=== design 1 ===
$ cat config.mk
export PLATFORM = sky130hd
export DESIGN_NAME = regfile_wport_arbiter
export DESIGN_NICKNAME = d
export VERILOG_FILES = /design/src/rtl/rf_pkg.sv /design/src/rtl/regfile_wport_arbiter_clear_seq.sv /design/src/rtl/regfile_wport_arbiter.sv
export SDC_FILE = /design/constraint.sdc
export NUM_CORES = 1
export LEC_CHECK = 0
export ABC_AREA = 1
export CAP_MARGIN = 20
export CORE_MARGIN = 5
export CORE_UTILIZATION = 36
export DETAILED_ROUTE_END_ITERATION = 10
export HOLD_SLACK_MARGIN = 0.05
export PLACE_DENSITY = 0.9
export SLEW_MARGIN = 20
export SYNTH_ARGS = -nofsm -noshare
export SYNTH_HDL_FRONTEND = slang
export SYNTH_SLANG_ARGS = --single-unit
export TNS_END_PERCENT = 30
$ cat constraint.sdc
create_clock -name clk -period 3.02 [get_ports clk]
set_clock_uncertainty 0.1 [all_clocks]
set_input_delay 0.453 -clock clk [delete_from_list [all_inputs] [get_ports clk]]
set_output_delay 0.453 -clock clk [all_outputs]
set_load 0.03 [all_outputs]
$ cat src/rtl/rf_pkg.sv
// Shared definitions for the register-file write-port arbiter.
// Widths, the x0 address and the INIT/RUN state encoding.
package rf_pkg;

    localparam int REG_AW = 5;
    localparam int XLEN   = 32;
    localparam int WCNT_W = 4;

    localparam logic [REG_AW-1:0] REG_ZERO = 5'd0;

    localparam logic [0:0] ST_INIT = 1'b0;
    localparam logic [0:0] ST_RUN  = 1'b1;

    // One write-port transaction as seen by the register file.
    typedef struct packed {
        logic              we;
        logic [REG_AW-1:0] a3;
        logic [XLEN-1:0]   wd3;
    } rf_wr_t;

    // Idle port: nothing enabled, address and data parked at zero.
    function automatic rf_wr_t rf_idle();
        rf_wr_t w;
        w.we  = 1'b0;
        w.a3  = REG_ZERO;
        w.wd3 = '0;
        return w;
    endfunction

    // A granted write; x0 is hardwired so its enable is suppressed.
    function automatic rf_wr_t rf_grant(
        input logic [REG_AW-1:0] addr,
        input logic [XLEN-1:0]   data
    );
        rf_wr_t w;
        w.we  = (addr != REG_ZERO);
        w.a3  = addr;
        w.wd3 = data;
        return w;
    endfunction

endpackage

$ cat src/rtl/regfile_wport_arbiter_clear_seq.sv
// Post-reset clear sequencer for the register file.
// Walks idx through 0..NREG-1 and flags the last write.
module rf_clear_seq
    import rf_pkg::*;
#(
    parameter int NREG = 32
) (
    input  logic              clk,
    input  logic              rst,
    input  logic              active_i,
    output logic [REG_AW-1:0] idx_o,
    output logic              done_o
);

    localparam logic [REG_AW-1:0] LAST_IDX = REG_AW'(NREG - 1);

    logic [REG_AW-1:0] idx_q;
    logic [REG_AW-1:0] idx_d;

    // Advance the pointer only while the clear is running.
    always_comb begin
        idx_d = idx_q;
        if (active_i) begin
            idx_d = idx_q + REG_AW'(1);
        end
    end

    // Pointer register; wraps back to 0 after the last entry.
    always_ff @(posedge clk) begin
        if (!rst) begin
            idx_q <= '0;
        end else begin
            idx_q <= idx_d;
        end
    end

    assign idx_o  = idx_q;
    assign done_o = active_i && (idx_q == LAST_IDX);

endmodule

$ cat src/rtl/regfile_wport_arbiter.sv
// Single write-port owner for the 32x32 RV32I register file.
// Clears after reset, then arbitrates writeback vs debug writes.
module regfile_wport_arbiter
    import rf_pkg::*;
#(
    parameter int INIT_CLEAR = 1,
    parameter int MAX_WAIT   = 4,
    parameter int NREG       = 32
) (
    input  logic              clk,
    input  logic              rst,
    input  logic              wb_we,
    input  logic [REG_AW-1:0] wb_addr,
    input  logic [XLEN-1:0]   wb_data,
    input  logic              dbg_req,
    input  logic [REG_AW-1:0] dbg_addr,
    input  logic [XLEN-1:0]   dbg_data,
    output logic              dbg_ack,
    output logic              wb_stall,
    output logic              init_busy,
    output logic              rf_we,
    output logic [REG_AW-1:0] rf_a3,
    output logic [XLEN-1:0]   rf_wd3
);

    localparam logic [WCNT_W-1:0] WAIT_LIM = WCNT_W'(MAX_WAIT);
    localparam logic [0:0] ST_RESET =
        (INIT_CLEAR != 0) ? ST_INIT : ST_RUN;
    localparam logic INIT_FLAG = (INIT_CLEAR != 0);

    logic [0:0]        state_q;
    logic [0:0]        state_d;
    logic [WCNT_W-1:0] wait_q;
    logic [WCNT_W-1:0] wait_d;

    logic              in_init;
    logic              in_run;
    logic [REG_AW-1:0] clr_idx;
    logic              clr_done;

    logic              starve;
    logic              grant_dbg;
    logic              grant_wb;
    rf_wr_t            port;

    assign in_init = (state_q == ST_INIT);
    assign in_run  = (state_q == ST_RUN);

    rf_clear_seq #(
        .NREG (NREG)
    ) u_clear (
        .clk      (clk),
        .rst      (rst),
        .active_i (in_init),
        .idx_o    (clr_idx),
        .done_o   (clr_done)
    );

    // Grant decision: starvation override, then writeback, then debug.
    always_comb begin
        starve    = dbg_req && wb_we && (wait_q == WAIT_LIM);
        grant_dbg = 1'b0;
        grant_wb  = 1'b0;
        if (in_run) begin
            if (starve) begin
                grant_dbg = 1'b1;
            end else if (wb_we) begin
                grant_wb = 1'b1;
            end else if (dbg_req) begin
                grant_dbg = 1'b1;
            end
        end
    end

    // Port drive and handshake outputs; reset overrides everything.
    always_comb begin
        port      = rf_idle();
        dbg_ack   = 1'b0;
        wb_stall  = 1'b0;
        init_busy = 1'b0;
        if (!rst) begin
            wb_stall  = 1'b1;
            init_busy = INIT_FLAG;
        end else if (in_init) begin
            port.we   = 1'b1;
            port.a3   = clr_idx;
            wb_stall  = 1'b1;
            init_busy = 1'b1;
        end else if (grant_dbg) begin
            port     = rf_grant(dbg_addr, dbg_data);
            dbg_ack  = 1'b1;
            wb_stall = wb_we;
        end else if (grant_wb) begin
            port = rf_grant(wb_addr, wb_data);
        end
    end

    assign rf_we  = port.we;
    assign rf_a3  = port.a3;
    assign rf_wd3 = port.wd3;

    // Next state and debug wait counter.
    always_comb begin
        state_d = state_q;
        wait_d  = wait_q;
        if (in_init) begin
            wait_d = '0;
            if (clr_done) begin
                state_d = ST_RUN;
            end
        end else if (!dbg_req || grant_dbg) begin
            wait_d = '0;
        end else if (wait_q != WAIT_LIM) begin
            wait_d = wait_q + WCNT_W'(1);
        end
    end

    // State and counter registers.
    always_ff @(posedge clk) begin
        if (!rst) begin
            state_q <= ST_RESET;
            wait_q  <= '0;
        end else begin
            state_q <= state_d;
            wait_q  <= wait_d;
        end
    end

endmodule

=== design 2 ===
**src/rtl/instr_boot_loader_pkg.sv**
```systemverilog
`default_nettype none
// ============================================================================
//  Module   : instr_boot_loader_pkg
//  Brief    : Shared FSM state encoding and checksum width for the boot loader
//  Revision : 1.0 - initial release
// ============================================================================
package instr_boot_loader_pkg;

  // Width of the stored image checksum (wraps modulo 2**CKSUM_W)
  localparam int CKSUM_W = 16;

  // Loader sequence: PRIME -> COPY -> CHECK -> {DONE | ERR}
  typedef enum logic [2:0] {
    ST_PRIME = 3'd0,
    ST_COPY  = 3'd1,
    ST_CHECK = 3'd2,
    ST_DONE  = 3'd3,
    ST_ERR   = 3'd4
  } state_t;

endpackage : instr_boot_loader_pkg
`default_nettype wire

```
**src/rtl/instr_boot_loader.sv**
```systemverilog
`default_nettype none
// ============================================================================
//  Module   : instr_boot_loader
//  Brief    : Copies LOAD_WORDS words from program flash into instruction
//             memory, verifies them against the trailing checksum word and
//             holds the processor in reset until the image is good.
//  Revision : 1.0 - initial release
// ============================================================================
module instr_boot_loader
  import instr_boot_loader_pkg::*;
#(
  parameter int ROM_AW     = 10,
  parameter int IMEM_AW    = 9,
  parameter int DATA_W     = 16,
  parameter int LOAD_WORDS = 512
) (
  input  logic               clk_in,
  input  logic               rst_load,
  input  logic               rst_processor,
  output logic               rom_en,
  output logic [ROM_AW-1:0]  rom_addr,
  input  logic [DATA_W-1:0]  rom_do,
  output logic               imem_we,
  output logic [IMEM_AW-1:0] imem_addr,
  output logic [DATA_W-1:0]  imem_wdata,
  output logic               done,
  output logic               err,
  output logic               proc_rst
);

  // Counter is one bit wider than the flash address so it can hold
  // LOAD_WORDS+1 (the drain step) even when LOAD_WORDS = 2**ROM_AW - 1.
  localparam int                CNT_W  = ROM_AW + 1;
  localparam logic [CNT_W-1:0]  c_LAST = CNT_W'(LOAD_WORDS);
  localparam logic [CNT_W-1:0]  c_ONE  = CNT_W'(1);

  state_t               r_state;
  logic [CNT_W-1:0]     r_cnt;
  logic [CKSUM_W-1:0]   r_sum;
  logic                 r_rom_en;
  logic [ROM_AW-1:0]    r_rom_addr;
  logic                 r_imem_we;
  logic [IMEM_AW-1:0]   r_imem_addr;
  logic                 r_done;
  logic                 r_err;

  logic [CKSUM_W-1:0]   w_rom_cks;
  logic [CNT_W-1:0]     w_cnt_m1;

  assign w_rom_cks = rom_do[CKSUM_W-1:0];
  assign w_cnt_m1  = r_cnt - c_ONE;

  // Flash data arrives one cycle after the read, so write data is taken
  // straight from rom_do while the (registered) write strobe is high.
  assign imem_wdata = r_imem_we ? rom_do : '0;

  assign rom_en    = r_rom_en;
  assign rom_addr  = r_rom_addr;
  assign imem_we   = r_imem_we;
  assign imem_addr = r_imem_addr;
  assign done      = r_done;
  assign err       = r_err;
  assign proc_rst  = rst_processor | ~r_done;

  // Loader FSM: issues flash reads, writes returned words, accumulates the
  // sum of every written word and compares it with the checksum word.
  always_ff @(posedge clk_in) begin
    if (rst_load) begin
      r_state     <= ST_PRIME;
      r_cnt       <= '0;
      r_sum       <= '0;
      r_rom_en    <= 1'b0;
      r_rom_addr  <= '0;
      r_imem_we   <= 1'b0;
      r_imem_addr <= '0;
      r_done      <= 1'b0;
      r_err       <= 1'b0;
    end else begin
      // Every word presented to instruction memory is also summed
      if (r_imem_we) begin
        r_sum <= r_sum + w_rom_cks;
      end

      case (r_state)
        ST_PRIME: begin
          r_rom_en   <= 1'b1;
          r_rom_addr <= '0;
          r_cnt      <= c_ONE;
          r_state    <= ST_COPY;
        end

        ST_COPY: begin
          if (r_cnt <= c_LAST) begin
            // Read word k while writing word k-1 (returned from the previous read);
            // k = LOAD_WORDS fetches the checksum word.
            r_rom_en    <= 1'b1;
            r_rom_addr  <= r_cnt[ROM_AW-1:0];
            r_imem_we   <= 1'b1;
            r_imem_addr <= IMEM_AW'(w_cnt_m1);
            r_cnt       <= r_cnt + c_ONE;
          end else begin
            // Last image word is being written/summed now; checksum word
            // is on rom_do during CHECK.
            r_rom_en  <= 1'b0;
            r_imem_we <= 1'b0;
            r_state   <= ST_CHECK;
          end
        end

        ST_CHECK: begin
          r_rom_en  <= 1'b0;
          r_imem_we <= 1'b0;
          if (w_rom_cks == r_sum) begin
            r_done  <= 1'b1;
            r_state <= ST_DONE;
          end else begin
            r_err   <= 1'b1;
            r_state <= ST_ERR;
          end
        end

        ST_DONE: begin
          r_rom_en  <= 1'b0;
          r_imem_we <= 1'b0;
          r_done    <= 1'b1;
          r_err     <= 1'b0;
        end

        ST_ERR: begin
          r_rom_en  <= 1'b0;
          r_imem_we <= 1'b0;
          r_done    <= 1'b0;
          r_err     <= 1'b1;
        end

        default: begin
          r_rom_en  <= 1'b0;
          r_imem_we <= 1'b0;
          r_state   <= ST_PRIME;
        end
      endcase
    end
  end

endmodule : instr_boot_loader
`default_nettype wire

```
**config.mk**
```make
export PLATFORM = sky130hd
export DESIGN_NAME = instr_boot_loader
export DESIGN_NICKNAME = d
export VERILOG_FILES = /design/src/rtl/instr_boot_loader_pkg.sv /design/src/rtl/instr_boot_loader.sv
export SDC_FILE = /design/constraint.sdc
export NUM_CORES = 1
export LEC_CHECK = 0
export CAP_MARGIN = 15
export CORE_MARGIN = 2
export CORE_UTILIZATION = 56
export DETAILED_ROUTE_END_ITERATION = 10
export PLACE_DENSITY = 0.94
export RECOVER_POWER = 100
export SETUP_SLACK_MARGIN = 0.5
export SKIP_CTS_REPAIR_TIMING = 1
export SYNTH_ARGS = -nofsm -noshare
export SYNTH_HDL_FRONTEND = slang
export SYNTH_SLANG_ARGS = --single-unit
```
**constraint.sdc**
```tcl
create_clock -name clk_in -period 7.2 [get_ports clk_in]
set_input_delay 1.44 -clock clk_in [delete_from_list [all_inputs] [get_ports clk_in]]
set_output_delay 1.44 -clock clk_in [all_outputs]
set_load 0.02 [all_outputs]
```
=== design 3 ===
File: src/rtl/time_pkg.sv
// Shared constants and types for the cascaded time counters
// (seconds, minutes, hours, days, months).
package time_pkg;

    // Typical runtime limits for each stage of a calendar/clock chain.
    localparam int SEC_MAX   = 59;
    localparam int MIN_MAX   = 59;
    localparam int HOUR_MAX  = 23;
    localparam int MONTH_MAX = 12;
    localparam int DAY_MIN   = 1;

    // What the counter does in a given cycle.
    typedef enum logic [2:0] {
        STEP_HOLD    = 3'd0,
        STEP_LOAD    = 3'd1,
        STEP_REJECT  = 3'd2,
        STEP_INC     = 3'd3,
        STEP_WRAP_UP = 3'd4,
        STEP_DEC     = 3'd5,
        STEP_WRAP_DN = 3'd6,
        STEP_CLAMP   = 3'd7
    } step_e;

endpackage

File: src/rtl/time_counter_if.sv
// Bus bundle of one time_counter stage. The master drives control/data,
// the slave (the counter) drives count, databus, carry and load_err.
// With TIME_COUNTER_BCD_EN defined the bundle also carries bcd[7:0].
interface time_counter_if #(
    parameter int WIDTH = 6
);
    import time_pkg::*;

    logic             load;
    logic             tick;
    logic             up_dn;
    logic             oe;
    logic [WIDTH-1:0] data;
    logic [WIDTH-1:0] limit;
    logic [WIDTH-1:0] count;
    logic [WIDTH-1:0] databus;
    logic             carry;
    logic             load_err;
`ifdef TIME_COUNTER_BCD_EN
    logic [7:0]       bcd;

    modport master (
        output load, tick, up_dn, oe, data, limit,
        input  count, databus, carry, load_err, bcd
    );
    modport slave (
        input  load, tick, up_dn, oe, data, limit,
        output count, databus, carry, load_err, bcd
    );
`else
    modport master (
        output load, tick, up_dn, oe, data, limit,
        input  count, databus, carry, load_err
    );
    modport slave (
        input  load, tick, up_dn, oe, data, limit,
        output count, databus, carry, load_err
    );
`endif

endinterface

File: src/rtl/time_counter_bin2bcd.sv
// Combinational binary to two-digit BCD conversion, valid for 0..99.
// Exists only when TIME_COUNTER_BCD_EN is defined.
`ifdef TIME_COUNTER_BCD_EN
module bin2bcd #(
    parameter int WIDTH = 6
) (
    input  logic [WIDTH-1:0] bin_i,
    output logic [7:0]       bcd_o
);
    logic [15:0] bin_ext_s;
    logic [15:0] tens_s;
    logic [15:0] ones_s;

    // Divide by ten: constant divisors keep this a small fixed network.
    always_comb begin
        bin_ext_s = 16'(bin_i);
        tens_s    = bin_ext_s / 16'd10;
        ones_s    = bin_ext_s % 16'd10;
        bcd_o     = {tens_s[3:0], ones_s[3:0]};
    end

endmodule
`endif

File: src/rtl/time_counter.sv
// Loadable up/down wrap counter with runtime limit, one stage of a
// seconds/minutes/hours/days chain. carry is a one-cycle registered pulse
// usable directly as the next stage's tick.
// Optional feature macro: TIME_COUNTER_BCD_EN adds a registered bcd image.
module time_counter
    import time_pkg::*;
#(
    parameter int WIDTH   = 6,
    parameter int MIN_VAL = 0,
    parameter int RST_VAL = MIN_VAL
) (
    input  logic                 clk,
    input  logic                 clear_n,
    time_counter_if.slave        bus
);
    localparam logic [WIDTH-1:0] MIN_W = WIDTH'(MIN_VAL);
    localparam logic [WIDTH-1:0] RST_W = WIDTH'(RST_VAL);
    localparam logic [WIDTH:0]   ONE_X = (WIDTH+1)'(1);

    // v >= MIN_VAL, phrased so a zero MIN_VAL is not a constant compare.
    function automatic logic ge_min(input logic [WIDTH-1:0] v);
        return (({1'b0, v} + ONE_X) > {1'b0, MIN_W});
    endfunction

    // v <= MIN_VAL, phrased the same way.
    function automatic logic le_min(input logic [WIDTH-1:0] v);
        return ({1'b0, v} < ({1'b0, MIN_W} + ONE_X));
    endfunction

    logic [WIDTH-1:0] count_q, count_d;
    logic             carry_q, carry_d;
    logic             load_err_q, load_err_d;
    logic [WIDTH-1:0] lim_s;
    logic             lim_low_s;
    step_e            step_s;

    // Effective limit: a limit below MIN_VAL behaves as MIN_VAL.
    always_comb begin
        lim_low_s = !ge_min(bus.limit);
        if (lim_low_s) begin
            lim_s = MIN_W;
        end else begin
            lim_s = bus.limit;
        end
    end

    // Decide this cycle's action: load beats tick beats hold.
    always_comb begin
        step_s = STEP_HOLD;
        if (bus.load) begin
            if (ge_min(bus.data) && (bus.data <= lim_s)) begin
                step_s = STEP_LOAD;
            end else begin
                step_s = STEP_REJECT;
            end
        end else if (bus.tick) begin
            if (lim_low_s) begin
                step_s = STEP_WRAP_UP;
            end else if (bus.up_dn) begin
                // Wrap test comes first, so count+1 never overflows.
                if (count_q >= lim_s) begin
                    step_s = STEP_WRAP_UP;
                end else begin
                    step_s = STEP_INC;
                end
            end else if (le_min(count_q)) begin
                step_s = STEP_WRAP_DN;
            end else if (count_q > lim_s) begin
                step_s = STEP_CLAMP;
            end else begin
                step_s = STEP_DEC;
            end
        end else begin
            step_s = STEP_HOLD;
        end
    end

    // Next count and pulse values for the chosen action.
    always_comb begin
        count_d    = count_q;
        carry_d    = 1'b0;
        load_err_d = 1'b0;
        case (step_s)
            STEP_LOAD:    count_d = bus.data;
            STEP_REJECT:  load_err_d = 1'b1;
            STEP_INC:     count_d = count_q + WIDTH'(1);
            STEP_WRAP_UP: begin
                count_d = MIN_W;
                carry_d = 1'b1;
            end
            STEP_DEC:     count_d = count_q - WIDTH'(1);
            STEP_WRAP_DN: begin
                count_d = lim_s;
                carry_d = 1'b1;
            end
            STEP_CLAMP:   count_d = lim_s;
            default:      count_d = count_q;
        endcase
    end

    // State and pulse registers, synchronous active-low clear.
    always_ff @(posedge clk) begin
        if (!clear_n) begin
            count_q    <= RST_W;
            carry_q    <= 1'b0;
            load_err_q <= 1'b0;
        end else begin
            count_q    <= count_d;
            carry_q    <= carry_d;
            load_err_q <= load_err_d;
        end
    end

    assign bus.count    = count_q;
    assign bus.carry    = carry_q;
    assign bus.load_err = load_err_q;
    assign bus.databus  = count_q & {WIDTH{bus.oe}};

`ifdef TIME_COUNTER_BCD_EN
    logic [7:0] bcd_d;
    logic [7:0] bcd_q;

    bin2bcd #(.WIDTH(WIDTH)) u_bin2bcd (
        .bin_i (count_d),
        .bcd_o (bcd_d)
    );

    // BCD image registered alongside count; cleared to zero on reset.
    always_ff @(posedge clk) begin
        if (!clear_n) begin
            bcd_q <= 8'h00;
        end else begin
            bcd_q <= bcd_d;
        end
    end

    assign bus.bcd = bcd_q;
`endif

endmodule

File: src/flat_wrapper.sv
// flat-port wrapper written by rule: the top's interface ports become plain ports
module time_counter_flat import time_pkg::*;
#(
    parameter int WIDTH   = 6,
    parameter int MIN_VAL = 0,
    parameter int RST_VAL = MIN_VAL
)
  (clk, clear_n, bus_load, bus_tick, bus_up_dn, bus_oe, bus_data, bus_limit, bus_count, bus_databus, bus_carry, bus_load_err);
  time_counter_if #(.WIDTH(WIDTH)) bus_i ();
  input  logic clk;
  input  logic clear_n;
  input wire logic [$bits(bus_i.load)-1:0] bus_load;
  input wire logic [$bits(bus_i.tick)-1:0] bus_tick;
  input wire logic [$bits(bus_i.up_dn)-1:0] bus_up_dn;
  input wire logic [$bits(bus_i.oe)-1:0] bus_oe;
  input wire logic [$bits(bus_i.data)-1:0] bus_data;
  input wire logic [$bits(bus_i.limit)-1:0] bus_limit;
  output wire logic [$bits(bus_i.count)-1:0] bus_count;
  output wire logic [$bits(bus_i.databus)-1:0] bus_databus;
  output wire logic [$bits(bus_i.carry)-1:0] bus_carry;
  output wire logic [$bits(bus_i.load_err)-1:0] bus_load_err;
  assign bus_i.load = bus_load;
  assign bus_i.tick = bus_tick;
  assign bus_i.up_dn = bus_up_dn;
  assign bus_i.oe = bus_oe;
  assign bus_i.data = bus_data;
  assign bus_i.limit = bus_limit;
  assign bus_count = bus_i.count;
  assign bus_databus = bus_i.databus;
  assign bus_carry = bus_i.carry;
  assign bus_load_err = bus_i.load_err;
  time_counter #(.WIDTH(WIDTH), .MIN_VAL(MIN_VAL), .RST_VAL(RST_VAL)) u_core (.clk(clk), .clear_n(clear_n), .bus(bus_i));
endmodule
File: config.mk
export PLATFORM = sky130hd
export DESIGN_NAME = time_counter_flat
export DESIGN_NICKNAME = d
export VERILOG_FILES = /design/src/rtl/time_pkg.sv /design/src/rtl/time_counter_if.sv /design/src/rtl/time_counter_bin2bcd.sv /design/src/rtl/time_counter.sv /design/src/flat_wrapper.sv
export SDC_FILE = /design/constraint.sdc
export NUM_CORES = 1
export LEC_CHECK = 0
export CAP_MARGIN = 30
export CELL_PAD_IN_SITES_DETAIL_PLACEMENT = 0
export CELL_PAD_IN_SITES_GLOBAL_PLACEMENT = 1
export CORE_UTILIZATION = 34
export CTS_BUF_LIST = sky130_fd_sc_hd__clkbuf_16
export CTS_CLUSTER_SIZE = 28
export DETAILED_ROUTE_END_ITERATION = 7
export GPL_ROUTABILITY_DRIVEN = 0
export PLACE_DENSITY_LB_ADDON = 0.1
export SKIP_CTS_REPAIR_TIMING = 1
export SLEW_MARGIN = 20
export SYNTH_ARGS = -nofsm -noshare
export SYNTH_HDL_FRONTEND = slang
export SYNTH_SLANG_ARGS = --single-unit
File: constraint.sdc
create_clock -name clk -period 2.4 [get_ports clk]
set_input_delay 0.48 -clock clk [delete_from_list [all_inputs] [get_ports clk]]
set_output_delay 0.48 -clock clk [all_outputs]
set_load 0.005 [all_outputs]
=== design 4 ===
$ cat src/rtl/prog_rom_pkg.sv
// Shared types and default widths for the program ROM arbiter and its checksum scanner.
package prog_rom_pkg;

  localparam int ADDR_W_DEF       = 10;
  localparam int DATA_W_DEF       = 18;
  localparam int DEPTH_DEF        = 1024;
  localparam int DBG_MAX_WAIT_DEF = 8;

  typedef enum logic [1:0] {G_NONE, G_CPU, G_DBG, G_SCAN} grant_t;

  typedef enum logic [1:0] {S_IDLE, S_SCAN, S_DRAIN, S_DONE} scan_state_t;

endpackage

$ cat src/rtl/prog_rom_scanner.sv
// Checksum scanner: walks the ROM address space through the arbiter and sums the
// returned words modulo 2^DATA_W.
module prog_rom_scanner
  import prog_rom_pkg::*;
#(
  parameter int ADDR_W = ADDR_W_DEF,
  parameter int DATA_W = DATA_W_DEF,
  parameter int DEPTH  = DEPTH_DEF
) (
  input  logic              clk,
  input  logic              rst,
  input  logic              start,
  input  logic              grant,
  input  logic              ret_valid,
  input  logic [DATA_W-1:0] ret_data,
  output logic              req,
  output logic [ADDR_W-1:0] addr,
  output logic              busy,
  output logic              done,
  output logic [DATA_W-1:0] sum
);

  localparam int CNT_W = $clog2(DEPTH + 1);

  scan_state_t       state_q, state_d;
  logic [CNT_W-1:0]  addr_q, addr_d;
  logic [DATA_W-1:0] acc_q, acc_d;
  logic [DATA_W-1:0] sum_q, sum_d;

  always_ff @(posedge clk) begin
    if (rst) begin
      state_q <= S_IDLE;
      addr_q  <= '0;
      acc_q   <= '0;
      sum_q   <= '0;
    end else begin
      state_q <= state_d;
      addr_q  <= addr_d;
      acc_q   <= acc_d;
      sum_q   <= sum_d;
    end
  end

  // Returns lag issues by one cycle, so the final word is folded in during DRAIN.
  always_comb begin
    state_d = state_q;
    addr_d  = addr_q;
    acc_d   = ret_valid ? acc_q + ret_data : acc_q;
    sum_d   = sum_q;
    case (state_q)
      S_IDLE: begin
        if (start) begin
          state_d = S_SCAN;
          addr_d  = '0;
          acc_d   = '0;
        end
      end
      S_SCAN: begin
        if (grant) begin
          addr_d = addr_q + CNT_W'(1);
          if (addr_q == CNT_W'(DEPTH - 1)) state_d = S_DRAIN;
        end
      end
      S_DRAIN: begin
        state_d = S_DONE;
        sum_d   = acc_d;
      end
      S_DONE:  state_d = S_IDLE;
      default: state_d = S_IDLE;
    endcase
  end

  always_comb begin
    req  = (state_q == S_SCAN) && (addr_q < CNT_W'(DEPTH));
    addr = ADDR_W'(addr_q);
    busy = (state_q == S_SCAN) || (state_q == S_DRAIN);
    done = (state_q == S_DONE);
    sum  = sum_q;
  end

endmodule

$ cat src/rtl/prog_rom_arbiter.sv
// Three-way arbiter for the synchronous program ROM: CPU fetch, debug reads and the
// checksum scanner, with tag-based routing of the one-cycle-late read data.
module prog_rom_arbiter
  import prog_rom_pkg::*;
#(
  parameter int ADDR_W       = ADDR_W_DEF,
  parameter int DATA_W       = DATA_W_DEF,
  parameter int DEPTH        = DEPTH_DEF,
  parameter int DBG_MAX_WAIT = DBG_MAX_WAIT_DEF
) (
  input  logic              CLK,
  input  logic              RST,
  input  logic              CPU_EN,
  input  logic [ADDR_W-1:0] CPU_ADDR,
  output logic [DATA_W-1:0] CPU_IR,
  output logic              CPU_STALL,
  input  logic              DBG_REQ,
  input  logic [ADDR_W-1:0] DBG_ADDR,
  output logic              DBG_ACK,
  output logic [DATA_W-1:0] DBG_DATA,
  input  logic              SCAN_START,
  output logic              SCAN_BUSY,
  output logic              SCAN_DONE,
  output logic [DATA_W-1:0] SCAN_SUM,
  output logic [ADDR_W-1:0] ROM_ADDR,
  input  logic [DATA_W-1:0] ROM_IR
);

  localparam int                WAIT_W   = $clog2(DBG_MAX_WAIT + 1);
  localparam logic [WAIT_W-1:0] WAIT_MAX = WAIT_W'(DBG_MAX_WAIT);

  grant_t            grant, tag_q, tag_d, ret_tag;
  logic [WAIT_W-1:0] wait_q, wait_d;
  logic [DATA_W-1:0] cpu_ir_q, cpu_ir_d;
  logic [DATA_W-1:0] dbg_data_q, dbg_data_d;
  logic              dbg_ok, forced;
  logic              scan_req, scan_busy, scan_done;
  logic [ADDR_W-1:0] scan_addr;
  logic [DATA_W-1:0] scan_sum;

  prog_rom_scanner #(
    .ADDR_W (ADDR_W),
    .DATA_W (DATA_W),
    .DEPTH  (DEPTH)
  ) u_scanner (
    .clk       (CLK),
    .rst       (RST),
    .start     (SCAN_START),
    .grant     (grant == G_SCAN),
    .ret_valid (ret_tag == G_SCAN),
    .ret_data  (ROM_IR),
    .req       (scan_req),
    .addr      (scan_addr),
    .busy      (scan_busy),
    .done      (scan_done),
    .sum       (scan_sum)
  );

  // A debug read already in flight blocks both a re-grant and the starvation force.
  always_comb begin
    dbg_ok = DBG_REQ && (tag_q != G_DBG);
    forced = dbg_ok && (wait_q == WAIT_MAX);
    grant  = G_NONE;
    if (RST)                   grant = G_NONE;
    else if (CPU_EN && !forced) grant = G_CPU;
    else if (dbg_ok)           grant = G_DBG;
    else if (scan_req)         grant = G_SCAN;
  end

  always_comb begin
    case (grant)
      G_CPU:   ROM_ADDR = CPU_ADDR;
      G_DBG:   ROM_ADDR = DBG_ADDR;
      G_SCAN:  ROM_ADDR = scan_addr;
      default: ROM_ADDR = '0;
    endcase
    CPU_STALL = CPU_EN && !RST && (grant != G_CPU);
  end

  // Reset drops whatever read is returning this cycle.
  always_comb begin
    ret_tag    = RST ? G_NONE : tag_q;
    tag_d      = grant;
    cpu_ir_d   = (ret_tag == G_CPU) ? ROM_IR : cpu_ir_q;
    dbg_data_d = (ret_tag == G_DBG) ? ROM_IR : dbg_data_q;
    wait_d     = wait_q;
    if (!DBG_REQ || grant == G_DBG)        wait_d = '0;
    else if (dbg_ok && wait_q != WAIT_MAX) wait_d = wait_q + WAIT_W'(1);
  end

  always_ff @(posedge CLK) begin
    if (RST) begin
      tag_q      <= G_NONE;
      wait_q     <= '0;
      cpu_ir_q   <= '0;
      dbg_data_q <= '0;
    end else begin
      tag_q      <= tag_d;
      wait_q     <= wait_d;
      cpu_ir_q   <= cpu_ir_d;
      dbg_data_q <= dbg_data_d;
    end
  end

  always_comb begin
    CPU_IR    = RST ? '0 : cpu_ir_d;
    DBG_ACK   = (ret_tag == G_DBG);
    DBG_DATA  = RST ? '0 : dbg_data_d;
    SCAN_BUSY = scan_busy && !RST;
    SCAN_DONE = scan_done && !RST;
    SCAN_SUM  = RST ? '0 : scan_sum;
  end

endmodule

$ cat config.mk
export PLATFORM = sky130hd
export DESIGN_NAME = prog_rom_arbiter
export DESIGN_NICKNAME = d
export VERILOG_FILES = /design/src/rtl/prog_rom_pkg.sv /design/src/rtl/prog_rom_scanner.sv /design/src/rtl/prog_rom_arbiter.sv
export SDC_FILE = /design/constraint.sdc
export NUM_CORES = 1
export LEC_CHECK = 0
export CORE_ASPECT_RATIO = 1.25
export CORE_MARGIN = 5
export CORE_UTILIZATION = 27
export DETAILED_ROUTE_END_ITERATION = 8
export MAX_ROUTING_LAYER = met4
export PLACE_DENSITY = 0.56
export SLEW_MARGIN = 20
export SYNTH_ARGS = -nofsm -noshare
export SYNTH_HDL_FRONTEND = slang
export SYNTH_SLANG_ARGS = --single-unit
export TNS_END_PERCENT = 100
$ cat constraint.sdc
create_clock -name CLK -period 2.4 [get_ports CLK]
set_input_delay 0.36 -clock CLK [delete_from_list [all_inputs] [get_ports CLK]]
set_output_delay 0.36 -clock CLK [all_outputs]
set_load 0.03 [all_outputs]

==> notes/layouts.md <==
Pictures saved along the way, in no particular order.

Pin map.
panel A
The bar under the picture is 50 µm long. Pins as bars across the die edge, other pins in grey.
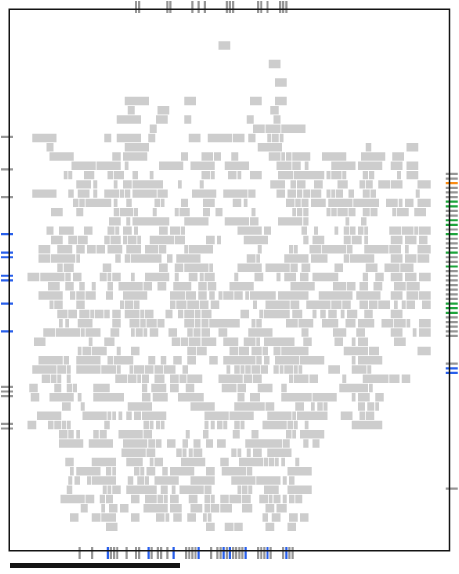
panel B
The bar under the picture is 20 µm long. Pins as bars across the die edge, other pins in grey.
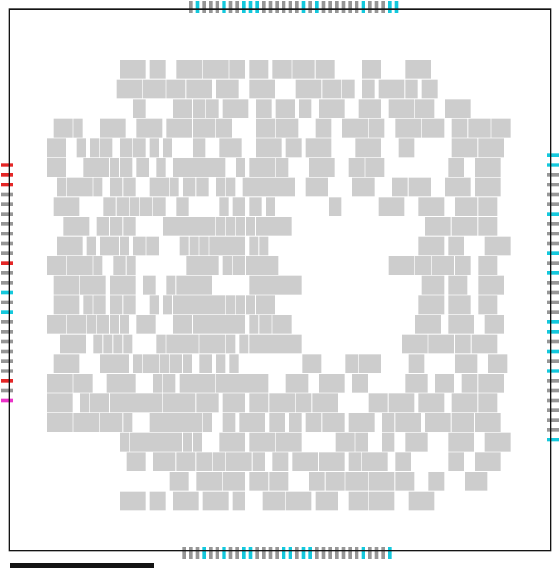
panel C
The bar under the picture is 20 µm long. Pins as bars across the die edge, other pins in grey.
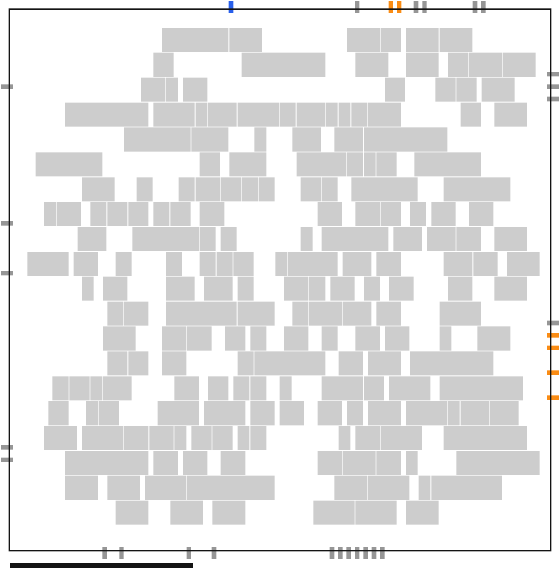
panel D
The bar under the picture is 20 µm long. Pins as bars across the die edge, other pins in grey.
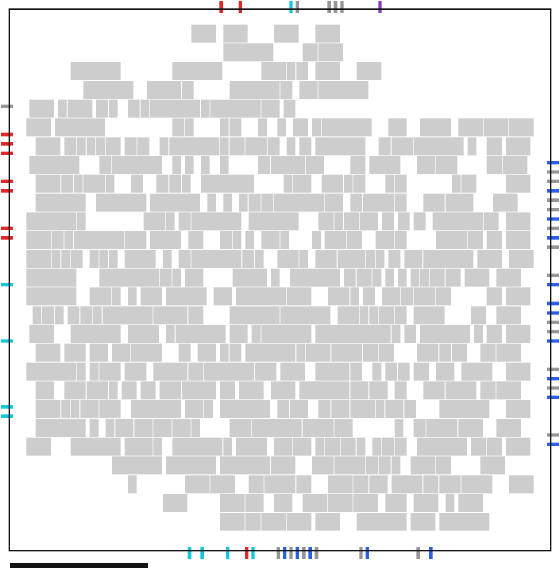
panel B: design 1
panel C: design 3
panel A: design 4
panel D: design 2
- largest die: panel A

design_2/detail.png
Window x 49 to 69, y 49 to 69 µm. Cells in grey, sequential cells in the stronger grey; small squares are vias.
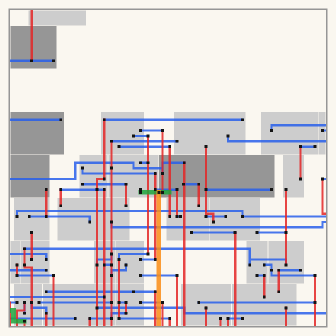
- metal 1: blue
- metal 3: green
- metal 4: orange
- metal 2: red
- sequential cells in the window: 1
- netlist names of flops here include: r_sum (1)
- cells with their middle in the window: 21
- most frequent: ha_1 (3), a21oi_1 (2), o21ai_0 (2)

==> Changelog: implementation, design 2 <==
### Metrics

- Post-route insts no fill: slightly below 500
- Root buf cell: clkbuf_8
- CP most frequent cell: dlygate4sd3_1
- Cell accounting for the most synthesized area: dfxtp_1
- Max Root-Sink Buffers: 2
- Hold path startpoint: r_cnt[10]$_SDFFE_PP0P_
- Final hold vios: 0
- Fin. max-slew vios: 87
- IO Count: a little under 60
- Failing checks: max-capacitance violations, max-slew violations
- FF-to-FF End: r_cnt[2]$_SDFFE_PP0P_
- GRT Util Overall: 23.71%
- Yosys top cell by instances: dfxtp_1
- Status: complete, but fails checks
- Met1 Track Usage GR: 27.27%
- Post-DRT Antenna Nets: 0
- Setup crit end kind: output pin
- Main flop type: dfxtp_1
- CP Launch Type: primary input
- Max_cap viols: 2
[design 2: cell families after synthesis]
| family | Yosys count | synth area share [%] |
|---|---|---|
| adder cells (fa/ha/maj) | 19 | 7.951 |
| XOR/XNOR | 18 | 5.112 |
| flip-flops | 53 | 34.40 |
| buffers and inverters | 32 | 4.625 |
| AND-OR/OR-AND | 96 | 20.77 |
| AND/OR/NAND/NOR | 143 | 24.18 |
| multiplexers | 9 | 2.962 |
[design 2: worst min-delay path: cells and delay by family, from the launching register on]
kind,cells,cell delay (ps)
buf+inv,1,50
simple gates,1,40
flops,1,320
[design 2: power by group through the flow]
stage	Clock, µW	Combinational, µW	Sequential, µW
floorplan	0	291	389
global placement	0	416	370
detailed placement	0	430	374
CTS	217	434	367
global route	223	464	372
finish	210	423	366
[design 2: metal layers]
layer	part of all wire, %	vias up	wire length (µm)
li1	-	1401	-
met1	42	1365	2993
met2	50	97	3554
met3	5.4	24	387
met4	2.9	0	207
met5	0	-	0
[design 2: state kept, by name (all words and copies together), names as in the netlist]
name,count
imem_we,1
r_cnt,11
imem_addr,9
r_sum,16
r_state,3
rom_en,1
rom_addr,10
done,1
err,1
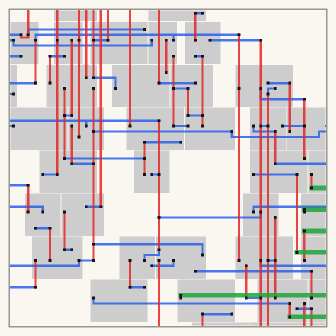
design_1/detail.png
Window x 46 to 66, y 46 to 66 µm. Cells in grey, sequential cells in the stronger grey; small squares are vias.
- metal 2: red
- metal 3: green
- metal 1: blue
- sequential cells in the window: 0
- most frequent: clkdlybuf4s50_1 (8), nand2_2 (7), a21oi_2 (6)
- cells with their middle in the window: 28

design_1/sizes.png
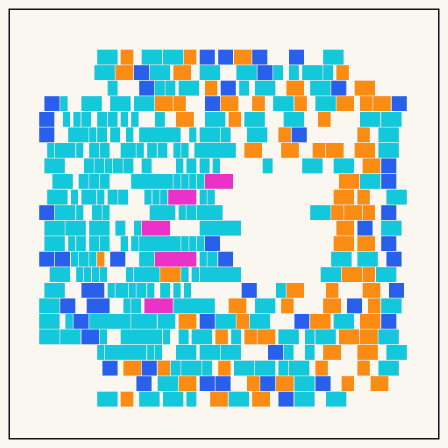
- _0 and _1 cells: cyan (cells 208; share 63%)
- _2 cells: orange (cells 72; share 22%)
- _6 and larger: magenta (cells 5; share 1.5%)
- _3 and _4 cells: blue (cells 47; share 14%)

==> Changelog: implementation, design 1 <==
### Metrics

- Status: complete, no violations
- FMAX: 0.3915 GHz
- Sum Neg Setup Slack: 0 ps
- Num rows: 23
- Power Total: 457.4 µW
- Relative slew slack: 64.75%
- Xor/xnor share: 0.5780%
- Die Area: 0.005606 mm²
- Die width: around 75 µm
- Uppermost layer routed: met4
- Post-route insts no fill: 382
- Number of port buffers: 118
- Final wirelength: between 5000 and 6000 µm
- Inserted Diodes: 0
- Post-route cell area: 0.002614 mm²
- Critical Path AT: 2000 ps
- Hold crit path type: register to register
- Clock transition at path regs: approximately 50 ps
- Largest power group: the clock network
- Flop pwr share: approximately 30%
- Top cell excl fill/tap: clkdlybuf4s50_1
- Ys flops: 10
- FILL cells: 357
- CP Launch Type: primary input
- P_seq: 139 µW
- Synthesized instance count: 221
- # hold bufs at CTS: 0
design 1: flip-flops by register name, indices dropped and copies added, names as in the netlist:
signal / count
wait_q: 4
u_clear.idx_o: 5
in_run: 1
design 1: Yosys cell counts, drive strengths merged:
cell	number	share of area, %
a21oi	36	19
buf	13	9.2
clkbuf	3	0.74
clkinv	2	0.83
dfxtp	10	13
ha	4	3.3
inv	17	4.2
nand2	57	20
nand3	53	21
nand3b	2	0.99
nand4	1	0.41
nor2	17	4.2
o21a	1	0.50
o21ai	4	1.3
xnor2	1	0.58
design 1: path summary, 6_finish.rpt:
path                     startpoint                     end  slack [ps]
max                           wb_we               rf_wd3[6]         470
min          wait_q[0]$_SDFFE_PP0P_  wait_q[0]$_SDFFE_PP0P_         370
min reg2reg  wait_q[0]$_SDFFE_PP0P_  wait_q[0]$_SDFFE_PP0P_         370
max reg2reg       in_run$_SDFF_PN0_  wait_q[3]$_SDFFE_PP0P_        1620
design 1: layout make-up:
class                           count  area [µm²]  share of cell area (%)
Clock buffer                        4       55.05                   2.106
Multi-Input combinational cell    176        1089                   41.65
Timing Repair Buffer              123        1131                   43.27
Inverter                           19       76.32                   2.920
Tap cell                           50       62.56                   2.393
Sequential cell                    10       200.2                   7.659
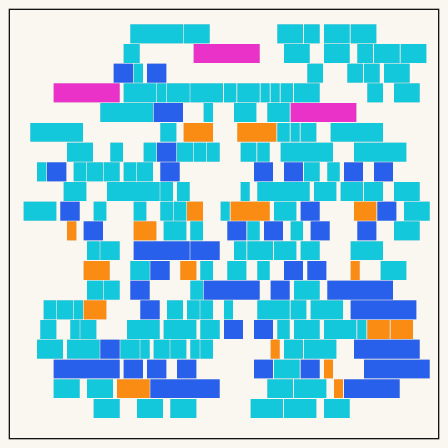
design_3/sizes.png
- _2 cells: orange (cells 17; share 8.5%)
- _6 and larger: magenta (cells 3; share 1.5%)
- _3 and _4 cells: blue (cells 42; share 21%)
- _0 and _1 cells: cyan (cells 137; share 69%)

design_3/placement.png
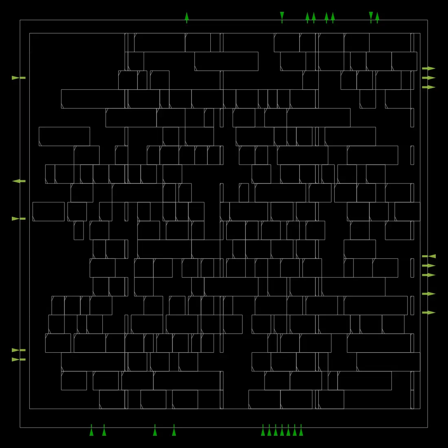
Layout Utilization: 60.41%
TAP cells: 44
num rows: 20
Core Region: 0.003078 mm²

==> Changelog: implementation, design 3 <==
### Metrics

- Worst-Margin Slew: 373.5 ps
- Sequential share of the synthesized area: around 14%
- Pwr/cell area: about 470 mW/mm²
- CP Max Fanout: 5
- Main flop type: dfxtp_1
- Status: complete, no violations
- Area fraction in compound gates: 32.13%
- Routed vias: 1,278
- Family with the most delay on the worst path: AND-OR/OR-AND gates
- Final wirelength: 3621 µm
- Tool warning count: 27
- Cell accounting for the most synthesized area: ha_1
- Placed Cells incl. Taps: 239
- Init Core Util: 35.93%
- Power Total: 872.1 µW
- Critical Path AT: 2380 ps
- Initial antenna violation count: 0
- CTS tree: done
[design 3: layer usage]
metal	wire length, µm	track usage, %	share of wire, %
met5	0	0	0
met4	33	2.381	0.91
met3	185	5.459	5.1
met2	1872	37.99	52
met1	1530	26.80	42
[design 3: state kept, by name, indices dropped and copies added (netlist names)]
signal and flops:
u_core.bus.count 6, u_core.bus.carry 1, u_core.bus.load_err 1
[design 3: cell type report]
class                      instances  area, µm²  share of cell area, %
clock buffer                       3      75.07                  4.038
inverter                          10      37.54                  2.019
multi-input combinational        116      975.9                  52.49
sequential                         8      160.2                  8.614
tap                               44      55.05                  2.961
timing repair buffer              62      555.5                  29.88
[design 3: worst paths after layout]
path                                         start                          endpoint  cells past startpoint
hold reg to reg   u_core.bus.count[0]$_SDFFE_PN0P_  u_core.bus.count[0]$_SDFFE_PN0P_                      3
setup / recovery                       bus_data[5]  u_core.bus.count[2]$_SDFFE_PN0P_                      7
setup reg to reg  u_core.bus.count[1]$_SDFFE_PN0P_  u_core.bus.count[1]$_SDFFE_PN0P_                      8
hold / removal    u_core.bus.count[0]$_SDFFE_PN0P_  u_core.bus.count[0]$_SDFFE_PN0P_                      3
design_4/cell_density.png
13 x 16 tiles, from white (low) to dark blue (high), 0 to 100% covered.
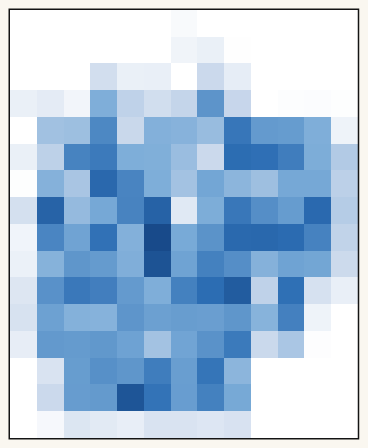
- mean over tiles: 34%
- densest ninth of the die: centre
- nearly empty tiles: 26%
- fullest tile: 89%
- tiles over 75% full: 6.2%

design_4/detail.png
Window x 87 to 107, y 109 to 129 µm. Cells in grey, sequential cells in the stronger grey; small squares are vias.
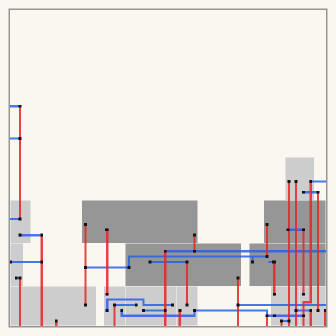
- metal 1: blue
- metal 2: red
- cells with their middle in the window: 12
- sequential cells in the window: 4
- netlist names of flops here include: u_scanner.addr_q (4)
- most frequent: dfxtp_1 (4), a21oi_1 (2), nor2_1 (2)

==> Changelog: implementation, design 4 <==
### Metrics

- Flop share of the area: between 20% and 30%
- Worst setup margin: about 38 ps
- FMAX: 0.4234 GHz
- Synth cell types: 54
- Top cells, area: dfxtp_1 38%, ha_1 6.6%, nand2_1 6.1%, a21oi_1 5.1%, nor2_1 4.4%
- Cycle use final: 98.42%
- Core Region: around 0.017 mm²
- Leakage power: 0.002901 µW
- Worst Path Buf+Inv: 3
- Status: complete, no violations
- Layout Utilization: roughly two fifths
- Inserted Diodes: 0
- Syn Area/Cell: 8.079 µm²
- GRT Util Overall: 15.45%
- Num rows: roughly 54
- Logic share of the area: 41.79%
- Kind of critical path: register to output pin
- Placed Cells incl. Taps: roughly 950
- Storage element area: approximately 0.0018 mm²
- Met1 Track Usage GR: 16.00%
- Worst-Margin Slew: 764.9 ps
[design 4: worst paths after layout]
| path | startpoint | slack [ps] | to | cells past startpoint |
|---|---|---|---|---|
| worst max-delay path | wait_q[1]$_SDFFE_PP0P_ | 40 | ROM_ADDR[6] | 8 |
| worst min-delay path | ROM_IR[2] | 380 | dbg_data_q[2]$_DFF_P_ | 3 |
| worst max register to register | u_scanner.acc_q[0]$_SDFF_PP0_ | 60 | u_scanner.sum[8]$_SDFFE_PP0P_ | 10 |
| worst min register to register | dbg_data_q[13]$_DFF_P_ | 460 | dbg_data_q[13]$_DFF_P_ | 2 |
[design 4: power groups by stage]
stage	logic, µW	clock network [µW]	registers [µW]
finish	1630	1550	1790
global route	1780	1650	1810
CTS	1620	1580	1790
detailed placement	1590	0	1830
global placement	1560	0	1820
floorplan	987	0	1780
[design 4: what timing repair did]
action / 4_1_cts / 5_1_grt
hold buffers: 0 / 0
setup endpoints to repair: 33 / 34
endpoints found under the hold margin: 0 / 0
cloned: 2 / 0
pin swaps: 18 / 21
setup buffers: 7 / 3
resized: 30 / 40

=== design 5 ===
==> src/rtl/lampFPU_pkg.sv <==
// Shared types and helpers for the lampFPU integer-to-float pipeline.
package lampFPU_pkg;

  typedef enum logic {
    RND_RNE = 1'b0,
    RND_RTZ = 1'b1
  } rnd_mode_e;

  // Per-operation control bits that travel alongside the datapath stage registers.
  typedef struct packed {
    logic      sign;
    logic      zero;
    rnd_mode_e rnd;
  } op_ctrl_t;

  function automatic int FUNC_bias(input int e_dw);
    return (1 << (e_dw - 1)) - 1;
  endfunction

endpackage

==> src/rtl/lamp_fpu_lzc.sv <==
// Combinational leading-zero counter; cnt_o is meaningless when all_zero_o is set.
module lamp_fpu_lzc #(
  parameter int W = 32
) (
  input  logic [W-1:0]         in_i,
  output logic [$clog2(W)-1:0] cnt_o,
  output logic                 all_zero_o
);

  localparam int CW = $clog2(W);

  // Scanning upward lets the highest set bit win the final assignment.
  always_comb begin
    cnt_o = '0;
    for (int i = 0; i < W; i++) begin
      if (in_i[i]) cnt_o = CW'(W - 1 - i);
    end
    all_zero_o = ~|in_i;
  end

endmodule

==> src/rtl/lamp_fpu_i2f_pipe.sv <==
// Three-stage integer-to-float converter (decode, normalise, round/pack) with
// valid/ready handshake and a single global stall.
module lamp_fpu_i2f_pipe
  import lampFPU_pkg::*;
#(
  parameter int INT_DW = 32,
  parameter int E_DW   = 8,
  parameter int F_DW   = 7
) (
  input  logic                   clk,
  input  logic                   rst,
  input  logic                   in_valid_i,
  output logic                   in_ready_o,
  input  logic [INT_DW-1:0]      op_i,
  input  logic                   signed_i,
  input  logic                   rnd_rtz_i,
  output logic                   out_valid_o,
  input  logic                   out_ready_i,
  output logic [E_DW+F_DW:0]     res_o,
  output logic                   inexact_o,
  output logic                   overflow_o
);

  localparam int LZ_W  = $clog2(INT_DW);
  localparam int EXP_W = E_DW + LZ_W + 2;
  localparam int TW    = INT_DW + F_DW;
  localparam int BIAS  = FUNC_bias(E_DW);

  typedef struct packed {
    op_ctrl_t          ctrl;
    logic [INT_DW-1:0] mag;
  } s1_t;

  typedef struct packed {
    op_ctrl_t         ctrl;
    logic [EXP_W-1:0] exp;
    logic [F_DW-1:0]  frac;
    logic             g;
    logic             s;
  } s2_t;

  s1_t s1_q, s1_d;
  s2_t s2_q, s2_d;
  logic v1_q, v2_q, out_valid_q;
  logic [E_DW+F_DW:0] res_q, res_d;
  logic inexact_q, inexact_d, overflow_q, overflow_d;
  logic adv;

  assign adv         = ~out_valid_q | out_ready_i;
  assign in_ready_o  = adv;
  assign out_valid_o = out_valid_q;
  assign res_o       = res_q;
  assign inexact_o   = inexact_q;
  assign overflow_o  = overflow_q;

  // S1: sign/magnitude decode; the most negative value maps to its unsigned magnitude.
  logic op_neg;
  assign op_neg = signed_i & op_i[INT_DW-1];

  always_comb begin
    s1_d           = '0;
    s1_d.ctrl.sign = op_neg;
    s1_d.ctrl.zero = (op_i == '0);
    s1_d.ctrl.rnd  = rnd_mode_e'(rnd_rtz_i);
    s1_d.mag       = op_neg ? (~op_i + 1'b1) : op_i;
  end

  // S2: normalise so the hidden one is dropped; zero padding covers narrow integers.
  logic [LZ_W-1:0]   lz;
  logic              lz_all_zero;
  logic [INT_DW-2:0] nrm_lo;
  logic [TW-1:0]     frac_x;

  lamp_fpu_lzc #(.W(INT_DW)) u_lzc (
    .in_i       (s1_q.mag),
    .cnt_o      (lz),
    .all_zero_o (lz_all_zero)
  );

  assign nrm_lo = (INT_DW-1)'(s1_q.mag << lz);
  assign frac_x = {nrm_lo, {(F_DW+1){1'b0}}};

  always_comb begin
    s2_d           = '0;
    s2_d.ctrl      = s1_q.ctrl;
    s2_d.ctrl.zero = s1_q.ctrl.zero | lz_all_zero;
    s2_d.exp       = EXP_W'(INT_DW - 1 + BIAS) - EXP_W'(lz);
    s2_d.frac      = frac_x[TW-1 -: F_DW];
    s2_d.g         = frac_x[TW-1-F_DW];
    s2_d.s         = |frac_x[TW-2-F_DW:0];
  end

  // S3: round, propagate mantissa carry into the exponent, then saturate to infinity.
  logic            inc, carry;
  logic [F_DW-1:0] frac_r;
  logic [EXP_W-1:0] exp_r;

  always_comb begin
    inc           = (s2_q.ctrl.rnd == RND_RNE) & s2_q.g & (s2_q.frac[0] | s2_q.s);
    {carry, frac_r} = {1'b0, s2_q.frac} + (F_DW+1)'(inc);
    exp_r         = s2_q.exp + EXP_W'(carry);
    res_d         = '0;
    inexact_d     = 1'b0;
    overflow_d    = 1'b0;
    if (s2_q.ctrl.zero) begin
      res_d = '0;
    end else if (exp_r >= EXP_W'((1 << E_DW) - 1)) begin
      res_d      = {s2_q.ctrl.sign, {E_DW{1'b1}}, {F_DW{1'b0}}};
      inexact_d  = 1'b1;
      overflow_d = 1'b1;
    end else begin
      res_d     = {s2_q.ctrl.sign, exp_r[E_DW-1:0], frac_r};
      inexact_d = s2_q.g | s2_q.s;
    end
  end

  always_ff @(posedge clk) begin
    if (rst) begin
      v1_q        <= 1'b0;
      v2_q        <= 1'b0;
      out_valid_q <= 1'b0;
      s1_q        <= '0;
      s2_q        <= '0;
      res_q       <= '0;
      inexact_q   <= 1'b0;
      overflow_q  <= 1'b0;
    end else if (adv) begin
      v1_q        <= in_valid_i;
      s1_q        <= s1_d;
      v2_q        <= v1_q;
      s2_q        <= s2_d;
      out_valid_q <= v2_q;
      res_q       <= res_d;
      inexact_q   <= inexact_d;
      overflow_q  <= overflow_d;
    end
  end

endmodule

==> config.mk <==
export PLATFORM = sky130hd
export DESIGN_NAME = lamp_fpu_i2f_pipe
export DESIGN_NICKNAME = d
export VERILOG_FILES = /design/src/rtl/lampFPU_pkg.sv /design/src/rtl/lamp_fpu_lzc.sv /design/src/rtl/lamp_fpu_i2f_pipe.sv
export SDC_FILE = /design/constraint.sdc
export NUM_CORES = 1
export LEC_CHECK = 0
export CORE_UTILIZATION = 63
export DETAILED_ROUTE_END_ITERATION = 10
export HOLD_SLACK_MARGIN = 0.05
export PLACE_DENSITY_LB_ADDON = 0.08
export SLEW_MARGIN = 20
export SYNTH_ARGS = -nofsm -noshare
export SYNTH_HDL_FRONTEND = slang
export SYNTH_SLANG_ARGS = --single-unit
==> constraint.sdc <==
create_clock -name clk -period 5.4 [get_ports clk]
set_input_delay 1.08 -clock clk [delete_from_list [all_inputs] [get_ports clk]]
set_output_delay 1.08 -clock clk [all_outputs]
set_load 0.02 [all_outputs]
=== design 6 ===
<file path="src/rtl/sop_pkg.sv">
// Shared constants and helpers for the programmable sum-of-products pipeline.
package sop_pkg;
  localparam logic [1:0] CFG_SEL_AND = 2'b00;
  localparam logic [1:0] CFG_SEL_POL = 2'b01;
  localparam logic [1:0] CFG_SEL_OR  = 2'b10;
  localparam int         HIT_CNT_W   = 16;

  function automatic int max_int(input int a, input int b);
    return (a > b) ? a : b;
  endfunction
endpackage

</file>
<file path="src/rtl/sop_stage.sv">
// One elastic register slice: loads when empty or when its contents leave this cycle.
module sop_stage #(
  parameter int W = 1
) (
  input  logic         clk,
  input  logic         rst_n,
  input  logic         valid_i,
  input  logic [W-1:0] data_i,
  output logic         ready_o,
  input  logic         adv_i,
  output logic         valid_o,
  output logic [W-1:0] data_o
);
  logic         valid_q;
  logic [W-1:0] data_q;

  assign ready_o = !valid_q | adv_i;
  assign valid_o = valid_q;
  assign data_o  = data_q;

  always_ff @(posedge clk or negedge rst_n) begin
    if (!rst_n) begin
      valid_q <= 1'b0;
      data_q  <= '0;
    end else if (ready_o) begin
      valid_q <= valid_i;
      if (valid_i) data_q <= data_i;
    end
  end
endmodule

</file>
<file path="src/rtl/sop_pipe.sv">
// Programmable 2-stage sum-of-products unit with valid/ready streaming.
// Optional hit counter built only when SOP_STATS_EN is defined.
module sop_pipe import sop_pkg::*; #(
  parameter  int N_IN    = 4,
  parameter  int N_TERMS = 2,
  parameter  int N_OUT   = 1,
  localparam int CFG_AW  = max_int(1, $clog2(max_int(N_TERMS, N_OUT))),
  localparam int CFG_DW  = max_int(N_IN, N_TERMS)
) (
  input  logic                 clk,
  input  logic                 rst_n,
  input  logic                 in_valid,
  output logic                 in_ready,
  input  logic [N_IN-1:0]      in_data,
  output logic                 out_valid,
  input  logic                 out_ready,
  output logic [N_OUT-1:0]     out_data,
  input  logic                 cfg_we,
  input  logic [1:0]           cfg_sel,
  input  logic [CFG_AW-1:0]    cfg_addr,
  input  logic [CFG_DW-1:0]    cfg_data,
  input  logic                 stats_clr,
  output logic [HIT_CNT_W-1:0] hit_cnt
);
  logic [N_TERMS-1:0][N_IN-1:0]  and_q, pol_q;
  logic [N_OUT-1:0][N_TERMS-1:0] or_q;
  logic [N_TERMS-1:0]            term_d, s1_terms;
  logic [N_OUT-1:0]              or_d;
  logic                          s1_valid, s1_adv;

  // Out-of-range addresses match no index below, so such writes fall away.
  always_ff @(posedge clk or negedge rst_n) begin
    if (!rst_n) begin
      for (int t = 0; t < N_TERMS; t++) begin
        and_q[t]                 <= '0;
        and_q[t][(2*t) % N_IN]   <= 1'b1;
        and_q[t][(2*t+1) % N_IN] <= 1'b1;
        pol_q[t]                 <= '0;
      end
      or_q <= '1;
    end else if (cfg_we) begin
      for (int t = 0; t < N_TERMS; t++) begin
        if (cfg_addr == CFG_AW'(t)) begin
          if (cfg_sel == CFG_SEL_AND) and_q[t] <= cfg_data[N_IN-1:0];
          if (cfg_sel == CFG_SEL_POL) pol_q[t] <= cfg_data[N_IN-1:0];
        end
      end
      for (int o = 0; o < N_OUT; o++) begin
        if (cfg_addr == CFG_AW'(o) && cfg_sel == CFG_SEL_OR) or_q[o] <= cfg_data[N_TERMS-1:0];
      end
    end
  end

  always_comb begin
    term_d = '0;
    for (int t = 0; t < N_TERMS; t++)
      term_d[t] = (|and_q[t]) & (&((in_data ^ pol_q[t]) | ~and_q[t]));
  end

  always_comb begin
    or_d = '0;
    for (int o = 0; o < N_OUT; o++)
      or_d[o] = |(s1_terms & or_q[o]);
  end

  sop_stage #(.W(N_TERMS)) u_s1 (
    .clk(clk), .rst_n(rst_n),
    .valid_i(in_valid), .data_i(term_d), .ready_o(in_ready),
    .adv_i(s1_adv), .valid_o(s1_valid), .data_o(s1_terms)
  );

  // Stage 2 readiness doubles as the stage 1 advance condition.
  sop_stage #(.W(N_OUT)) u_s2 (
    .clk(clk), .rst_n(rst_n),
    .valid_i(s1_valid), .data_i(or_d), .ready_o(s1_adv),
    .adv_i(out_ready), .valid_o(out_valid), .data_o(out_data)
  );

`ifdef SOP_STATS_EN
  logic [HIT_CNT_W-1:0] hit_q, hit_d;

  always_comb begin
    hit_d = hit_q;
    if (stats_clr)
      hit_d = '0;
    else if (out_valid && out_ready && (|out_data) && hit_q != '1)
      hit_d = hit_q + 1'b1;
  end

  always_ff @(posedge clk or negedge rst_n) begin
    if (!rst_n) hit_q <= '0;
    else        hit_q <= hit_d;
  end

  assign hit_cnt = hit_q;
`else
  logic stats_clr_unused;
  assign stats_clr_unused = stats_clr;
  assign hit_cnt          = '0;
`endif
endmodule

</file>
<file path="config.mk">
export PLATFORM = sky130hd
export DESIGN_NAME = sop_pipe
export DESIGN_NICKNAME = d
export VERILOG_FILES = /design/src/rtl/sop_pkg.sv /design/src/rtl/sop_stage.sv /design/src/rtl/sop_pipe.sv
export SDC_FILE = /design/constraint.sdc
export NUM_CORES = 1
export LEC_CHECK = 0
export ABC_AREA = 1
export CORE_UTILIZATION = 48
export CTS_BUF_LIST = sky130_fd_sc_hd__clkbuf_4
export DETAILED_ROUTE_END_ITERATION = 16
export GPL_TIMING_DRIVEN = 0
export PLACE_DENSITY = 0.84
export RECOVER_POWER = 100
export SETUP_SLACK_MARGIN = 0.05
export SYNTH_ARGS = -nofsm -noshare
export SYNTH_HDL_FRONTEND = slang
export SYNTH_SLANG_ARGS = --single-unit
</file>
<file path="constraint.sdc">
create_clock -name clk -period 1.08 [get_ports clk]
set_clock_uncertainty 0.05 [all_clocks]
set_input_delay 0.162 -clock clk [delete_from_list [all_inputs] [get_ports clk]]
set_output_delay 0.162 -clock clk [all_outputs]
set_load 0.02 [all_outputs]
</file>
=== design 7 ===
**config.mk**
```make
export PLATFORM = sky130hd
export DESIGN_NAME = keypad_scan_ctrl
export DESIGN_NICKNAME = d
export VERILOG_FILES = /design/src/rtl/keypad_pkg.sv /design/src/rtl/keypad_scan_ctrl_sync_2ff.sv /design/src/rtl/keypad_scan_ctrl.sv
export SDC_FILE = /design/constraint.sdc
export NUM_CORES = 1
export LEC_CHECK = 0
export ABC_AREA = 0
export CORE_MARGIN = 4
export CORE_UTILIZATION = 35
export DETAILED_ROUTE_END_ITERATION = 8
export GPL_ROUTABILITY_DRIVEN = 1
export SYNTH_ARGS = -nofsm -noshare
export SYNTH_HDL_FRONTEND = slang
export SYNTH_HIERARCHICAL = 1
export SYNTH_SLANG_ARGS = --single-unit
```
**constraint.sdc**
```tcl
create_clock -name clk -period 2.4 [get_ports clk]
set_input_delay 0.6 -clock clk [delete_from_list [all_inputs] [get_ports clk]]
set_output_delay 0.6 -clock clk [all_outputs]
set_load 0.03 [all_outputs]
```
**src/rtl/keypad_pkg.sv**
```systemverilog
// Shared types and constants for the 4x4 keypad scanner.
package keypad_pkg;

    typedef enum logic [1:0] {SCAN, DEBOUNCE, HELD, RELEASE} scan_state_t;

    localparam logic [3:0] COL_IDLE = 4'b1110;

    // Indexed by {row[1:0], col[1:0]}
    localparam logic [3:0] KEY_MAP [16] = '{
        4'h1, 4'h2, 4'h3, 4'hA,
        4'h4, 4'h5, 4'h6, 4'hB,
        4'h7, 4'h8, 4'h9, 4'hC,
        4'hE, 4'h0, 4'hF, 4'hD
    };

    function automatic logic one_low(input logic [3:0] v);
        logic [3:0] x;
        x = ~v;
        return (x != 4'd0) && ((x & (x - 4'd1)) == 4'd0);
    endfunction

    // Index of the lowest-numbered low bit; callers ensure at least one is low.
    function automatic logic [1:0] low_idx(input logic [3:0] v);
        logic [1:0] idx;
        idx = 2'd0;
        for (int i = 3; i >= 0; i--) begin
            if (!v[i]) idx = 2'(i);
        end
        return idx;
    endfunction

endpackage

```
**src/rtl/keypad_scan_ctrl_sync_2ff.sv**
```systemverilog
// Two-flop synchroniser for asynchronous level inputs.
module sync_2ff #(
    parameter int               WIDTH     = 4,
    parameter logic [WIDTH-1:0] RESET_VAL = '1
) (
    input  logic             clk,
    input  logic             async_reset,
    input  logic [WIDTH-1:0] d_i,
    output logic [WIDTH-1:0] q_o
);

    logic [WIDTH-1:0] meta_q;
    logic [WIDTH-1:0] sync_q;

    always_ff @(posedge clk or posedge async_reset) begin
        if (async_reset) begin
            meta_q <= RESET_VAL;
            sync_q <= RESET_VAL;
        end else begin
            meta_q <= d_i;
            sync_q <= meta_q;
        end
    end

    assign q_o = sync_q;

endmodule

```
**src/rtl/keypad_scan_ctrl.sv**
```systemverilog
// Column scanner with press/release debounce and single-cycle key strobe.
//   state    | meaning
//   SCAN     | rotate columns, sample rows at end of each dwell
//   DEBOUNCE | column frozen, waiting for the latched row pattern to stay put
//   HELD     | key accepted, waiting for all rows high
//   RELEASE  | counting consecutive all-high cycles before resuming the scan
module keypad_scan_ctrl
    import keypad_pkg::*;
#(
    parameter int SCAN_DWELL      = 1000,
    parameter int DEBOUNCE_CYCLES = 20000
) (
    input  logic       clk,
    input  logic       async_reset,
    input  logic [3:0] row_in,
    output logic [3:0] col_out,
    output logic [3:0] key_code,
    output logic       key_valid,
    output logic       key_held
);

    localparam int DW_W = $clog2(SCAN_DWELL);
    localparam int DB_W = $clog2(DEBOUNCE_CYCLES + 1);
    localparam logic [DW_W-1:0] DWELL_LAST = DW_W'(SCAN_DWELL - 1);
    localparam logic [DB_W-1:0] DEB_LAST   = DB_W'(DEBOUNCE_CYCLES - 1);

    logic [3:0]      rows_s;
    scan_state_t     state_q, state_d;
    logic [3:0]      col_q, col_d;
    logic [DW_W-1:0] dwell_q, dwell_d;
    logic [DB_W-1:0] deb_q, deb_d;
    logic [3:0]      pat_q, pat_d;
    logic [1:0]      row_q, row_d;
    logic [3:0]      code_q, code_d;
    logic            valid_q, valid_d;
    logic            held_q, held_d;

    sync_2ff #(.WIDTH(4), .RESET_VAL(4'hF)) u_row_sync (
        .clk         (clk),
        .async_reset (async_reset),
        .d_i         (row_in),
        .q_o         (rows_s)
    );

    always_comb begin
        state_d = state_q;
        col_d   = col_q;
        dwell_d = dwell_q;
        deb_d   = deb_q;
        pat_d   = pat_q;
        row_d   = row_q;
        code_d  = code_q;
        valid_d = 1'b0;
        held_d  = held_q;
        case (state_q)
            SCAN: begin
                if (dwell_q == DWELL_LAST) begin
                    dwell_d = '0;
                    if (one_low(rows_s)) begin
                        pat_d   = rows_s;
                        row_d   = low_idx(rows_s);
                        deb_d   = DB_W'(1);
                        state_d = DEBOUNCE;
                    end else begin
                        col_d = {col_q[2:0], col_q[3]};
                    end
                end else begin
                    dwell_d = dwell_q + DW_W'(1);
                end
            end
            DEBOUNCE: begin
                if (rows_s == pat_q) begin
                    if (deb_q == DEB_LAST) begin
                        deb_d   = '0;
                        code_d  = KEY_MAP[{row_q, low_idx(col_q)}];
                        valid_d = 1'b1;
                        held_d  = 1'b1;
                        state_d = HELD;
                    end else begin
                        deb_d = deb_q + DB_W'(1);
                    end
                end else begin
                    deb_d   = '0;
                    dwell_d = '0;
                    col_d   = {col_q[2:0], col_q[3]};
                    state_d = SCAN;
                end
            end
            HELD: begin
                if (rows_s == 4'hF) begin
                    deb_d   = DB_W'(1);
                    state_d = RELEASE;
                end
            end
            RELEASE: begin
                if (rows_s == 4'hF) begin
                    if (deb_q == DEB_LAST) begin
                        deb_d   = '0;
                        dwell_d = '0;
                        held_d  = 1'b0;
                        col_d   = COL_IDLE;
                        state_d = SCAN;
                    end else begin
                        deb_d = deb_q + DB_W'(1);
                    end
                end else begin
                    deb_d   = '0;
                    state_d = HELD;
                end
            end
            default: state_d = SCAN;
        endcase
    end

    always_ff @(posedge clk or posedge async_reset) begin
        if (async_reset) begin
            state_q <= SCAN;
            col_q   <= COL_IDLE;
            dwell_q <= '0;
            deb_q   <= '0;
            pat_q   <= 4'hF;
            row_q   <= 2'd0;
            code_q  <= 4'h0;
            valid_q <= 1'b0;
            held_q  <= 1'b0;
        end else begin
            state_q <= state_d;
            col_q   <= col_d;
            dwell_q <= dwell_d;
            deb_q   <= deb_d;
            pat_q   <= pat_d;
            row_q   <= row_d;
            code_q  <= code_d;
            valid_q <= valid_d;
            held_q  <= held_d;
        end
    end

    assign col_out   = col_q;
    assign key_code  = code_q;
    assign key_valid = valid_q;
    assign key_held  = held_q;

endmodule

```
design_5/io_placement.png
The bar under the picture is 20 µm long. Pins as bars across the die edge, other pins in grey.
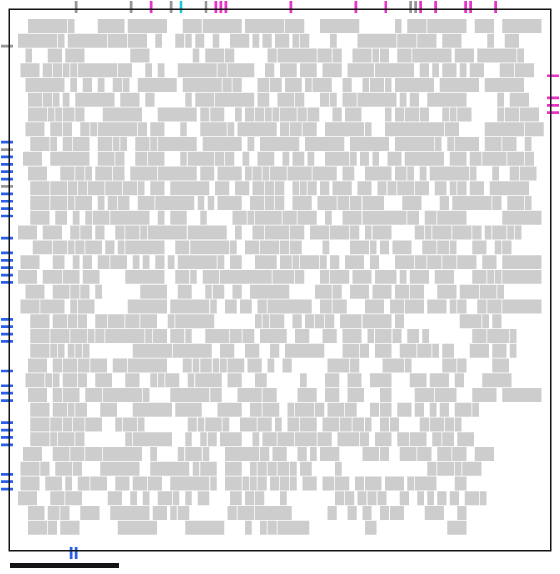
- res_o: magenta (pins 16; direction output; edge 12 top, 4 right)
- out_ready_i: cyan (pins 1; direction input; edge top)
- op_i: blue (pins 32; direction input; edge 30 left, 2 bottom)
- all pins by edge: 33 left, 19 top, 4 right, 2 bottom

==> Changelog: implementation, design 5 <==
### Metrics

- Syn Area/Cell: approximately 7.6 µm²
- GP Congestion: 0.9438
- Die width: 99.50 µm
- Global-route wire length before repair: around 27,000 µm
- Clock-cell share of area: under 10%
- CP Launch Type: register
- Status: complete, no violations
- Combinational gates: 631
- Main flop type: dfxtp_1
- Setup crit end kind: register
- Synth cell types: 82
- Initial antenna violation count: 0
- Worst hold path depth: 2
- Logic share of the area: 61.44%
- Fin. max-slew vios: 0
- Flop Count: about 76
- Storage element area: 0.001521 mm²
- Yosys stat area: 0.005988 mm²
- Core Region: ~0.009 mm²
- Final net count: 841
design 5: routing by layer:
layer | up-vias | share of wire, % | global-route usage (%)
met5 | - | 0 | 0
met4 | 0 | 2.8 | 14.37
met3 | 38 | 7.2 | 6.184
met2 | 294 | 46 | 54.27
met1 | 2862 | 44 | 45.60
li1 | 2933 | - | -
design 5: logic make-up after synthesis:
group / count (synthesis) / synth area share [%]
flops: 76 / 25.41
buf+inv: 83 / 6.331
mux: 50 / 8.984
compound gates: 230 / 27.60
simple gates: 310 / 25.30
fa+ha+maj: 6 / 1.254
xor+xnor: 35 / 5.119
design 5: registers in the layout, summed over array words and instances, names as in the netlist:
signal / flops
s1_q: 35
out_valid_o: 1
v1_q: 1
overflow_o: 1
s2_q: 20
res_o: 16
v2_q: 1
inexact_o: 1
design 5: worst reg2reg max path, cell delays in order, from the launching register on:
cell and delay (ps):
dfxtp_1 560, nor2_1 100, o31a_1 280, o311ai_4 310, o21a_1 190, buf_4 410
inv_1 540, nand2b_1 310, o22a_1 170, a21boi_0 410, o2111ai_1 200, and4bb_1 350
a21oi_2 50
design 5: report_power, final:
part	switching [µW]	internal [µW]	total [µW]
Sequential	80.2	614	695
Clock	242	245	487
Combinational	450	337	786
Total	772	1200	1970
design_7/io_placement.png
The bar under the picture is 20 µm long. Pins as bars across the die edge, other pins in grey.
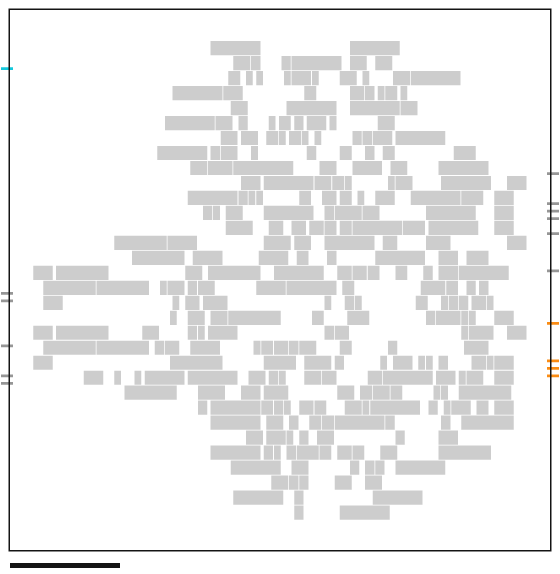
- col_out: orange (pins 4; direction output; edge right)
- clk: cyan (pins 1; direction input; edge left)

design_7/cell_density.png
10 x 10 tiles, from white (low) to dark blue (high), 0 to 100% covered.
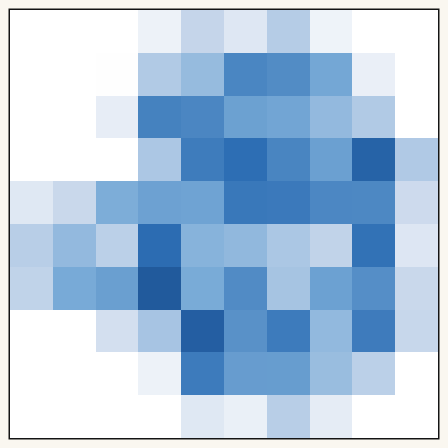
- mean over tiles: 32%
- fullest tile: 83%
- nearly empty tiles: 27%

==> Changelog: implementation, design 7 <==
### Metrics

- Status: complete, no violations
- Top cells, area: dfrtp_1 32%, dfstp_2 14%, mux2_4 3.2%, ha_1 3.1%, o2bb2ai_1 3.1%
- Largest type area fraction: 31.75%
- Ys flops: between 50 and 60
- Logic area: 0.001425 mm²
- CTS tree: done
- Final hold vios: 0
- GP Congestion: 0.7607
- Relative slew slack: 56.97%
- Initial antenna violation count: 0
- Leakage power: 0.001324 µW
- Met3 WL: 209 µm
- CP Launch Type: register
- DP Worst Slack: 165.0 ps
- Die Area: 0.009613 mm²
- GR peak layer: met2
- Yosys Instances: 278
- Flop Count: 51
- Sum Neg Setup Slack: 0 ps
[design 7: flip-flops by register name (all words and copies together) (netlist names), 2 cells and up]
name / count
u_row_sync/meta_q: 4
pat_q: 4
key_code: 4
u_row_sync/q_o: 4
state_q: 2
col_out: 4
dwell_q: 10
row_q: 2
deb_q: 15
[design 7: critical path, delay by kind of cell (launching register included)]
kind / cells / cell delay (ps)
mux: 1 / 330
simple gates: 4 / 1170
flops: 1 / 410
fa+ha+maj: 1 / 220
[design 7: power by group]
| part | internal [µW] | switching (µW) |
|---|---|---|
| sequential | 872 | 8.07 |
| combinational | 16.7 | 25.0 |
| clock | 311 | 292 |
| total | 1200 | 326 |
[design 7: cell families (layout without fill, tap and decap cells)]
group / after synthesis / after routing / synth area share [%]
AND-OR/OR-AND: 63 / 63 / 15.87
XOR/XNOR: 9 / 9 / 2.778
adder cells (fa/ha/maj): 7 / 7 / 3.086
buffers and inverters: 26 / 40 / 4.277
flip-flops: 51 / 51 / 45.63
multiplexers: 18 / 18 / 7.584
AND/OR/NAND/NOR: 104 / 104 / 20.77
design_6/cell_density.png
10 x 10 tiles, from white (low) to dark blue (high), 0 to 100% covered.
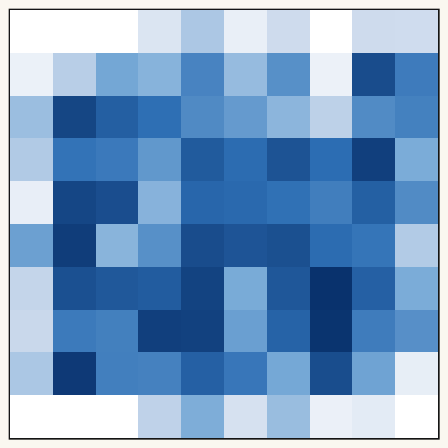
- fullest tile: 99%
- densest ninth of the die: centre
- nearly empty tiles: 8.0%

design_6/io_placement.png
The bar under the picture is 20 µm long. Pins as bars across the die edge, other pins in grey.
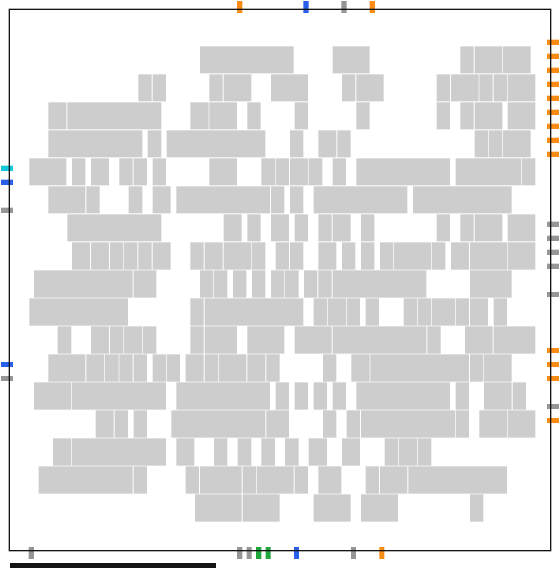
- hit_cnt: orange (pins 16; direction output; edge 13 right, 2 top, 1 bottom)
- cfg_sel: green (pins 2; direction input; edge bottom)
- in_data: blue (pins 4; direction input; edge 2 left, 1 bottom, 1 top)
- clk: cyan (pins 1; direction input; edge left)
- all pins by edge: 19 right, 8 bottom, 5 left, 4 top

==> Changelog: implementation, design 6 <==
### Metrics

- Ys flops: 23
- Hold crit path type: primary input to async pin
- Final setup fails: 2
- Routed vias: 1,072
- P_seq: 1200 µW
- RSZ-0062 raised after global routing: true
- Power Clock: 414 µW
- CP Max Fanout: 4
- Resize count post-CTS: 18
- WHS: -11.94 ps
- Non-CTS buffers: 36
- Max_cap viols: 0
- Routed length on met2: 1215 µm
- Worst setup margin: -92.64 ps
- Total gr overflow: 0
- Init Core Util: 53.16%
- Status: complete, but fails checks
- Failing checks: negative hold slack, negative setup slack
- DR pass1 iterations: 4
- Die Area: 0.002750 mm²
- Yosys top cell by instances: nand2_1
- Final hold vios: 17
- Logic share of the area: 32.93%
- Pin count of the biggest net entering global routing: 24
- Synthesized instance count: 160
- Worst-case reg-to-reg path depth: 6
- Clock power share: 18.4%
-- design 6: logic make-up after synthesis --
logic type      after synthesis  share of synthesized area (%)
compound gates               22                          9.119
flops                        23                          47.75
buf+inv                      37                          16.29
other cells                   1                         0.3071
simple gates                 77                          26.54
-- design 6: worst max-delay path: stages, from the launching register on --
cell,delay (ps)
dfrtp_2,460
nand3_4,70
buf_6,110
-- design 6: per-stage QoR --
step / utilization (%) / setup slack, ps / cell area (µm²) / power [µW]
2_1_floorplan: - / 98.27 / 1291 / 1607
3_3_place_gp: 65.58 / -504.8 / 1506 / 1790
3_5_place_dp: 65.58 / -528.9 / 1506 / 1822
4_1_cts: 67.05 / -88.47 / 1540 / 2225
5_1_grt: 67.32 / -123.5 / 1546 / 2418
6_report: 67.32 / -92.64 / 1546 / 2257
-- design 6: flip-flops by register name, indices dropped and copies added, names as in the netlist --
register	cells
and_q	8
or_q	2
pol_q	8
u_s1.data_o	2
u_s1.valid_o	1
u_s2.data_o	1
u_s2.valid_o	1

=== design 8 ===
## src/rtl/can_header_decoder_pkg.sv

```systemverilog
// Shared types and constants for the CAN header decoder slice.
`default_nettype none

package can_pkg;

  typedef enum logic [2:0] {
    WAIT_IDLE = 3'd0,
    IDLE      = 3'd1,
    BASE_ID   = 3'd2,
    SRR_RTR   = 3'd3,
    IDE_BIT   = 3'd4,
    EXT_ID    = 3'd5,
    RTR_EXT   = 3'd6,
    EDL_BIT   = 3'd7
  } can_state_e;

  localparam int   CAN_BASE_ID_W = 11;
  localparam int   CAN_EXT_ID_W  = 18;
  localparam int   CAN_ID_W      = 29;
  localparam logic CAN_DOMINANT  = 1'b0;

endpackage

`default_nettype wire

```

## src/rtl/can_header_decoder_if.sv

```systemverilog
// Sample-point input and decoded-header output bundle of the CAN header decoder.
`default_nettype none

interface can_header_decoder_if;
  import can_pkg::*;

  logic                sp;
  logic                rx_bit;
  logic [CAN_ID_W-1:0] id;
  logic                ide;
  logic                rtr;
  logic                edl;
  logic                hdr_valid;
  logic                stuff_err;
  logic                busy;

  modport master (
    output sp, rx_bit,
    input  id, ide, rtr, edl, hdr_valid, stuff_err, busy
  );

  modport slave (
    input  sp, rx_bit,
    output id, ide, rtr, edl, hdr_valid, stuff_err, busy
  );

endinterface

`default_nettype wire

```

## src/rtl/can_header_decoder_destuffer.sv

```systemverilog
// CAN bit destuffer: drops stuff bits and flags a stuff-rule violation.
`default_nettype none

module can_destuffer
  import can_pkg::*;
#(
  parameter int STUFF_LEN = 5
) (
  input  logic clk,
  input  logic reset,
  input  logic sp_i,
  input  logic rx_bit_i,
  input  logic enable_i,
  input  logic restart_i,
  output logic data_strobe_o,
  output logic data_bit_o,
  output logic stuff_err_o
);

  localparam int RUN_W = $clog2(STUFF_LEN + 1);

  logic [RUN_W-1:0] run_q, run_d;
  logic             last_q, last_d;

  always_comb begin
    run_d         = run_q;
    last_d        = last_q;
    data_strobe_o = 1'b0;
    data_bit_o    = rx_bit_i;
    stuff_err_o   = 1'b0;
    if (sp_i) begin
      if (restart_i) begin
        // The SOF itself opens the first run.
        run_d  = RUN_W'(1);
        last_d = CAN_DOMINANT;
      end else if (enable_i) begin
        if (run_q == RUN_W'(STUFF_LEN)) begin
          if (rx_bit_i == last_q) begin
            stuff_err_o = 1'b1;
          end else begin
            run_d  = RUN_W'(1);
            last_d = rx_bit_i;
          end
        end else begin
          data_strobe_o = 1'b1;
          last_d        = rx_bit_i;
          run_d         = (rx_bit_i == last_q) ? run_q + RUN_W'(1) : RUN_W'(1);
        end
      end
    end
  end

  always_ff @(posedge clk) begin
    if (reset) begin
      run_q  <= '0;
      last_q <= 1'b0;
    end else begin
      run_q  <= run_d;
      last_q <= last_d;
    end
  end

endmodule

`default_nettype wire

```

## src/rtl/can_header_decoder.sv

```systemverilog
// CAN header decoder: idle/SOF detection, destuffing and arbitration/control
// header extraction into held output registers.
`default_nettype none

module can_header_decoder
  import can_pkg::*;
#(
  parameter int IDLE_BITS = 11,
  parameter int STUFF_LEN = 5
) (
  input  logic                 clk,
  input  logic                 reset,
  can_header_decoder_if.slave  bus
);

  localparam int IDLE_W = $clog2(IDLE_BITS + 1);

  can_state_e          state_q, state_d;
  logic [IDLE_W-1:0]   idle_cnt_q, idle_cnt_d;
  logic [4:0]          bit_cnt_q, bit_cnt_d;
  logic [CAN_ID_W-1:0] shift_q, shift_d;
  logic                r12_q, r12_d;
  logic                ide_bit_q, ide_bit_d;

  logic [CAN_ID_W-1:0] id_q, id_d;
  logic                ide_q, ide_d;
  logic                rtr_q, rtr_d;
  logic                edl_q, edl_d;
  logic                hdr_valid_q, hdr_valid_d;
  logic                stuff_err_q, stuff_err_d;
  logic                busy_q, busy_d;

  logic ds_strobe;
  logic ds_bit;
  logic ds_err;
  logic ds_enable;
  logic ds_restart;

  assign ds_restart = (state_q == IDLE) && (bus.rx_bit == CAN_DOMINANT);
  assign ds_enable  = (state_q != WAIT_IDLE) && (state_q != IDLE);

  can_destuffer #(
    .STUFF_LEN (STUFF_LEN)
  ) u_destuffer (
    .clk           (clk),
    .reset         (reset),
    .sp_i          (bus.sp),
    .rx_bit_i      (bus.rx_bit),
    .enable_i      (ds_enable),
    .restart_i     (ds_restart),
    .data_strobe_o (ds_strobe),
    .data_bit_o    (ds_bit),
    .stuff_err_o   (ds_err)
  );

  always_comb begin
    state_d     = state_q;
    idle_cnt_d  = idle_cnt_q;
    bit_cnt_d   = bit_cnt_q;
    shift_d     = shift_q;
    r12_d       = r12_q;
    ide_bit_d   = ide_bit_q;
    id_d        = id_q;
    ide_d       = ide_q;
    rtr_d       = rtr_q;
    edl_d       = edl_q;
    hdr_valid_d = 1'b0;
    stuff_err_d = 1'b0;
    busy_d      = busy_q;

    if (bus.sp) begin
      case (state_q)
        WAIT_IDLE: begin
          if (bus.rx_bit != CAN_DOMINANT) begin
            if (idle_cnt_q != IDLE_W'(IDLE_BITS)) begin
              idle_cnt_d = idle_cnt_q + IDLE_W'(1);
            end
            if (idle_cnt_q >= IDLE_W'(IDLE_BITS - 1)) begin
              state_d    = IDLE;
              idle_cnt_d = '0;
            end
          end else begin
            idle_cnt_d = '0;
          end
        end

        IDLE: begin
          if (bus.rx_bit == CAN_DOMINANT) begin
            busy_d    = 1'b1;
            bit_cnt_d = '0;
            shift_d   = '0;
            state_d   = BASE_ID;
          end
        end

        default: begin
          if (ds_err) begin
            stuff_err_d = 1'b1;
            busy_d      = 1'b0;
            state_d     = WAIT_IDLE;
          end else if (ds_strobe) begin
            case (state_q)
              BASE_ID: begin
                shift_d   = {shift_q[CAN_ID_W-2:0], ds_bit};
                bit_cnt_d = bit_cnt_q + 5'd1;
                if (bit_cnt_q == 5'(CAN_BASE_ID_W - 1)) begin
                  state_d = SRR_RTR;
                end
              end
              SRR_RTR: begin
                r12_d   = ds_bit;
                state_d = IDE_BIT;
              end
              IDE_BIT: begin
                ide_bit_d = ds_bit;
                if (ds_bit) begin
                  bit_cnt_d = '0;
                  state_d   = EXT_ID;
                end else begin
                  state_d = EDL_BIT;
                end
              end
              EXT_ID: begin
                shift_d   = {shift_q[CAN_ID_W-2:0], ds_bit};
                bit_cnt_d = bit_cnt_q + 5'd1;
                if (bit_cnt_q == 5'(CAN_EXT_ID_W - 1)) begin
                  state_d = RTR_EXT;
                end
              end
              RTR_EXT: begin
                r12_d   = ds_bit;
                state_d = EDL_BIT;
              end
              EDL_BIT: begin
                // Base frames only ever shifted 11 bits; mask keeps id[28:11] clean regardless.
                id_d        = ide_bit_q ? shift_q
                                        : {{CAN_EXT_ID_W{1'b0}}, shift_q[CAN_BASE_ID_W-1:0]};
                ide_d       = ide_bit_q;
                rtr_d       = r12_q;
                edl_d       = ds_bit;
                hdr_valid_d = 1'b1;
                busy_d      = 1'b0;
                idle_cnt_d  = '0;
                state_d     = WAIT_IDLE;
              end
              default: begin
                state_d = WAIT_IDLE;
              end
            endcase
          end
        end
      endcase
    end
  end

  always_ff @(posedge clk) begin
    if (reset) begin
      state_q     <= WAIT_IDLE;
      idle_cnt_q  <= '0;
      bit_cnt_q   <= '0;
      shift_q     <= '0;
      r12_q       <= 1'b0;
      ide_bit_q   <= 1'b0;
      id_q        <= '0;
      ide_q       <= 1'b0;
      rtr_q       <= 1'b0;
      edl_q       <= 1'b0;
      hdr_valid_q <= 1'b0;
      stuff_err_q <= 1'b0;
      busy_q      <= 1'b0;
    end else begin
      state_q     <= state_d;
      idle_cnt_q  <= idle_cnt_d;
      bit_cnt_q   <= bit_cnt_d;
      shift_q     <= shift_d;
      r12_q       <= r12_d;
      ide_bit_q   <= ide_bit_d;
      id_q        <= id_d;
      ide_q       <= ide_d;
      rtr_q       <= rtr_d;
      edl_q       <= edl_d;
      hdr_valid_q <= hdr_valid_d;
      stuff_err_q <= stuff_err_d;
      busy_q      <= busy_d;
    end
  end

  assign bus.id        = id_q;
  assign bus.ide       = ide_q;
  assign bus.rtr       = rtr_q;
  assign bus.edl       = edl_q;
  assign bus.hdr_valid = hdr_valid_q;
  assign bus.stuff_err = stuff_err_q;
  assign bus.busy      = busy_q;

endmodule

`default_nettype wire

```

## src/flat_wrapper.sv

```systemverilog
// flat-port wrapper written by rule: the top's interface ports become plain ports
module can_header_decoder_flat import can_pkg::*;
#(
  parameter int IDLE_BITS = 11,
  parameter int STUFF_LEN = 5
)
  (clk, reset, bus_sp, bus_rx_bit, bus_id, bus_ide, bus_rtr, bus_edl, bus_hdr_valid, bus_stuff_err, bus_busy);
  can_header_decoder_if bus_i ();
  input  logic clk;
  input  logic reset;
  input wire logic [$bits(bus_i.sp)-1:0] bus_sp;
  input wire logic [$bits(bus_i.rx_bit)-1:0] bus_rx_bit;
  output wire logic [$bits(bus_i.id)-1:0] bus_id;
  output wire logic [$bits(bus_i.ide)-1:0] bus_ide;
  output wire logic [$bits(bus_i.rtr)-1:0] bus_rtr;
  output wire logic [$bits(bus_i.edl)-1:0] bus_edl;
  output wire logic [$bits(bus_i.hdr_valid)-1:0] bus_hdr_valid;
  output wire logic [$bits(bus_i.stuff_err)-1:0] bus_stuff_err;
  output wire logic [$bits(bus_i.busy)-1:0] bus_busy;
  assign bus_i.sp = bus_sp;
  assign bus_i.rx_bit = bus_rx_bit;
  assign bus_id = bus_i.id;
  assign bus_ide = bus_i.ide;
  assign bus_rtr = bus_i.rtr;
  assign bus_edl = bus_i.edl;
  assign bus_hdr_valid = bus_i.hdr_valid;
  assign bus_stuff_err = bus_i.stuff_err;
  assign bus_busy = bus_i.busy;
  can_header_decoder #(.IDLE_BITS(IDLE_BITS), .STUFF_LEN(STUFF_LEN)) u_core (.clk(clk), .reset(reset), .bus(bus_i));
endmodule
```

## config.mk

```make
export PLATFORM = sky130hd
export DESIGN_NAME = can_header_decoder_flat
export DESIGN_NICKNAME = d
export VERILOG_FILES = /design/src/rtl/can_header_decoder_pkg.sv /design/src/rtl/can_header_decoder_if.sv /design/src/rtl/can_header_decoder_destuffer.sv /design/src/rtl/can_header_decoder.sv /design/src/flat_wrapper.sv
export SDC_FILE = /design/constraint.sdc
export NUM_CORES = 1
export LEC_CHECK = 0
export ABC_AREA = 1
export CAP_MARGIN = 5
export CORE_MARGIN = 8
export CORE_UTILIZATION = 45
export CTS_BUF_LIST = sky130_fd_sc_hd__clkbuf_4 sky130_fd_sc_hd__clkbuf_8
export CTS_CLUSTER_SIZE = 14
export DETAILED_ROUTE_END_ITERATION = 16
export PLACE_DENSITY = 0.69
export SYNTH_ARGS = -nofsm -noshare
export SYNTH_HDL_FRONTEND = slang
export SYNTH_SLANG_ARGS = --single-unit
```

## constraint.sdc

```tcl
create_clock -name clk -period 2.1 [get_ports clk]
set_input_delay 0.42 -clock clk [delete_from_list [all_inputs] [get_ports clk]]
set_output_delay 0.42 -clock clk [all_outputs]
set_load 0.01 [all_outputs]
```

=== design 9 ===
<file path="src/rtl/matc_unloader.sv">
// Result-memory unloader: reads NUM_WORDS words in order and streams
// them out through a 2-entry skid FIFO with valid/ready flow control.
module matc_unloader #(
   parameter int DATA_W    = 21,
   parameter int ADDR_W    = 12,
   parameter int NUM_WORDS = 1024
) (
   input  logic              clk,
   input  logic              nrst,
   input  logic              start,
   output logic              mem_rd_en,
   output logic [ADDR_W-1:0] mem_addr,
   input  logic [DATA_W-1:0] mem_rdata,
   output logic              out_valid,
   input  logic              out_ready,
   output logic [DATA_W-1:0] out_data,
   output logic              out_last,
   output logic              busy,
   output logic              fin
);

   typedef enum logic [1:0] {
      IDLE,
      READ,
      DRAIN
   } state_t;

   localparam logic [ADDR_W-1:0] LAST_ADDR = ADDR_W'(NUM_WORDS - 1);

   state_t            state;
   logic [DATA_W-1:0] fifo_data [2];
   logic [1:0]        fifo_last;
   logic              wr_ptr;
   logic              rd_ptr;
   logic [1:0]        count;
   logic              in_flight;
   logic              in_flight_last;
   logic              xfer;
   logic              at_last;
   logic              final_xfer;
   logic [2:0]        occupancy;

   assign out_valid  = (count != 2'd0);
   assign xfer       = out_valid & out_ready;
   assign out_data   = fifo_data[rd_ptr];
   assign out_last   = out_valid & fifo_last[rd_ptr];
   assign final_xfer = xfer & out_last;
   assign at_last    = (mem_addr == LAST_ADDR);

   // Slots already claimed next cycle; a transfer frees one now.
   assign occupancy = {1'b0, count} + {2'b00, in_flight}
                    - {2'b00, xfer};
   assign mem_rd_en = (state == READ) && (occupancy < 3'd2);

   always_ff @(posedge clk or negedge nrst) begin
      if (!nrst) begin
         state          <= IDLE;
         mem_addr       <= '0;
         fifo_data[0]   <= '0;
         fifo_data[1]   <= '0;
         fifo_last      <= '0;
         wr_ptr         <= 1'b0;
         rd_ptr         <= 1'b0;
         count          <= 2'd0;
         in_flight      <= 1'b0;
         in_flight_last <= 1'b0;
         busy           <= 1'b0;
         fin            <= 1'b0;
      end else begin
         fin            <= 1'b0;
         in_flight      <= mem_rd_en;
         in_flight_last <= mem_rd_en & at_last;

         if (in_flight) begin
            fifo_data[wr_ptr] <= mem_rdata;
            fifo_last[wr_ptr] <= in_flight_last;
            wr_ptr            <= ~wr_ptr;
         end
         if (xfer)
            rd_ptr <= ~rd_ptr;
         count <= count + 2'(in_flight) - 2'(xfer);

         unique case (state)
            IDLE: begin
               if (start) begin
                  state    <= READ;
                  busy     <= 1'b1;
                  mem_addr <= '0;
               end
            end
            READ: begin
               if (mem_rd_en) begin
                  if (at_last)
                     state <= DRAIN;
                  else
                     mem_addr <= mem_addr + 1'b1;
               end
            end
            DRAIN: begin
               if (final_xfer) begin
                  state <= IDLE;
                  busy  <= 1'b0;
                  fin   <= 1'b1;
               end
            end
            default: state <= IDLE;
         endcase
      end
   end

endmodule

</file>
<file path="config.mk">
export PLATFORM = sky130hd
export DESIGN_NAME = matc_unloader
export DESIGN_NICKNAME = d
export VERILOG_FILES = /design/src/rtl/matc_unloader.sv
export SDC_FILE = /design/constraint.sdc
export NUM_CORES = 1
export LEC_CHECK = 0
export CELL_PAD_IN_SITES_DETAIL_PLACEMENT = 2
export CELL_PAD_IN_SITES_GLOBAL_PLACEMENT = 2
export CORE_MARGIN = 2
export CORE_UTILIZATION = 31
export CTS_CLUSTER_DIAMETER = 60
export DETAILED_ROUTE_END_ITERATION = 6
export PLACE_DENSITY_LB_ADDON = 0.1
export SYNTH_ARGS = -nofsm -noshare
export SYNTH_HDL_FRONTEND = slang
export SYNTH_SLANG_ARGS = --single-unit
</file>
<file path="constraint.sdc">
create_clock -name clk -period 2.5 [get_ports clk]
set_input_delay 0.5 -clock clk [delete_from_list [all_inputs] [get_ports clk]]
set_output_delay 0.5 -clock clk [all_outputs]
set_load 0.05 [all_outputs]
</file>
=== design 10 ===
<file path="src/rtl/activation_requantizer.sv">
// activation_requantizer: captures 1.1.14 lane sums, applies activation, rounds/saturates to 1.0.7, LPC lanes per cycle
module activation_requantizer #(
  parameter int LANES = 32,
  parameter int LPC = 4,
  parameter int ACT_MODE = 1
) (
  input  logic                 clk,
  input  logic                 rst,
  input  logic                 ena,
  input  logic [16*LANES-1:0]  sums_in,
  output logic [8*LANES-1:0]   acts,
  output logic                 busy,
  output logic                 done
);
  localparam int N_GRP = LANES / LPC;
  localparam int GW = N_GRP > 1 ? $clog2(N_GRP) : 1;
  typedef enum logic [1:0] {S_IDLE, S_RUN, S_DONE} state_t;
  state_t state, state_nx;
  logic [GW-1:0] grp;
  logic [16*LANES-1:0] cap;
  logic [8*LANES-1:0] stage, stage_nx;
  logic last;
  function automatic logic [7:0] requant(input logic [15:0] x);
    logic signed [17:0] xs, t_id, t_hs;
    xs = 18'(signed'(x));
    t_id = (xs + 18'sd64) >>> 7;
    t_hs = ((xs + 18'sd256) >>> 9) + 18'sd64;
    if (ACT_MODE == 2) return t_hs < 18'sd0 ? 8'h00 : t_hs > 18'sd127 ? 8'h7f : t_hs[7:0];
    if (ACT_MODE == 1 && xs < 18'sd0) return 8'h00;
    return t_id < -18'sd128 ? 8'h80 : t_id > 18'sd127 ? 8'h7f : t_id[7:0];
  endfunction
  assign last = grp == GW'(N_GRP - 1);
  assign busy = state != S_IDLE;
  always_comb begin
    stage_nx = stage;
    for (int j = 0; j < LPC; j++)
      stage_nx[(int'(grp) * LPC + j) * 8 +: 8] = requant(cap[(int'(grp) * LPC + j) * 16 +: 16]);
  end
  always_comb begin
    state_nx = state;
    state_nx = state == S_IDLE ? (ena ? S_RUN : S_IDLE) :
               state == S_RUN  ? (last ? S_DONE : S_RUN) : S_IDLE;
  end
  always_ff @(posedge clk) begin
    if (rst) begin
      state <= S_IDLE;
      grp <= '0;
      cap <= '0;
      stage <= '0;
      acts <= '0;
      done <= 1'b0;
    end else begin
      state <= state_nx;
      done <= state == S_RUN && last;
      if (state == S_IDLE && ena) begin
        cap <= sums_in;
        grp <= '0;
      end
      if (state == S_RUN) begin
        stage <= stage_nx;
        grp <= last ? '0 : grp + GW'(1);
        if (last) acts <= stage_nx;
      end
    end
  end
endmodule
</file>
<file path="config.mk">
export PLATFORM = sky130hd
export DESIGN_NAME = activation_requantizer
export DESIGN_NICKNAME = d
export VERILOG_FILES = /design/src/rtl/activation_requantizer.sv
export SDC_FILE = /design/constraint.sdc
export NUM_CORES = 2
export LEC_CHECK = 0
export CAP_MARGIN = 20
export CORE_AREA = 4 4 299 301
export CTS_CLUSTER_SIZE = 8
export DETAILED_ROUTE_END_ITERATION = 12
export DIE_AREA = 0 0 303 305
export PLACE_DENSITY = 0.68
export SLEW_MARGIN = 20
export SYNTH_ARGS = -nofsm -noshare
export SYNTH_HDL_FRONTEND = slang
export SYNTH_SLANG_ARGS = --single-unit
export TNS_END_PERCENT = 50
</file>
<file path="constraint.sdc">
create_clock -name clk -period 10.98 [get_ports clk]
set_clock_uncertainty 0.05 [all_clocks]
set_input_delay 1.098 -clock clk [delete_from_list [all_inputs] [get_ports clk]]
set_output_delay 1.098 -clock clk [all_outputs]
set_load 0.01 [all_outputs]
</file>
=== design 11 ===
===== src/rtl/spi_image_loader_pkg.sv =====
// Shared types and command codes for the SPI image loader.
package spi_img_pkg;

  typedef enum logic [1:0] {
    IDLE  = 2'd0,
    LOAD  = 2'd1,
    READY = 2'd2,
    CHECK = 2'd3
  } img_state_t;

  localparam logic [7:0] CMD_START = 8'hA5;
  localparam logic [7:0] CMD_CLEAR = 8'h5A;

endpackage


===== src/rtl/spi_image_loader_buf.sv =====
// img_bit_buffer: bit-addressable pixel store with a byte-wide write port (MSB = lowest pixel),
// synchronous clear and a registered 1-bit read port.
module img_bit_buffer #(
  parameter int NPIX = 256
) (
  input  logic                      clk,
  input  logic                      rst,
  input  logic                      we,
  input  logic [$clog2(NPIX/8)-1:0] widx,
  input  logic [7:0]                wdata,
  input  logic                      clr,
  input  logic [$clog2(NPIX)-1:0]   raddr,
  output logic                      rdata
);
  logic [NPIX-1:0] mem;

  // Lane i of a written byte lands on pixel 8*widx+i, taken from data bit 7-i.
  always_ff @(posedge clk or posedge rst) begin
    if (rst) begin
      mem <= '0;
    end else if (clr) begin
      mem <= '0;
    end else if (we) begin
      for (int i = 0; i < 8; i++) mem[{widx, 3'(i)}] <= wdata[3'(7 - i)];
    end
  end

  always_ff @(posedge clk or posedge rst) begin
    if (rst) rdata <= 1'b0;
    else     rdata <= mem[raddr];
  end

endmodule


===== src/rtl/spi_image_loader.sv =====
// spi_image_loader: waits for START on the SPI byte stream, unpacks one frame of 1-bit pixels,
// then holds it for the engine. SPI_IMG_CHECKSUM_EN adds a trailing XOR checksum byte.
module spi_image_loader
  import spi_img_pkg::*;
#(
  parameter int IMG_W = 16,
  parameter int IMG_H = 16
) (
  input  logic                             clk,
  input  logic                             rst,
  input  logic [7:0]                       spi_rx_data,
  input  logic                             byte_valid,
  output logic                             byte_taken,
  output logic                             rx_enable,
  output logic                             image_ready,
  input  logic                             img_consumed,
  output logic                             frame_err,
  input  logic [$clog2(IMG_W*IMG_H)-1:0]   rd_addr,
  output logic                             rd_data
);
  localparam int NPIX      = IMG_W * IMG_H;
  localparam int IMG_BYTES = NPIX / 8;
  localparam int CW        = $clog2(IMG_BYTES);
`ifdef SPI_IMG_CHECKSUM_EN
  localparam img_state_t DONE_ST = CHECK;
`else
  localparam img_state_t DONE_ST = READY;
`endif

  img_state_t     state, state_nx;
  logic           live_q, taken_q, acc;
  logic [CW-1:0]  cnt;
  logic           start_cmd, buf_we, buf_clr;
  logic           is_start, is_clear, last_byte;
`ifdef SPI_IMG_CHECKSUM_EN
  logic [7:0]     xsum;
  logic           err_q, chk_bad;
`endif

  assign is_start  = (spi_rx_data == CMD_START);
  assign is_clear  = (spi_rx_data == CMD_CLEAR);
  assign last_byte = (cnt == CW'(IMG_BYTES - 1));

  // The holdoff on taken_q masks the receiver's trailing byte_valid cycle.
  assign acc         = live_q & byte_valid & ~taken_q & (state != READY);
  assign byte_taken  = acc;
  assign rx_enable   = live_q & (state != READY);
  assign image_ready = (state == READY);

  // live_q keeps rx_enable low for the first cycle after reset.
  always_ff @(posedge clk or posedge rst) begin
    if (rst) begin
      live_q  <= 1'b0;
      taken_q <= 1'b0;
    end else begin
      live_q  <= 1'b1;
      taken_q <= acc;
    end
  end

  always_ff @(posedge clk or posedge rst) begin
    if (rst) state <= IDLE;
    else     state <= state_nx;
  end

  always_comb begin
    state_nx = state;
    case (state)
      IDLE:  if (acc && is_start) state_nx = LOAD;
      LOAD:  if (acc && last_byte) state_nx = DONE_ST;
      READY: if (img_consumed) state_nx = IDLE;
`ifdef SPI_IMG_CHECKSUM_EN
      CHECK: if (acc) state_nx = chk_bad ? IDLE : READY;
`endif
      default: state_nx = IDLE;
    endcase
  end

  always_comb begin
    start_cmd = 1'b0;
    buf_we    = 1'b0;
    buf_clr   = 1'b0;
    case (state)
      IDLE: begin
        start_cmd = acc & is_start;
        buf_clr   = acc & is_clear;
      end
      LOAD: buf_we = acc;
`ifdef SPI_IMG_CHECKSUM_EN
      CHECK: buf_clr = acc & chk_bad;
`endif
      default: ;
    endcase
  end

  always_ff @(posedge clk or posedge rst) begin
    if (rst)            cnt <= '0;
    else if (start_cmd) cnt <= '0;
    else if (buf_we)    cnt <= cnt + 1'b1;
  end

`ifdef SPI_IMG_CHECKSUM_EN
  assign chk_bad = (spi_rx_data != xsum);

  always_ff @(posedge clk or posedge rst) begin
    if (rst) begin
      xsum  <= '0;
      err_q <= 1'b0;
    end else begin
      if (start_cmd)   xsum <= '0;
      else if (buf_we) xsum <= xsum ^ spi_rx_data;
      if (start_cmd)                            err_q <= 1'b0;
      else if (state == CHECK && acc && chk_bad) err_q <= 1'b1;
    end
  end

  assign frame_err = err_q;
`else
  assign frame_err = 1'b0;
`endif

  img_bit_buffer #(.NPIX(NPIX)) u_buf (
    .clk   (clk),
    .rst   (rst),
    .we    (buf_we),
    .widx  (cnt),
    .wdata (spi_rx_data),
    .clr   (buf_clr),
    .raddr (rd_addr),
    .rdata (rd_data)
  );

endmodule


===== config.mk =====
export PLATFORM = sky130hd
export DESIGN_NAME = spi_image_loader
export DESIGN_NICKNAME = d
export VERILOG_FILES = /design/src/rtl/spi_image_loader_pkg.sv /design/src/rtl/spi_image_loader_buf.sv /design/src/rtl/spi_image_loader.sv
export SDC_FILE = /design/constraint.sdc
export NUM_CORES = 1
export LEC_CHECK = 0
export CORE_MARGIN = 2
export CORE_UTILIZATION = 50
export DETAILED_ROUTE_END_ITERATION = 12
export PLACE_DENSITY_LB_ADDON = 0.08
export SLEW_MARGIN = 20
export SYNTH_ARGS = -nofsm -noshare
export SYNTH_HDL_FRONTEND = slang
export SYNTH_SLANG_ARGS = --single-unit

===== constraint.sdc =====
create_clock -name clk -period 5 [get_ports clk]
set_input_delay 0.75 -clock clk [delete_from_list [all_inputs] [get_ports clk]]
set_output_delay 0.75 -clock clk [all_outputs]
set_load 0.05 [all_outputs]

design_10/cell_density.png
30 x 30 tiles, from white (low) to dark blue (high), 0 to 100% covered.
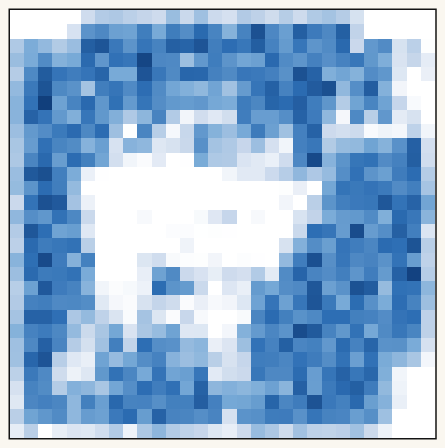
- densest ninth of the die: middle right
- fullest tile: 94%
- emptiest ninth of the die: centre
- mean over tiles: 44%

==> Changelog: implementation, design 10 <==
### Metrics

- # DRC: 0
- GR peak layer: met2
- Clock transition at path regs: 50 ps
- Pwr/cell area: 166.6 mW/mm²
- IO Count: 773
- Switch Pwr: between 1500 and 2000 µW
- Final net count: 4,623
- Synthesized instance count: 3,625
- Status: complete, no violations
- CP Max Fanout: 34
- Power Clock: 3120 µW
- Worst-case reg-to-reg path depth: 11
- Final hold vios: 0
- DR pass1 iterations: 6
- Layout cells sized above 1: 7.230%
- Combinational gates: about 2,500
- Post-CTS Setup Repair Bufs: 0
- Switch share: 26.19%
- Logic family by area: AND-OR/OR-AND gates
- CP startpoint: grp[0]$_SDFFE_PP0P_
- Global-route wire length before repair: 175,800 µm
- Core Region: 0.08662 mm²
-- design 10: synthesized netlist by cell type (10+ instances only) --
cell        n  area [µm²]
nand2_1   941        3532
inv_1      21       78.83
and2_1     33       206.5
mux4_2     61        1374
nand3_1    53       265.3
mux2i_1    33       330.3
ha_1       12       150.1
o21ai_0   286        1431
nor2_1    109       409.1
and3_1     22       137.6
nor3_1     26       130.1
buf_1      26       97.59
nand4_1    19       118.9
o32ai_1    17       148.9
o21ai_1    12       60.06
buf_2      19       95.09
dfxtp_1   814       16300
clkbuf_1  204       765.7
nand2b_1   22       137.6
a21oi_1   450        2252
a22oi_1   142        1066
nor2b_1    10       62.56
o31ai_1    17       127.6
a221oi_1   21       183.9
a22o_1     58       508.0
mux4_1     13       341.6
o22ai_1    22       137.6
-- design 10: flip-flops by register name (all words and copies together), names as in the netlist --
register and count:
state 2, stage 232, acts 256, cap 320, done 1, grp 3
-- design 10: critical path, cell delays in order, from the launching register on --
cell and delay, ps:
dfxtp_4 630, buf_4 630, nand2b_1 540, o22ai_1 480, a21o_1 130, ha_1 230, nand4_1 270, a221oi_4 510
mux2_4 280, nand2_2 120, nor2_1 830, o21ai_0 210
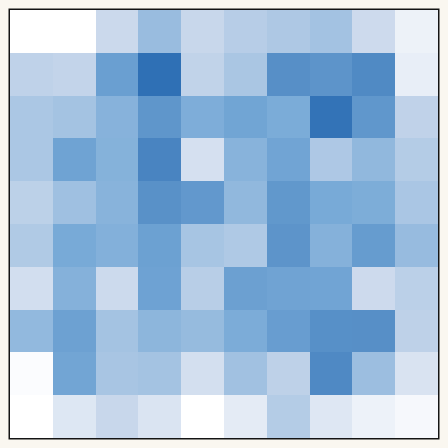
design_9/cell_density.png
10 x 10 tiles, from white (low) to dark blue (high), 0 to 100% covered.
- mean over tiles: 38%
- densest ninth of the die: centre
- nearly empty tiles: 5.0%
- fullest tile: 74%

==> Changelog: implementation, design 9 <==
### Metrics

- Flop pwr share: between 20% and 30%
- Fin. max-slew vios: 0
- Final setup fails: 13
- Post-route insts no fill: 453
- Final net count: 344
- Layout Skew: 9.374 ps
- Status: complete, but fails checks
- Sink Count: ~66
- DR iter-0 viols: ~47
- Hold crit path type: primary input to async pin
- Worst setup margin: -358.6 ps
- Post-DP HPWL: 5424 µm
- Crit path cell chain: o21a_1, ha_1, inv_1, ha_2, fa_2, xnor2_4, nor3_4, buf_12
- CTS tree: done
- Worst vdd ir: 0.9329 mV
- RSZ-0062 raised after global routing: true
- Failing checks: negative setup slack
- Yosys Instances: roughly 240
## design 9: layout make-up
cell class	count	area, µm²	area share (%)
Tap cell	133	166.4	3.937
Multi-Input combinational cell	152	1400	33.13
Timing Repair Buffer	80	737.0	17.44
Clock inverter	7	125.1	2.960
Sequential cell	66	1652	39.08
Inverter	6	22.52	0.5329
Clock buffer	9	123.9	2.931
## design 9: worst max-delay path, delay by kind of cell (launching register included)
kind,cells,cell delay [ps]
buf+inv,2,220
xor+xnor,1,170
fa+ha+maj,3,850
compound gates,1,200
flops,1,400
simple gates,1,190
## design 9: Yosys cell counts, types with 4 or more instances
cell | instances | share of area [%]
dfrtp_1 | 66 | 54
mux2_2 | 65 | 24
nand2_1 | 11 | 1.3
a31oi_1 | 10 | 2.0
a21oi_1 | 6 | 0.98
inv_1 | 6 | 0.73
nor2_1 | 6 | 0.73
o21ai_0 | 6 | 0.98
clkbuf_1 | 5 | 0.61
nand3_1 | 5 | 0.81
o21ai_1 | 4 | 0.65
## design 9: metal layers
layer	share of wire [%]	wire [µm]	track usage, %	up-vias
li1	-	-	-	1017
met1	44	3527	19.54	1158
met2	51	4099	27.58	46
met3	3.2	255	3.021	9
met4	1.4	115	6.081	0
met5	0	0	0	-
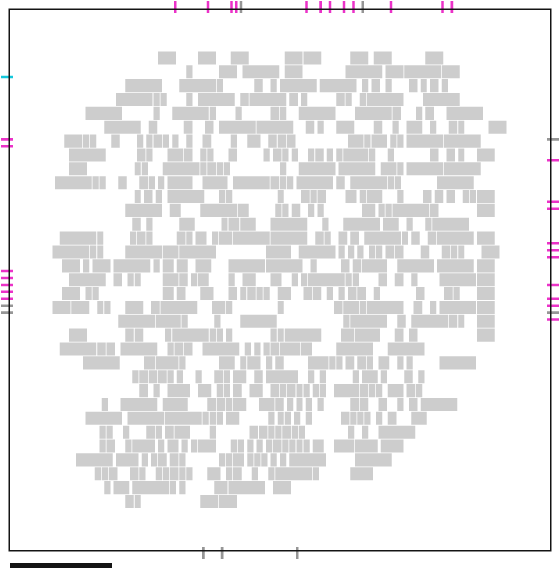
design_8/io_placement.png
The bar under the picture is 20 µm long. Pins as bars across the die edge, other pins in grey.
- clk: cyan (pins 1; direction input; edge left)
- bus_id: magenta (pins 29; direction output; edge 12 top, 10 right, 7 left)
- all pins by edge: 14 top, 12 right, 10 left, 3 bottom

==> Changelog: implementation, design 8 <==
### Metrics

- Final hold vios: 0
- Clkbuf count: 9
- P_seq: roughly 1600 µW
- Critical Path AT: 2010 ps
- CP most frequent cell: nand2_1
- Vias in the first global route: about 3,000
- Combinational gates: 363
- Largest type area fraction: 45.07%
- Post-DP HPWL: 5269 µm
- # hold bufs at CTS: 0
- IO Count: 39
- Uppermost layer routed: met4
- Global-route wire length before repair: 13,310 µm
- CP peak stage delay: 360 ps
- Worst-Margin Slew: 704.2 ps
- Fraction of the mapped netlist area in adder cells: between 2 and 2.5%
- Yosys top cell by instances: nand2_1
- Yosys stat area: 0.003642 mm²
- Switch Pwr: about 670 µW
- Status: complete, no violations
- Cell accounting for the most synthesized area: dfxtp_1
## design 8: per-layer routing
metal  track usage (%)  vias to the layer above
met1             16.76                     1425
met2             23.06                       58
met4             6.231                        0
met5                 0                        -
met3             4.235                       14
li1                  -                     1705
## design 8: worst paths after layout
| check | depth (start not counted) | endpoint | start | slack [ps] |
|---|---|---|---|---|
| hold / removal | 2 | u_core.shift_q[8]$_SDFFE_PP0P_ | reset | 440 |
| setup reg to reg | 8 | u_core.bit_cnt_q[1]$_SDFFE_PP0P_ | u_core.state_q[1]$_SDFFE_PP0P_ | 330 |
| setup / recovery | 8 | u_core.bit_cnt_q[1]$_SDFFE_PP0P_ | u_core.state_q[1]$_SDFFE_PP0P_ | 330 |
| hold reg to reg | 2 | u_core.bus.id[14]$_SDFFE_PP0P_ | u_core.bus.id[14]$_SDFFE_PP0P_ | 460 |
## design 8: worst register-to-register path: cells and delay by family, from the launching register on
kind,cells,cell delay (ps)
and+or+nand+nor,6,1040
DFF,1,360
AOI/OAI and AO/OA,1,180
buffers and inverters,1,100
## design 8: through the flow
step                total power, µW  utilization (%)
floorplan                      1650                -
global placement               1677            52.19
detailed placement             1678            52.19
CTS                            2746            54.47
global route                   2813            54.47
finish                         2704            54.47
design_11/cell_density.png
12 x 12 tiles, from white (low) to dark blue (high), 0 to 100% covered.
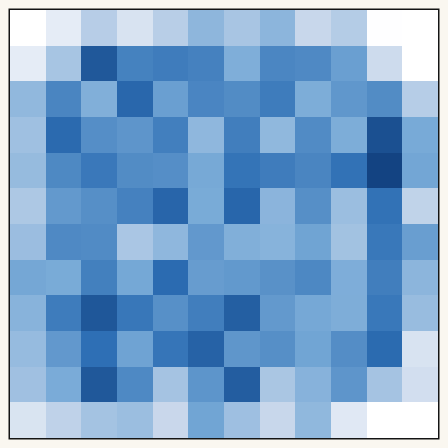
- fullest tile: 92%
- nearly empty tiles: 4.2%
- tiles over 75% full: 9.7%
- mean over tiles: 51%

==> Changelog: implementation, design 11 <==
### Metrics

- Area Overhead vs Synth: 12.61%
- CP Depth: 5
- Sink Count: 138
- Final wirelength: 17,470 µm
- Layout cells sized above 1: 10.50%
- Xor/xnor share: 0.3828%
- Status: complete, no violations
- # DRC: 0
- CP Launch Type: primary input
- Sequential share of the synthesized area: between 50% and 60%
- Wire per inst: about 21 µm
- Worst Path Buf+Inv: 3
- CP Max Fanout: 4
- CTS tree: done
- FILL cells: 1,181
- Post-CTS Setup Repair Bufs: 0
- Worst-case reg-to-reg path depth: 6
- CP peak stage delay: 810 ps
- Clock power share: between 40% and 50%
- Post-DP HPWL: between 10,000 and 15,000 µm
-- design 11: state kept, by name, summed over array words and instances (netlist names) --
signal,cells
u_buf.mem,128
cnt,5
state,2
live_q,1
taken_q,1
u_buf.rdata,1
-- design 11: per-stage QoR --
step / cells / total power, µW / setup WS (ps)
after floorplan: 670 / 1248 / 553.8
after global placement: 822 / 1297 / 1636
after detailed placement: 822 / 1300 / 1576
after CTS: 852 / 2555 / 1749
after global routing: 852 / 2624 / 1667
final: 852 / 2534 / 1764
-- design 11: cell type report --
class / count / area, µm² / area share [%]
Sequential cell: 138 / 3453 / 44.67
Clock inverter: 9 / 122.6 / 1.586
Inverter: 5 / 23.77 / 0.3075
Tap cell: 176 / 220.2 / 2.849
Clock buffer: 21 / 460.4 / 5.957
Multi-Input combinational cell: 471 / 3144 / 40.68
Timing Repair Buffer: 32 / 305.3 / 3.950
-- design 11: routing by layer --
metal	up-vias	track usage [%]	share of wire (%)
met5	-	0	0
met4	0	8.980	1.7
met3	22	5.968	5.5
met2	175	37.89	47
met1	2704	37.37	46
li1	2419	-	-

==> gallery <==
Cell outlines without signal wires.
(a)
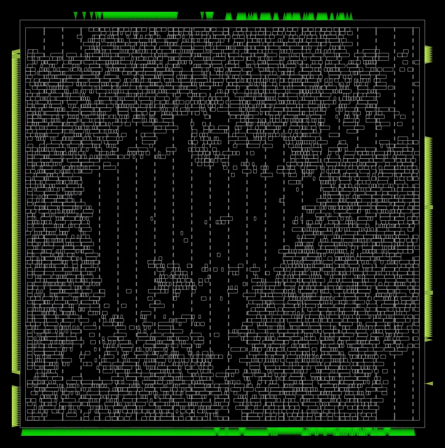
(b)
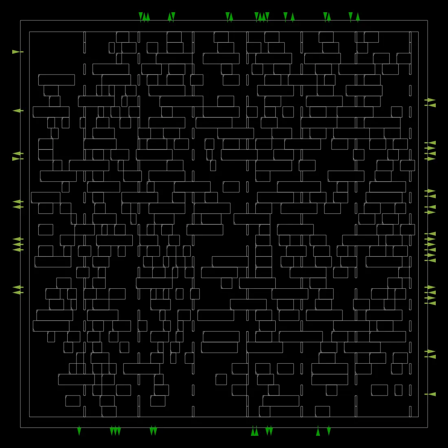
(c)
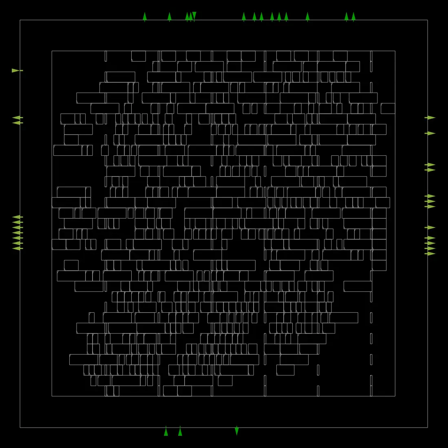
(d)
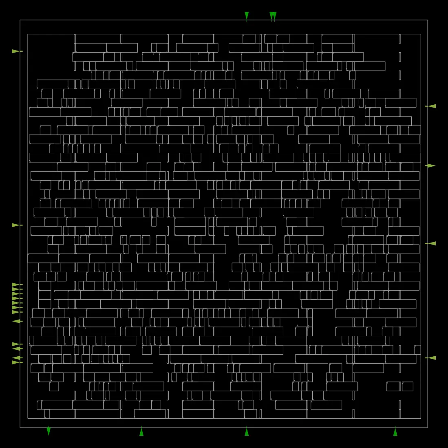
(d): design 11
(b): design 9
(a): design 10
(c): design 8
- fewest sequential cells: (b)


=== design 12 ===
### config.mk
export PLATFORM = sky130hd
export DESIGN_NAME = alu_share_ctrl
export DESIGN_NICKNAME = d
export VERILOG_FILES = /design/src/rtl/alu_share_ctrl.sv
export SDC_FILE = /design/constraint.sdc
export NUM_CORES = 1
export LEC_CHECK = 0
export CORE_UTILIZATION = 30
export CTS_CLUSTER_DIAMETER = 100
export DETAILED_ROUTE_END_ITERATION = 16
export PLACE_DENSITY = 0.5
export SYNTH_ARGS = -nofsm -noshare
export SYNTH_HDL_FRONTEND = slang
export SYNTH_SLANG_ARGS = --single-unit
### constraint.sdc
create_clock -name clk -period 7.3 [get_ports clk]
set_input_delay 1.46 -clock clk [delete_from_list [all_inputs] [get_ports clk]]
set_output_delay 1.46 -clock clk [all_outputs]
set_load 0.005 [all_outputs]
### src/rtl/alu_share_ctrl.sv
// Two-requester front end for a single shared ALU: round-robin grant, one op in flight,
// registered result/flag response tagged with the requester ID.

module alu #(
    parameter int WIDTH = 8
) (
    input  logic [WIDTH-1:0] a,
    input  logic [WIDTH-1:0] b,
    input  logic [3:0]       opcode,
    output logic [WIDTH-1:0] result,
    output logic             zero,
    output logic             carry,
    output logic             sign,
    output logic             illegal
);
    // ext[WIDTH] carries the carry/borrow or the bit shifted out
    logic [WIDTH:0] ext;

    always_comb begin
        ext     = '0;
        illegal = 1'b0;
        case (opcode)
            4'd0:    ext = {1'b0, a} + {1'b0, b};
            4'd1:    ext = {1'b0, a} - {1'b0, b};
            4'd2:    ext = {1'b0, a & b};
            4'd3:    ext = {1'b0, a | b};
            4'd4:    ext = {1'b0, a ^ b};
            4'd5:    ext = {1'b0, ~a};
            4'd6:    ext = {a, 1'b0};
            4'd7:    ext = {a[0], 1'b0, a[WIDTH-1:1]};
            4'd8:    ext = {1'b0, a} + (WIDTH+1)'(1);
            4'd9:    ext = {1'b0, a} - (WIDTH+1)'(1);
            default: illegal = 1'b1;
        endcase
        result = ext[WIDTH-1:0];
        carry  = ext[WIDTH];
        sign   = ext[WIDTH-1];
        zero   = !illegal && (ext[WIDTH-1:0] == '0);
    end
endmodule

module alu_share_ctrl #(
    parameter int WIDTH = 8,
    parameter int CNT_W = 16
) (
    input  logic             clk,
    input  logic             rst_n,
    input  logic             req0_valid,
    output logic             req0_ready,
    input  logic [WIDTH-1:0] req0_a,
    input  logic [WIDTH-1:0] req0_b,
    input  logic [3:0]       req0_opcode,
    input  logic             req1_valid,
    output logic             req1_ready,
    input  logic [WIDTH-1:0] req1_a,
    input  logic [WIDTH-1:0] req1_b,
    input  logic [3:0]       req1_opcode,
    output logic             rsp_valid,
    input  logic             rsp_ready,
    output logic             rsp_id,
    output logic [WIDTH-1:0] rsp_result,
    output logic             rsp_zero,
    output logic             rsp_carry,
    output logic             rsp_sign,
    output logic             rsp_illegal,
    output logic             busy,
    output logic [CNT_W-1:0] ops_done
);
    // Handshakes: a request transfers on a rising edge where reqN_valid && reqN_ready;
    // a response transfers on a rising edge where rsp_valid && rsp_ready, and rsp_*
    // stay frozen while rsp_valid is high and rsp_ready is low.
    typedef enum logic [1:0] {
        IDLE = 2'd0,
        EXEC = 2'd1,
        RESP = 2'd2
    } state_t;

    state_t           state, state_next;
    logic             last_grant;
    logic [WIDTH-1:0] op_a, op_b;
    logic [3:0]       op_code;
    logic             op_id;
    logic             grant0, grant1;
    logic             hs0, hs1;

    logic [WIDTH-1:0] alu_result;
    logic             alu_zero, alu_carry, alu_sign, alu_illegal;

    alu #(.WIDTH(WIDTH)) u_alu (
        .a       (op_a),
        .b       (op_b),
        .opcode  (op_code),
        .result  (alu_result),
        .zero    (alu_zero),
        .carry   (alu_carry),
        .sign    (alu_sign),
        .illegal (alu_illegal)
    );

    // On a tie the requester that did not win last time goes first
    always_comb begin
        grant1 = req1_valid && (!req0_valid || !last_grant);
        grant0 = req0_valid && !grant1;
    end

    always_comb begin
        req0_ready = (state == IDLE) && grant0;
        req1_ready = (state == IDLE) && grant1;
        hs0        = req0_ready && req0_valid;
        hs1        = req1_ready && req1_valid;
        rsp_valid  = (state == RESP);
        busy       = (state != IDLE);
    end

    always_comb begin
        state_next = state;
        case (state)
            IDLE:    if (hs0 || hs1) state_next = EXEC;
            EXEC:    state_next = RESP;
            RESP:    if (rsp_ready) state_next = IDLE;
            default: state_next = IDLE;
        endcase
    end

    always_ff @(posedge clk or negedge rst_n) begin
        if (!rst_n) begin
            state       <= IDLE;
            last_grant  <= 1'b1;
            op_a        <= '0;
            op_b        <= '0;
            op_code     <= '0;
            op_id       <= 1'b0;
            rsp_id      <= 1'b0;
            rsp_result  <= '0;
            rsp_zero    <= 1'b0;
            rsp_carry   <= 1'b0;
            rsp_sign    <= 1'b0;
            rsp_illegal <= 1'b0;
            ops_done    <= '0;
        end else begin
            state <= state_next;
            if (hs0 || hs1) begin
                op_a       <= hs1 ? req1_a : req0_a;
                op_b       <= hs1 ? req1_b : req0_b;
                op_code    <= hs1 ? req1_opcode : req0_opcode;
                op_id      <= hs1;
                last_grant <= hs1;
            end
            if (state == EXEC) begin
                rsp_id      <= op_id;
                rsp_result  <= alu_illegal ? '0 : alu_result;
                rsp_zero    <= alu_illegal ? 1'b0 : alu_zero;
                rsp_carry   <= alu_illegal ? 1'b0 : alu_carry;
                rsp_sign    <= alu_illegal ? 1'b0 : alu_sign;
                rsp_illegal <= alu_illegal;
            end
            if (state == RESP && rsp_ready) begin
                ops_done <= ops_done + 1'b1;
            end
        end
    end
endmodule

==> Changelog: implementation <==
### Metrics

- P_seq: 527 µW
- Kind of critical path: primary input to output pin
- Status: complete, no violations
- Num rows: 39
- Worst hold path depth: 2
- DP Worst Slack: 1974 ps
- Logic area: 0.002032 mm²
- Top cells by count, synth: 58 x nand2_1, 51 x dfrtp_1, 38 x nor2_1, 35 x a21oi_1, 28 x inv_1
- Worst vdd ir: approximately 0.15 mV
- Area Overhead vs Synth: 28.18%
- # hold bufs at CTS: 0
- Pwr/cell area: 435.7 mW/mm²
- Switch Pwr: between 900 and 1000 µW
- Worst-Margin Slew: slightly below 1000 ps
- Critical Path AT: 3840 ps
- GP Congestion: ~0.81
- Vias in the first global route: 2,981
- CP Max Fanout: 30
- FF-to-FF End: rsp_zero$_DFFE_PN0N_
- DR iter-0 viols: approximately 170
- Final net count: ~550
- Async set-reset flop share out of synthesis: 100.0%
- Total gr overflow: 0
- Setup crit end kind: output pin
- Uppermost layer routed: met4
## per-stage QoR
stage          instance area [µm²]  power (µW)
6_report                      4553        1984
2_1_floorplan                 3552        1397
5_1_grt                       4553        2189
4_1_cts                       4553        2005
3_3_place_gp                  4410        1729
3_5_place_dp                  4410        1753
## cell type report
| type | count | area share, % |
|---|---|---|
| Clock buffer | 6 | 2.830 |
| Timing Repair Buffer | 80 | 17.31 |
| Clock inverter | 2 | 0.3023 |
| Multi-Input combinational cell | 311 | 44.63 |
| Inverter | 29 | 2.391 |
| Tap cell | 143 | 3.930 |
| Sequential cell | 52 | 28.61 |
## cells by family (layout without fill, tap and decap cells)
family,Yosys count,count (layout),share of synthesized area (%)
adder cells (fa/ha/maj),27,27,9.722
buffers and inverters,49,117,6.129
AND/OR/NAND/NOR,136,136,17.89
XOR/XNOR,24,24,5.918
AND-OR/OR-AND,108,108,18.25
flip-flops,52,52,36.67
multiplexers,16,16,5.424
## worst max-delay path, stage by stage
cell             delay, ps
clkdlybuf4s50_1        500
and2_1                 770
o21ai_1                470
inv_1                  140
clkdlybuf4s50_1        510
design_12/detail.png
Window x 73 to 93, y 73 to 93 µm. Cells in grey, sequential cells in the stronger grey; small squares are vias.
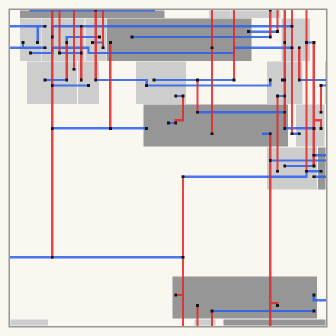
- metal 1: blue
- metal 2: red
- cells with their middle in the window: 13
- sequential cells in the window: 3
- most frequent: xnor2_1 (3), dfrtp_1 (3)
- netlist names of flops here include: ops_done (2), rsp_result (1)



==> layout pictures side by side <==
Cell sizes after repair.
image #1
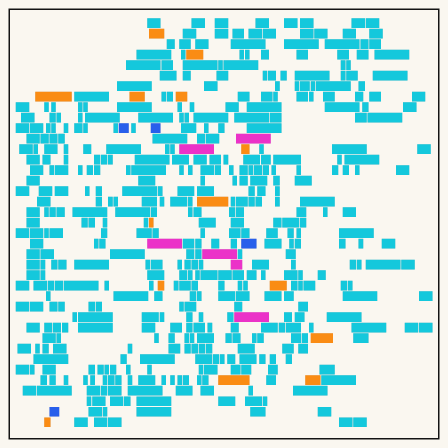
image #2
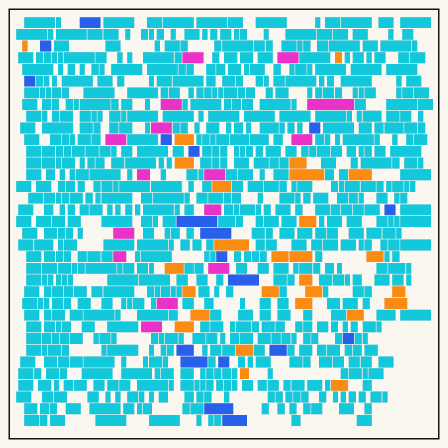
image #3
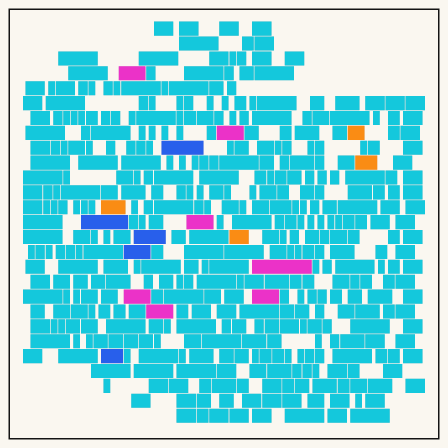
image #4
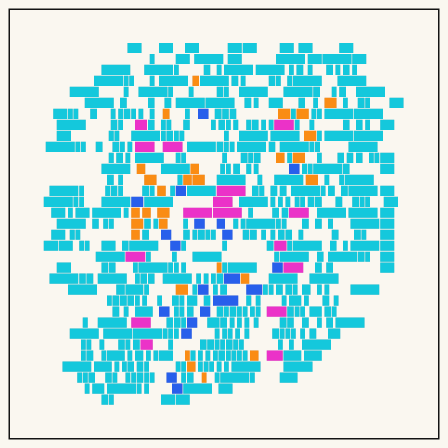
image #5
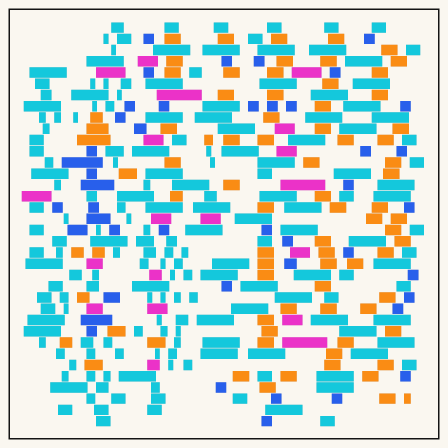
image #6
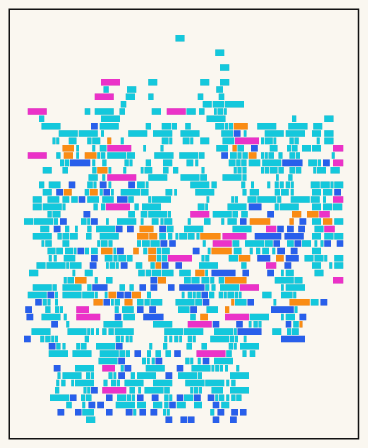
Image #5 is design 9.
Image #1 is design 12.
Image #6 is design 4.
Image #4 is design 8.
Image #2 is design 5.
Image #3 is design 2.


==> notes/layouts.md <==
Pictures saved along the way, in no particular order.

Local utilization.
picture 1
10 x 10 tiles, from white (low) to dark blue (high), 0 to 100% covered.
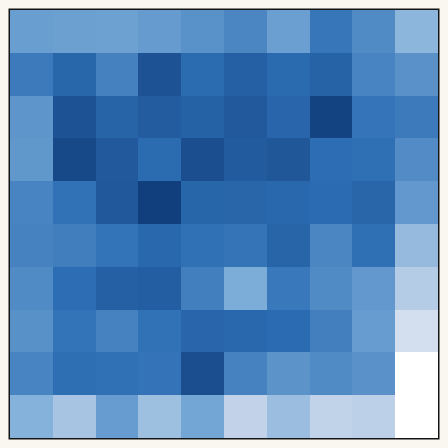
picture 2
8 x 8 tiles, from white (low) to dark blue (high), 0 to 100% covered.
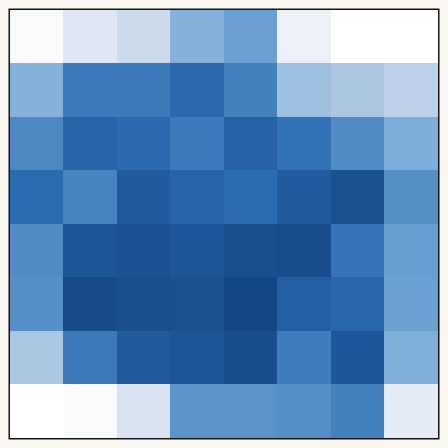
picture 3
7 x 7 tiles, from white (low) to dark blue (high), 0 to 100% covered.
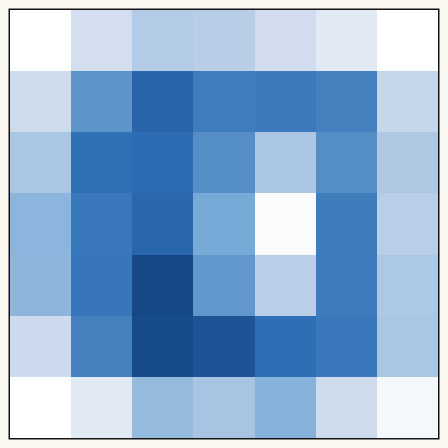
picture 4
12 x 12 tiles, from white (low) to dark blue (high), 0 to 100% covered.
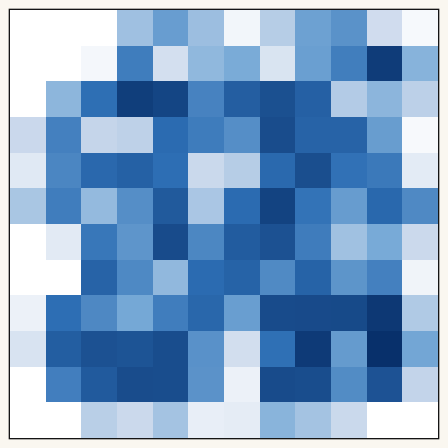
picture 5
11 x 11 tiles, from white (low) to dark blue (high), 0 to 100% covered.
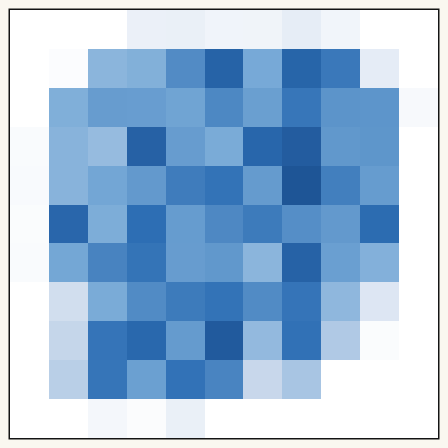
picture 6
11 x 11 tiles, from white (low) to dark blue (high), 0 to 100% covered.
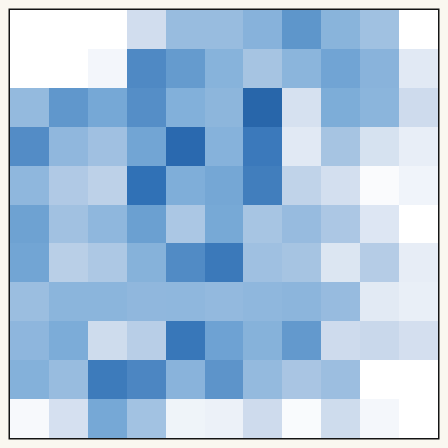
Picture 3 is design 1.
Picture 2 is design 2.
Picture 6 is design 12.
Picture 4 is design 3.
Picture 1 is design 5.
Picture 5 is design 8.

Power is estimated from default activity; no workload was simulated.
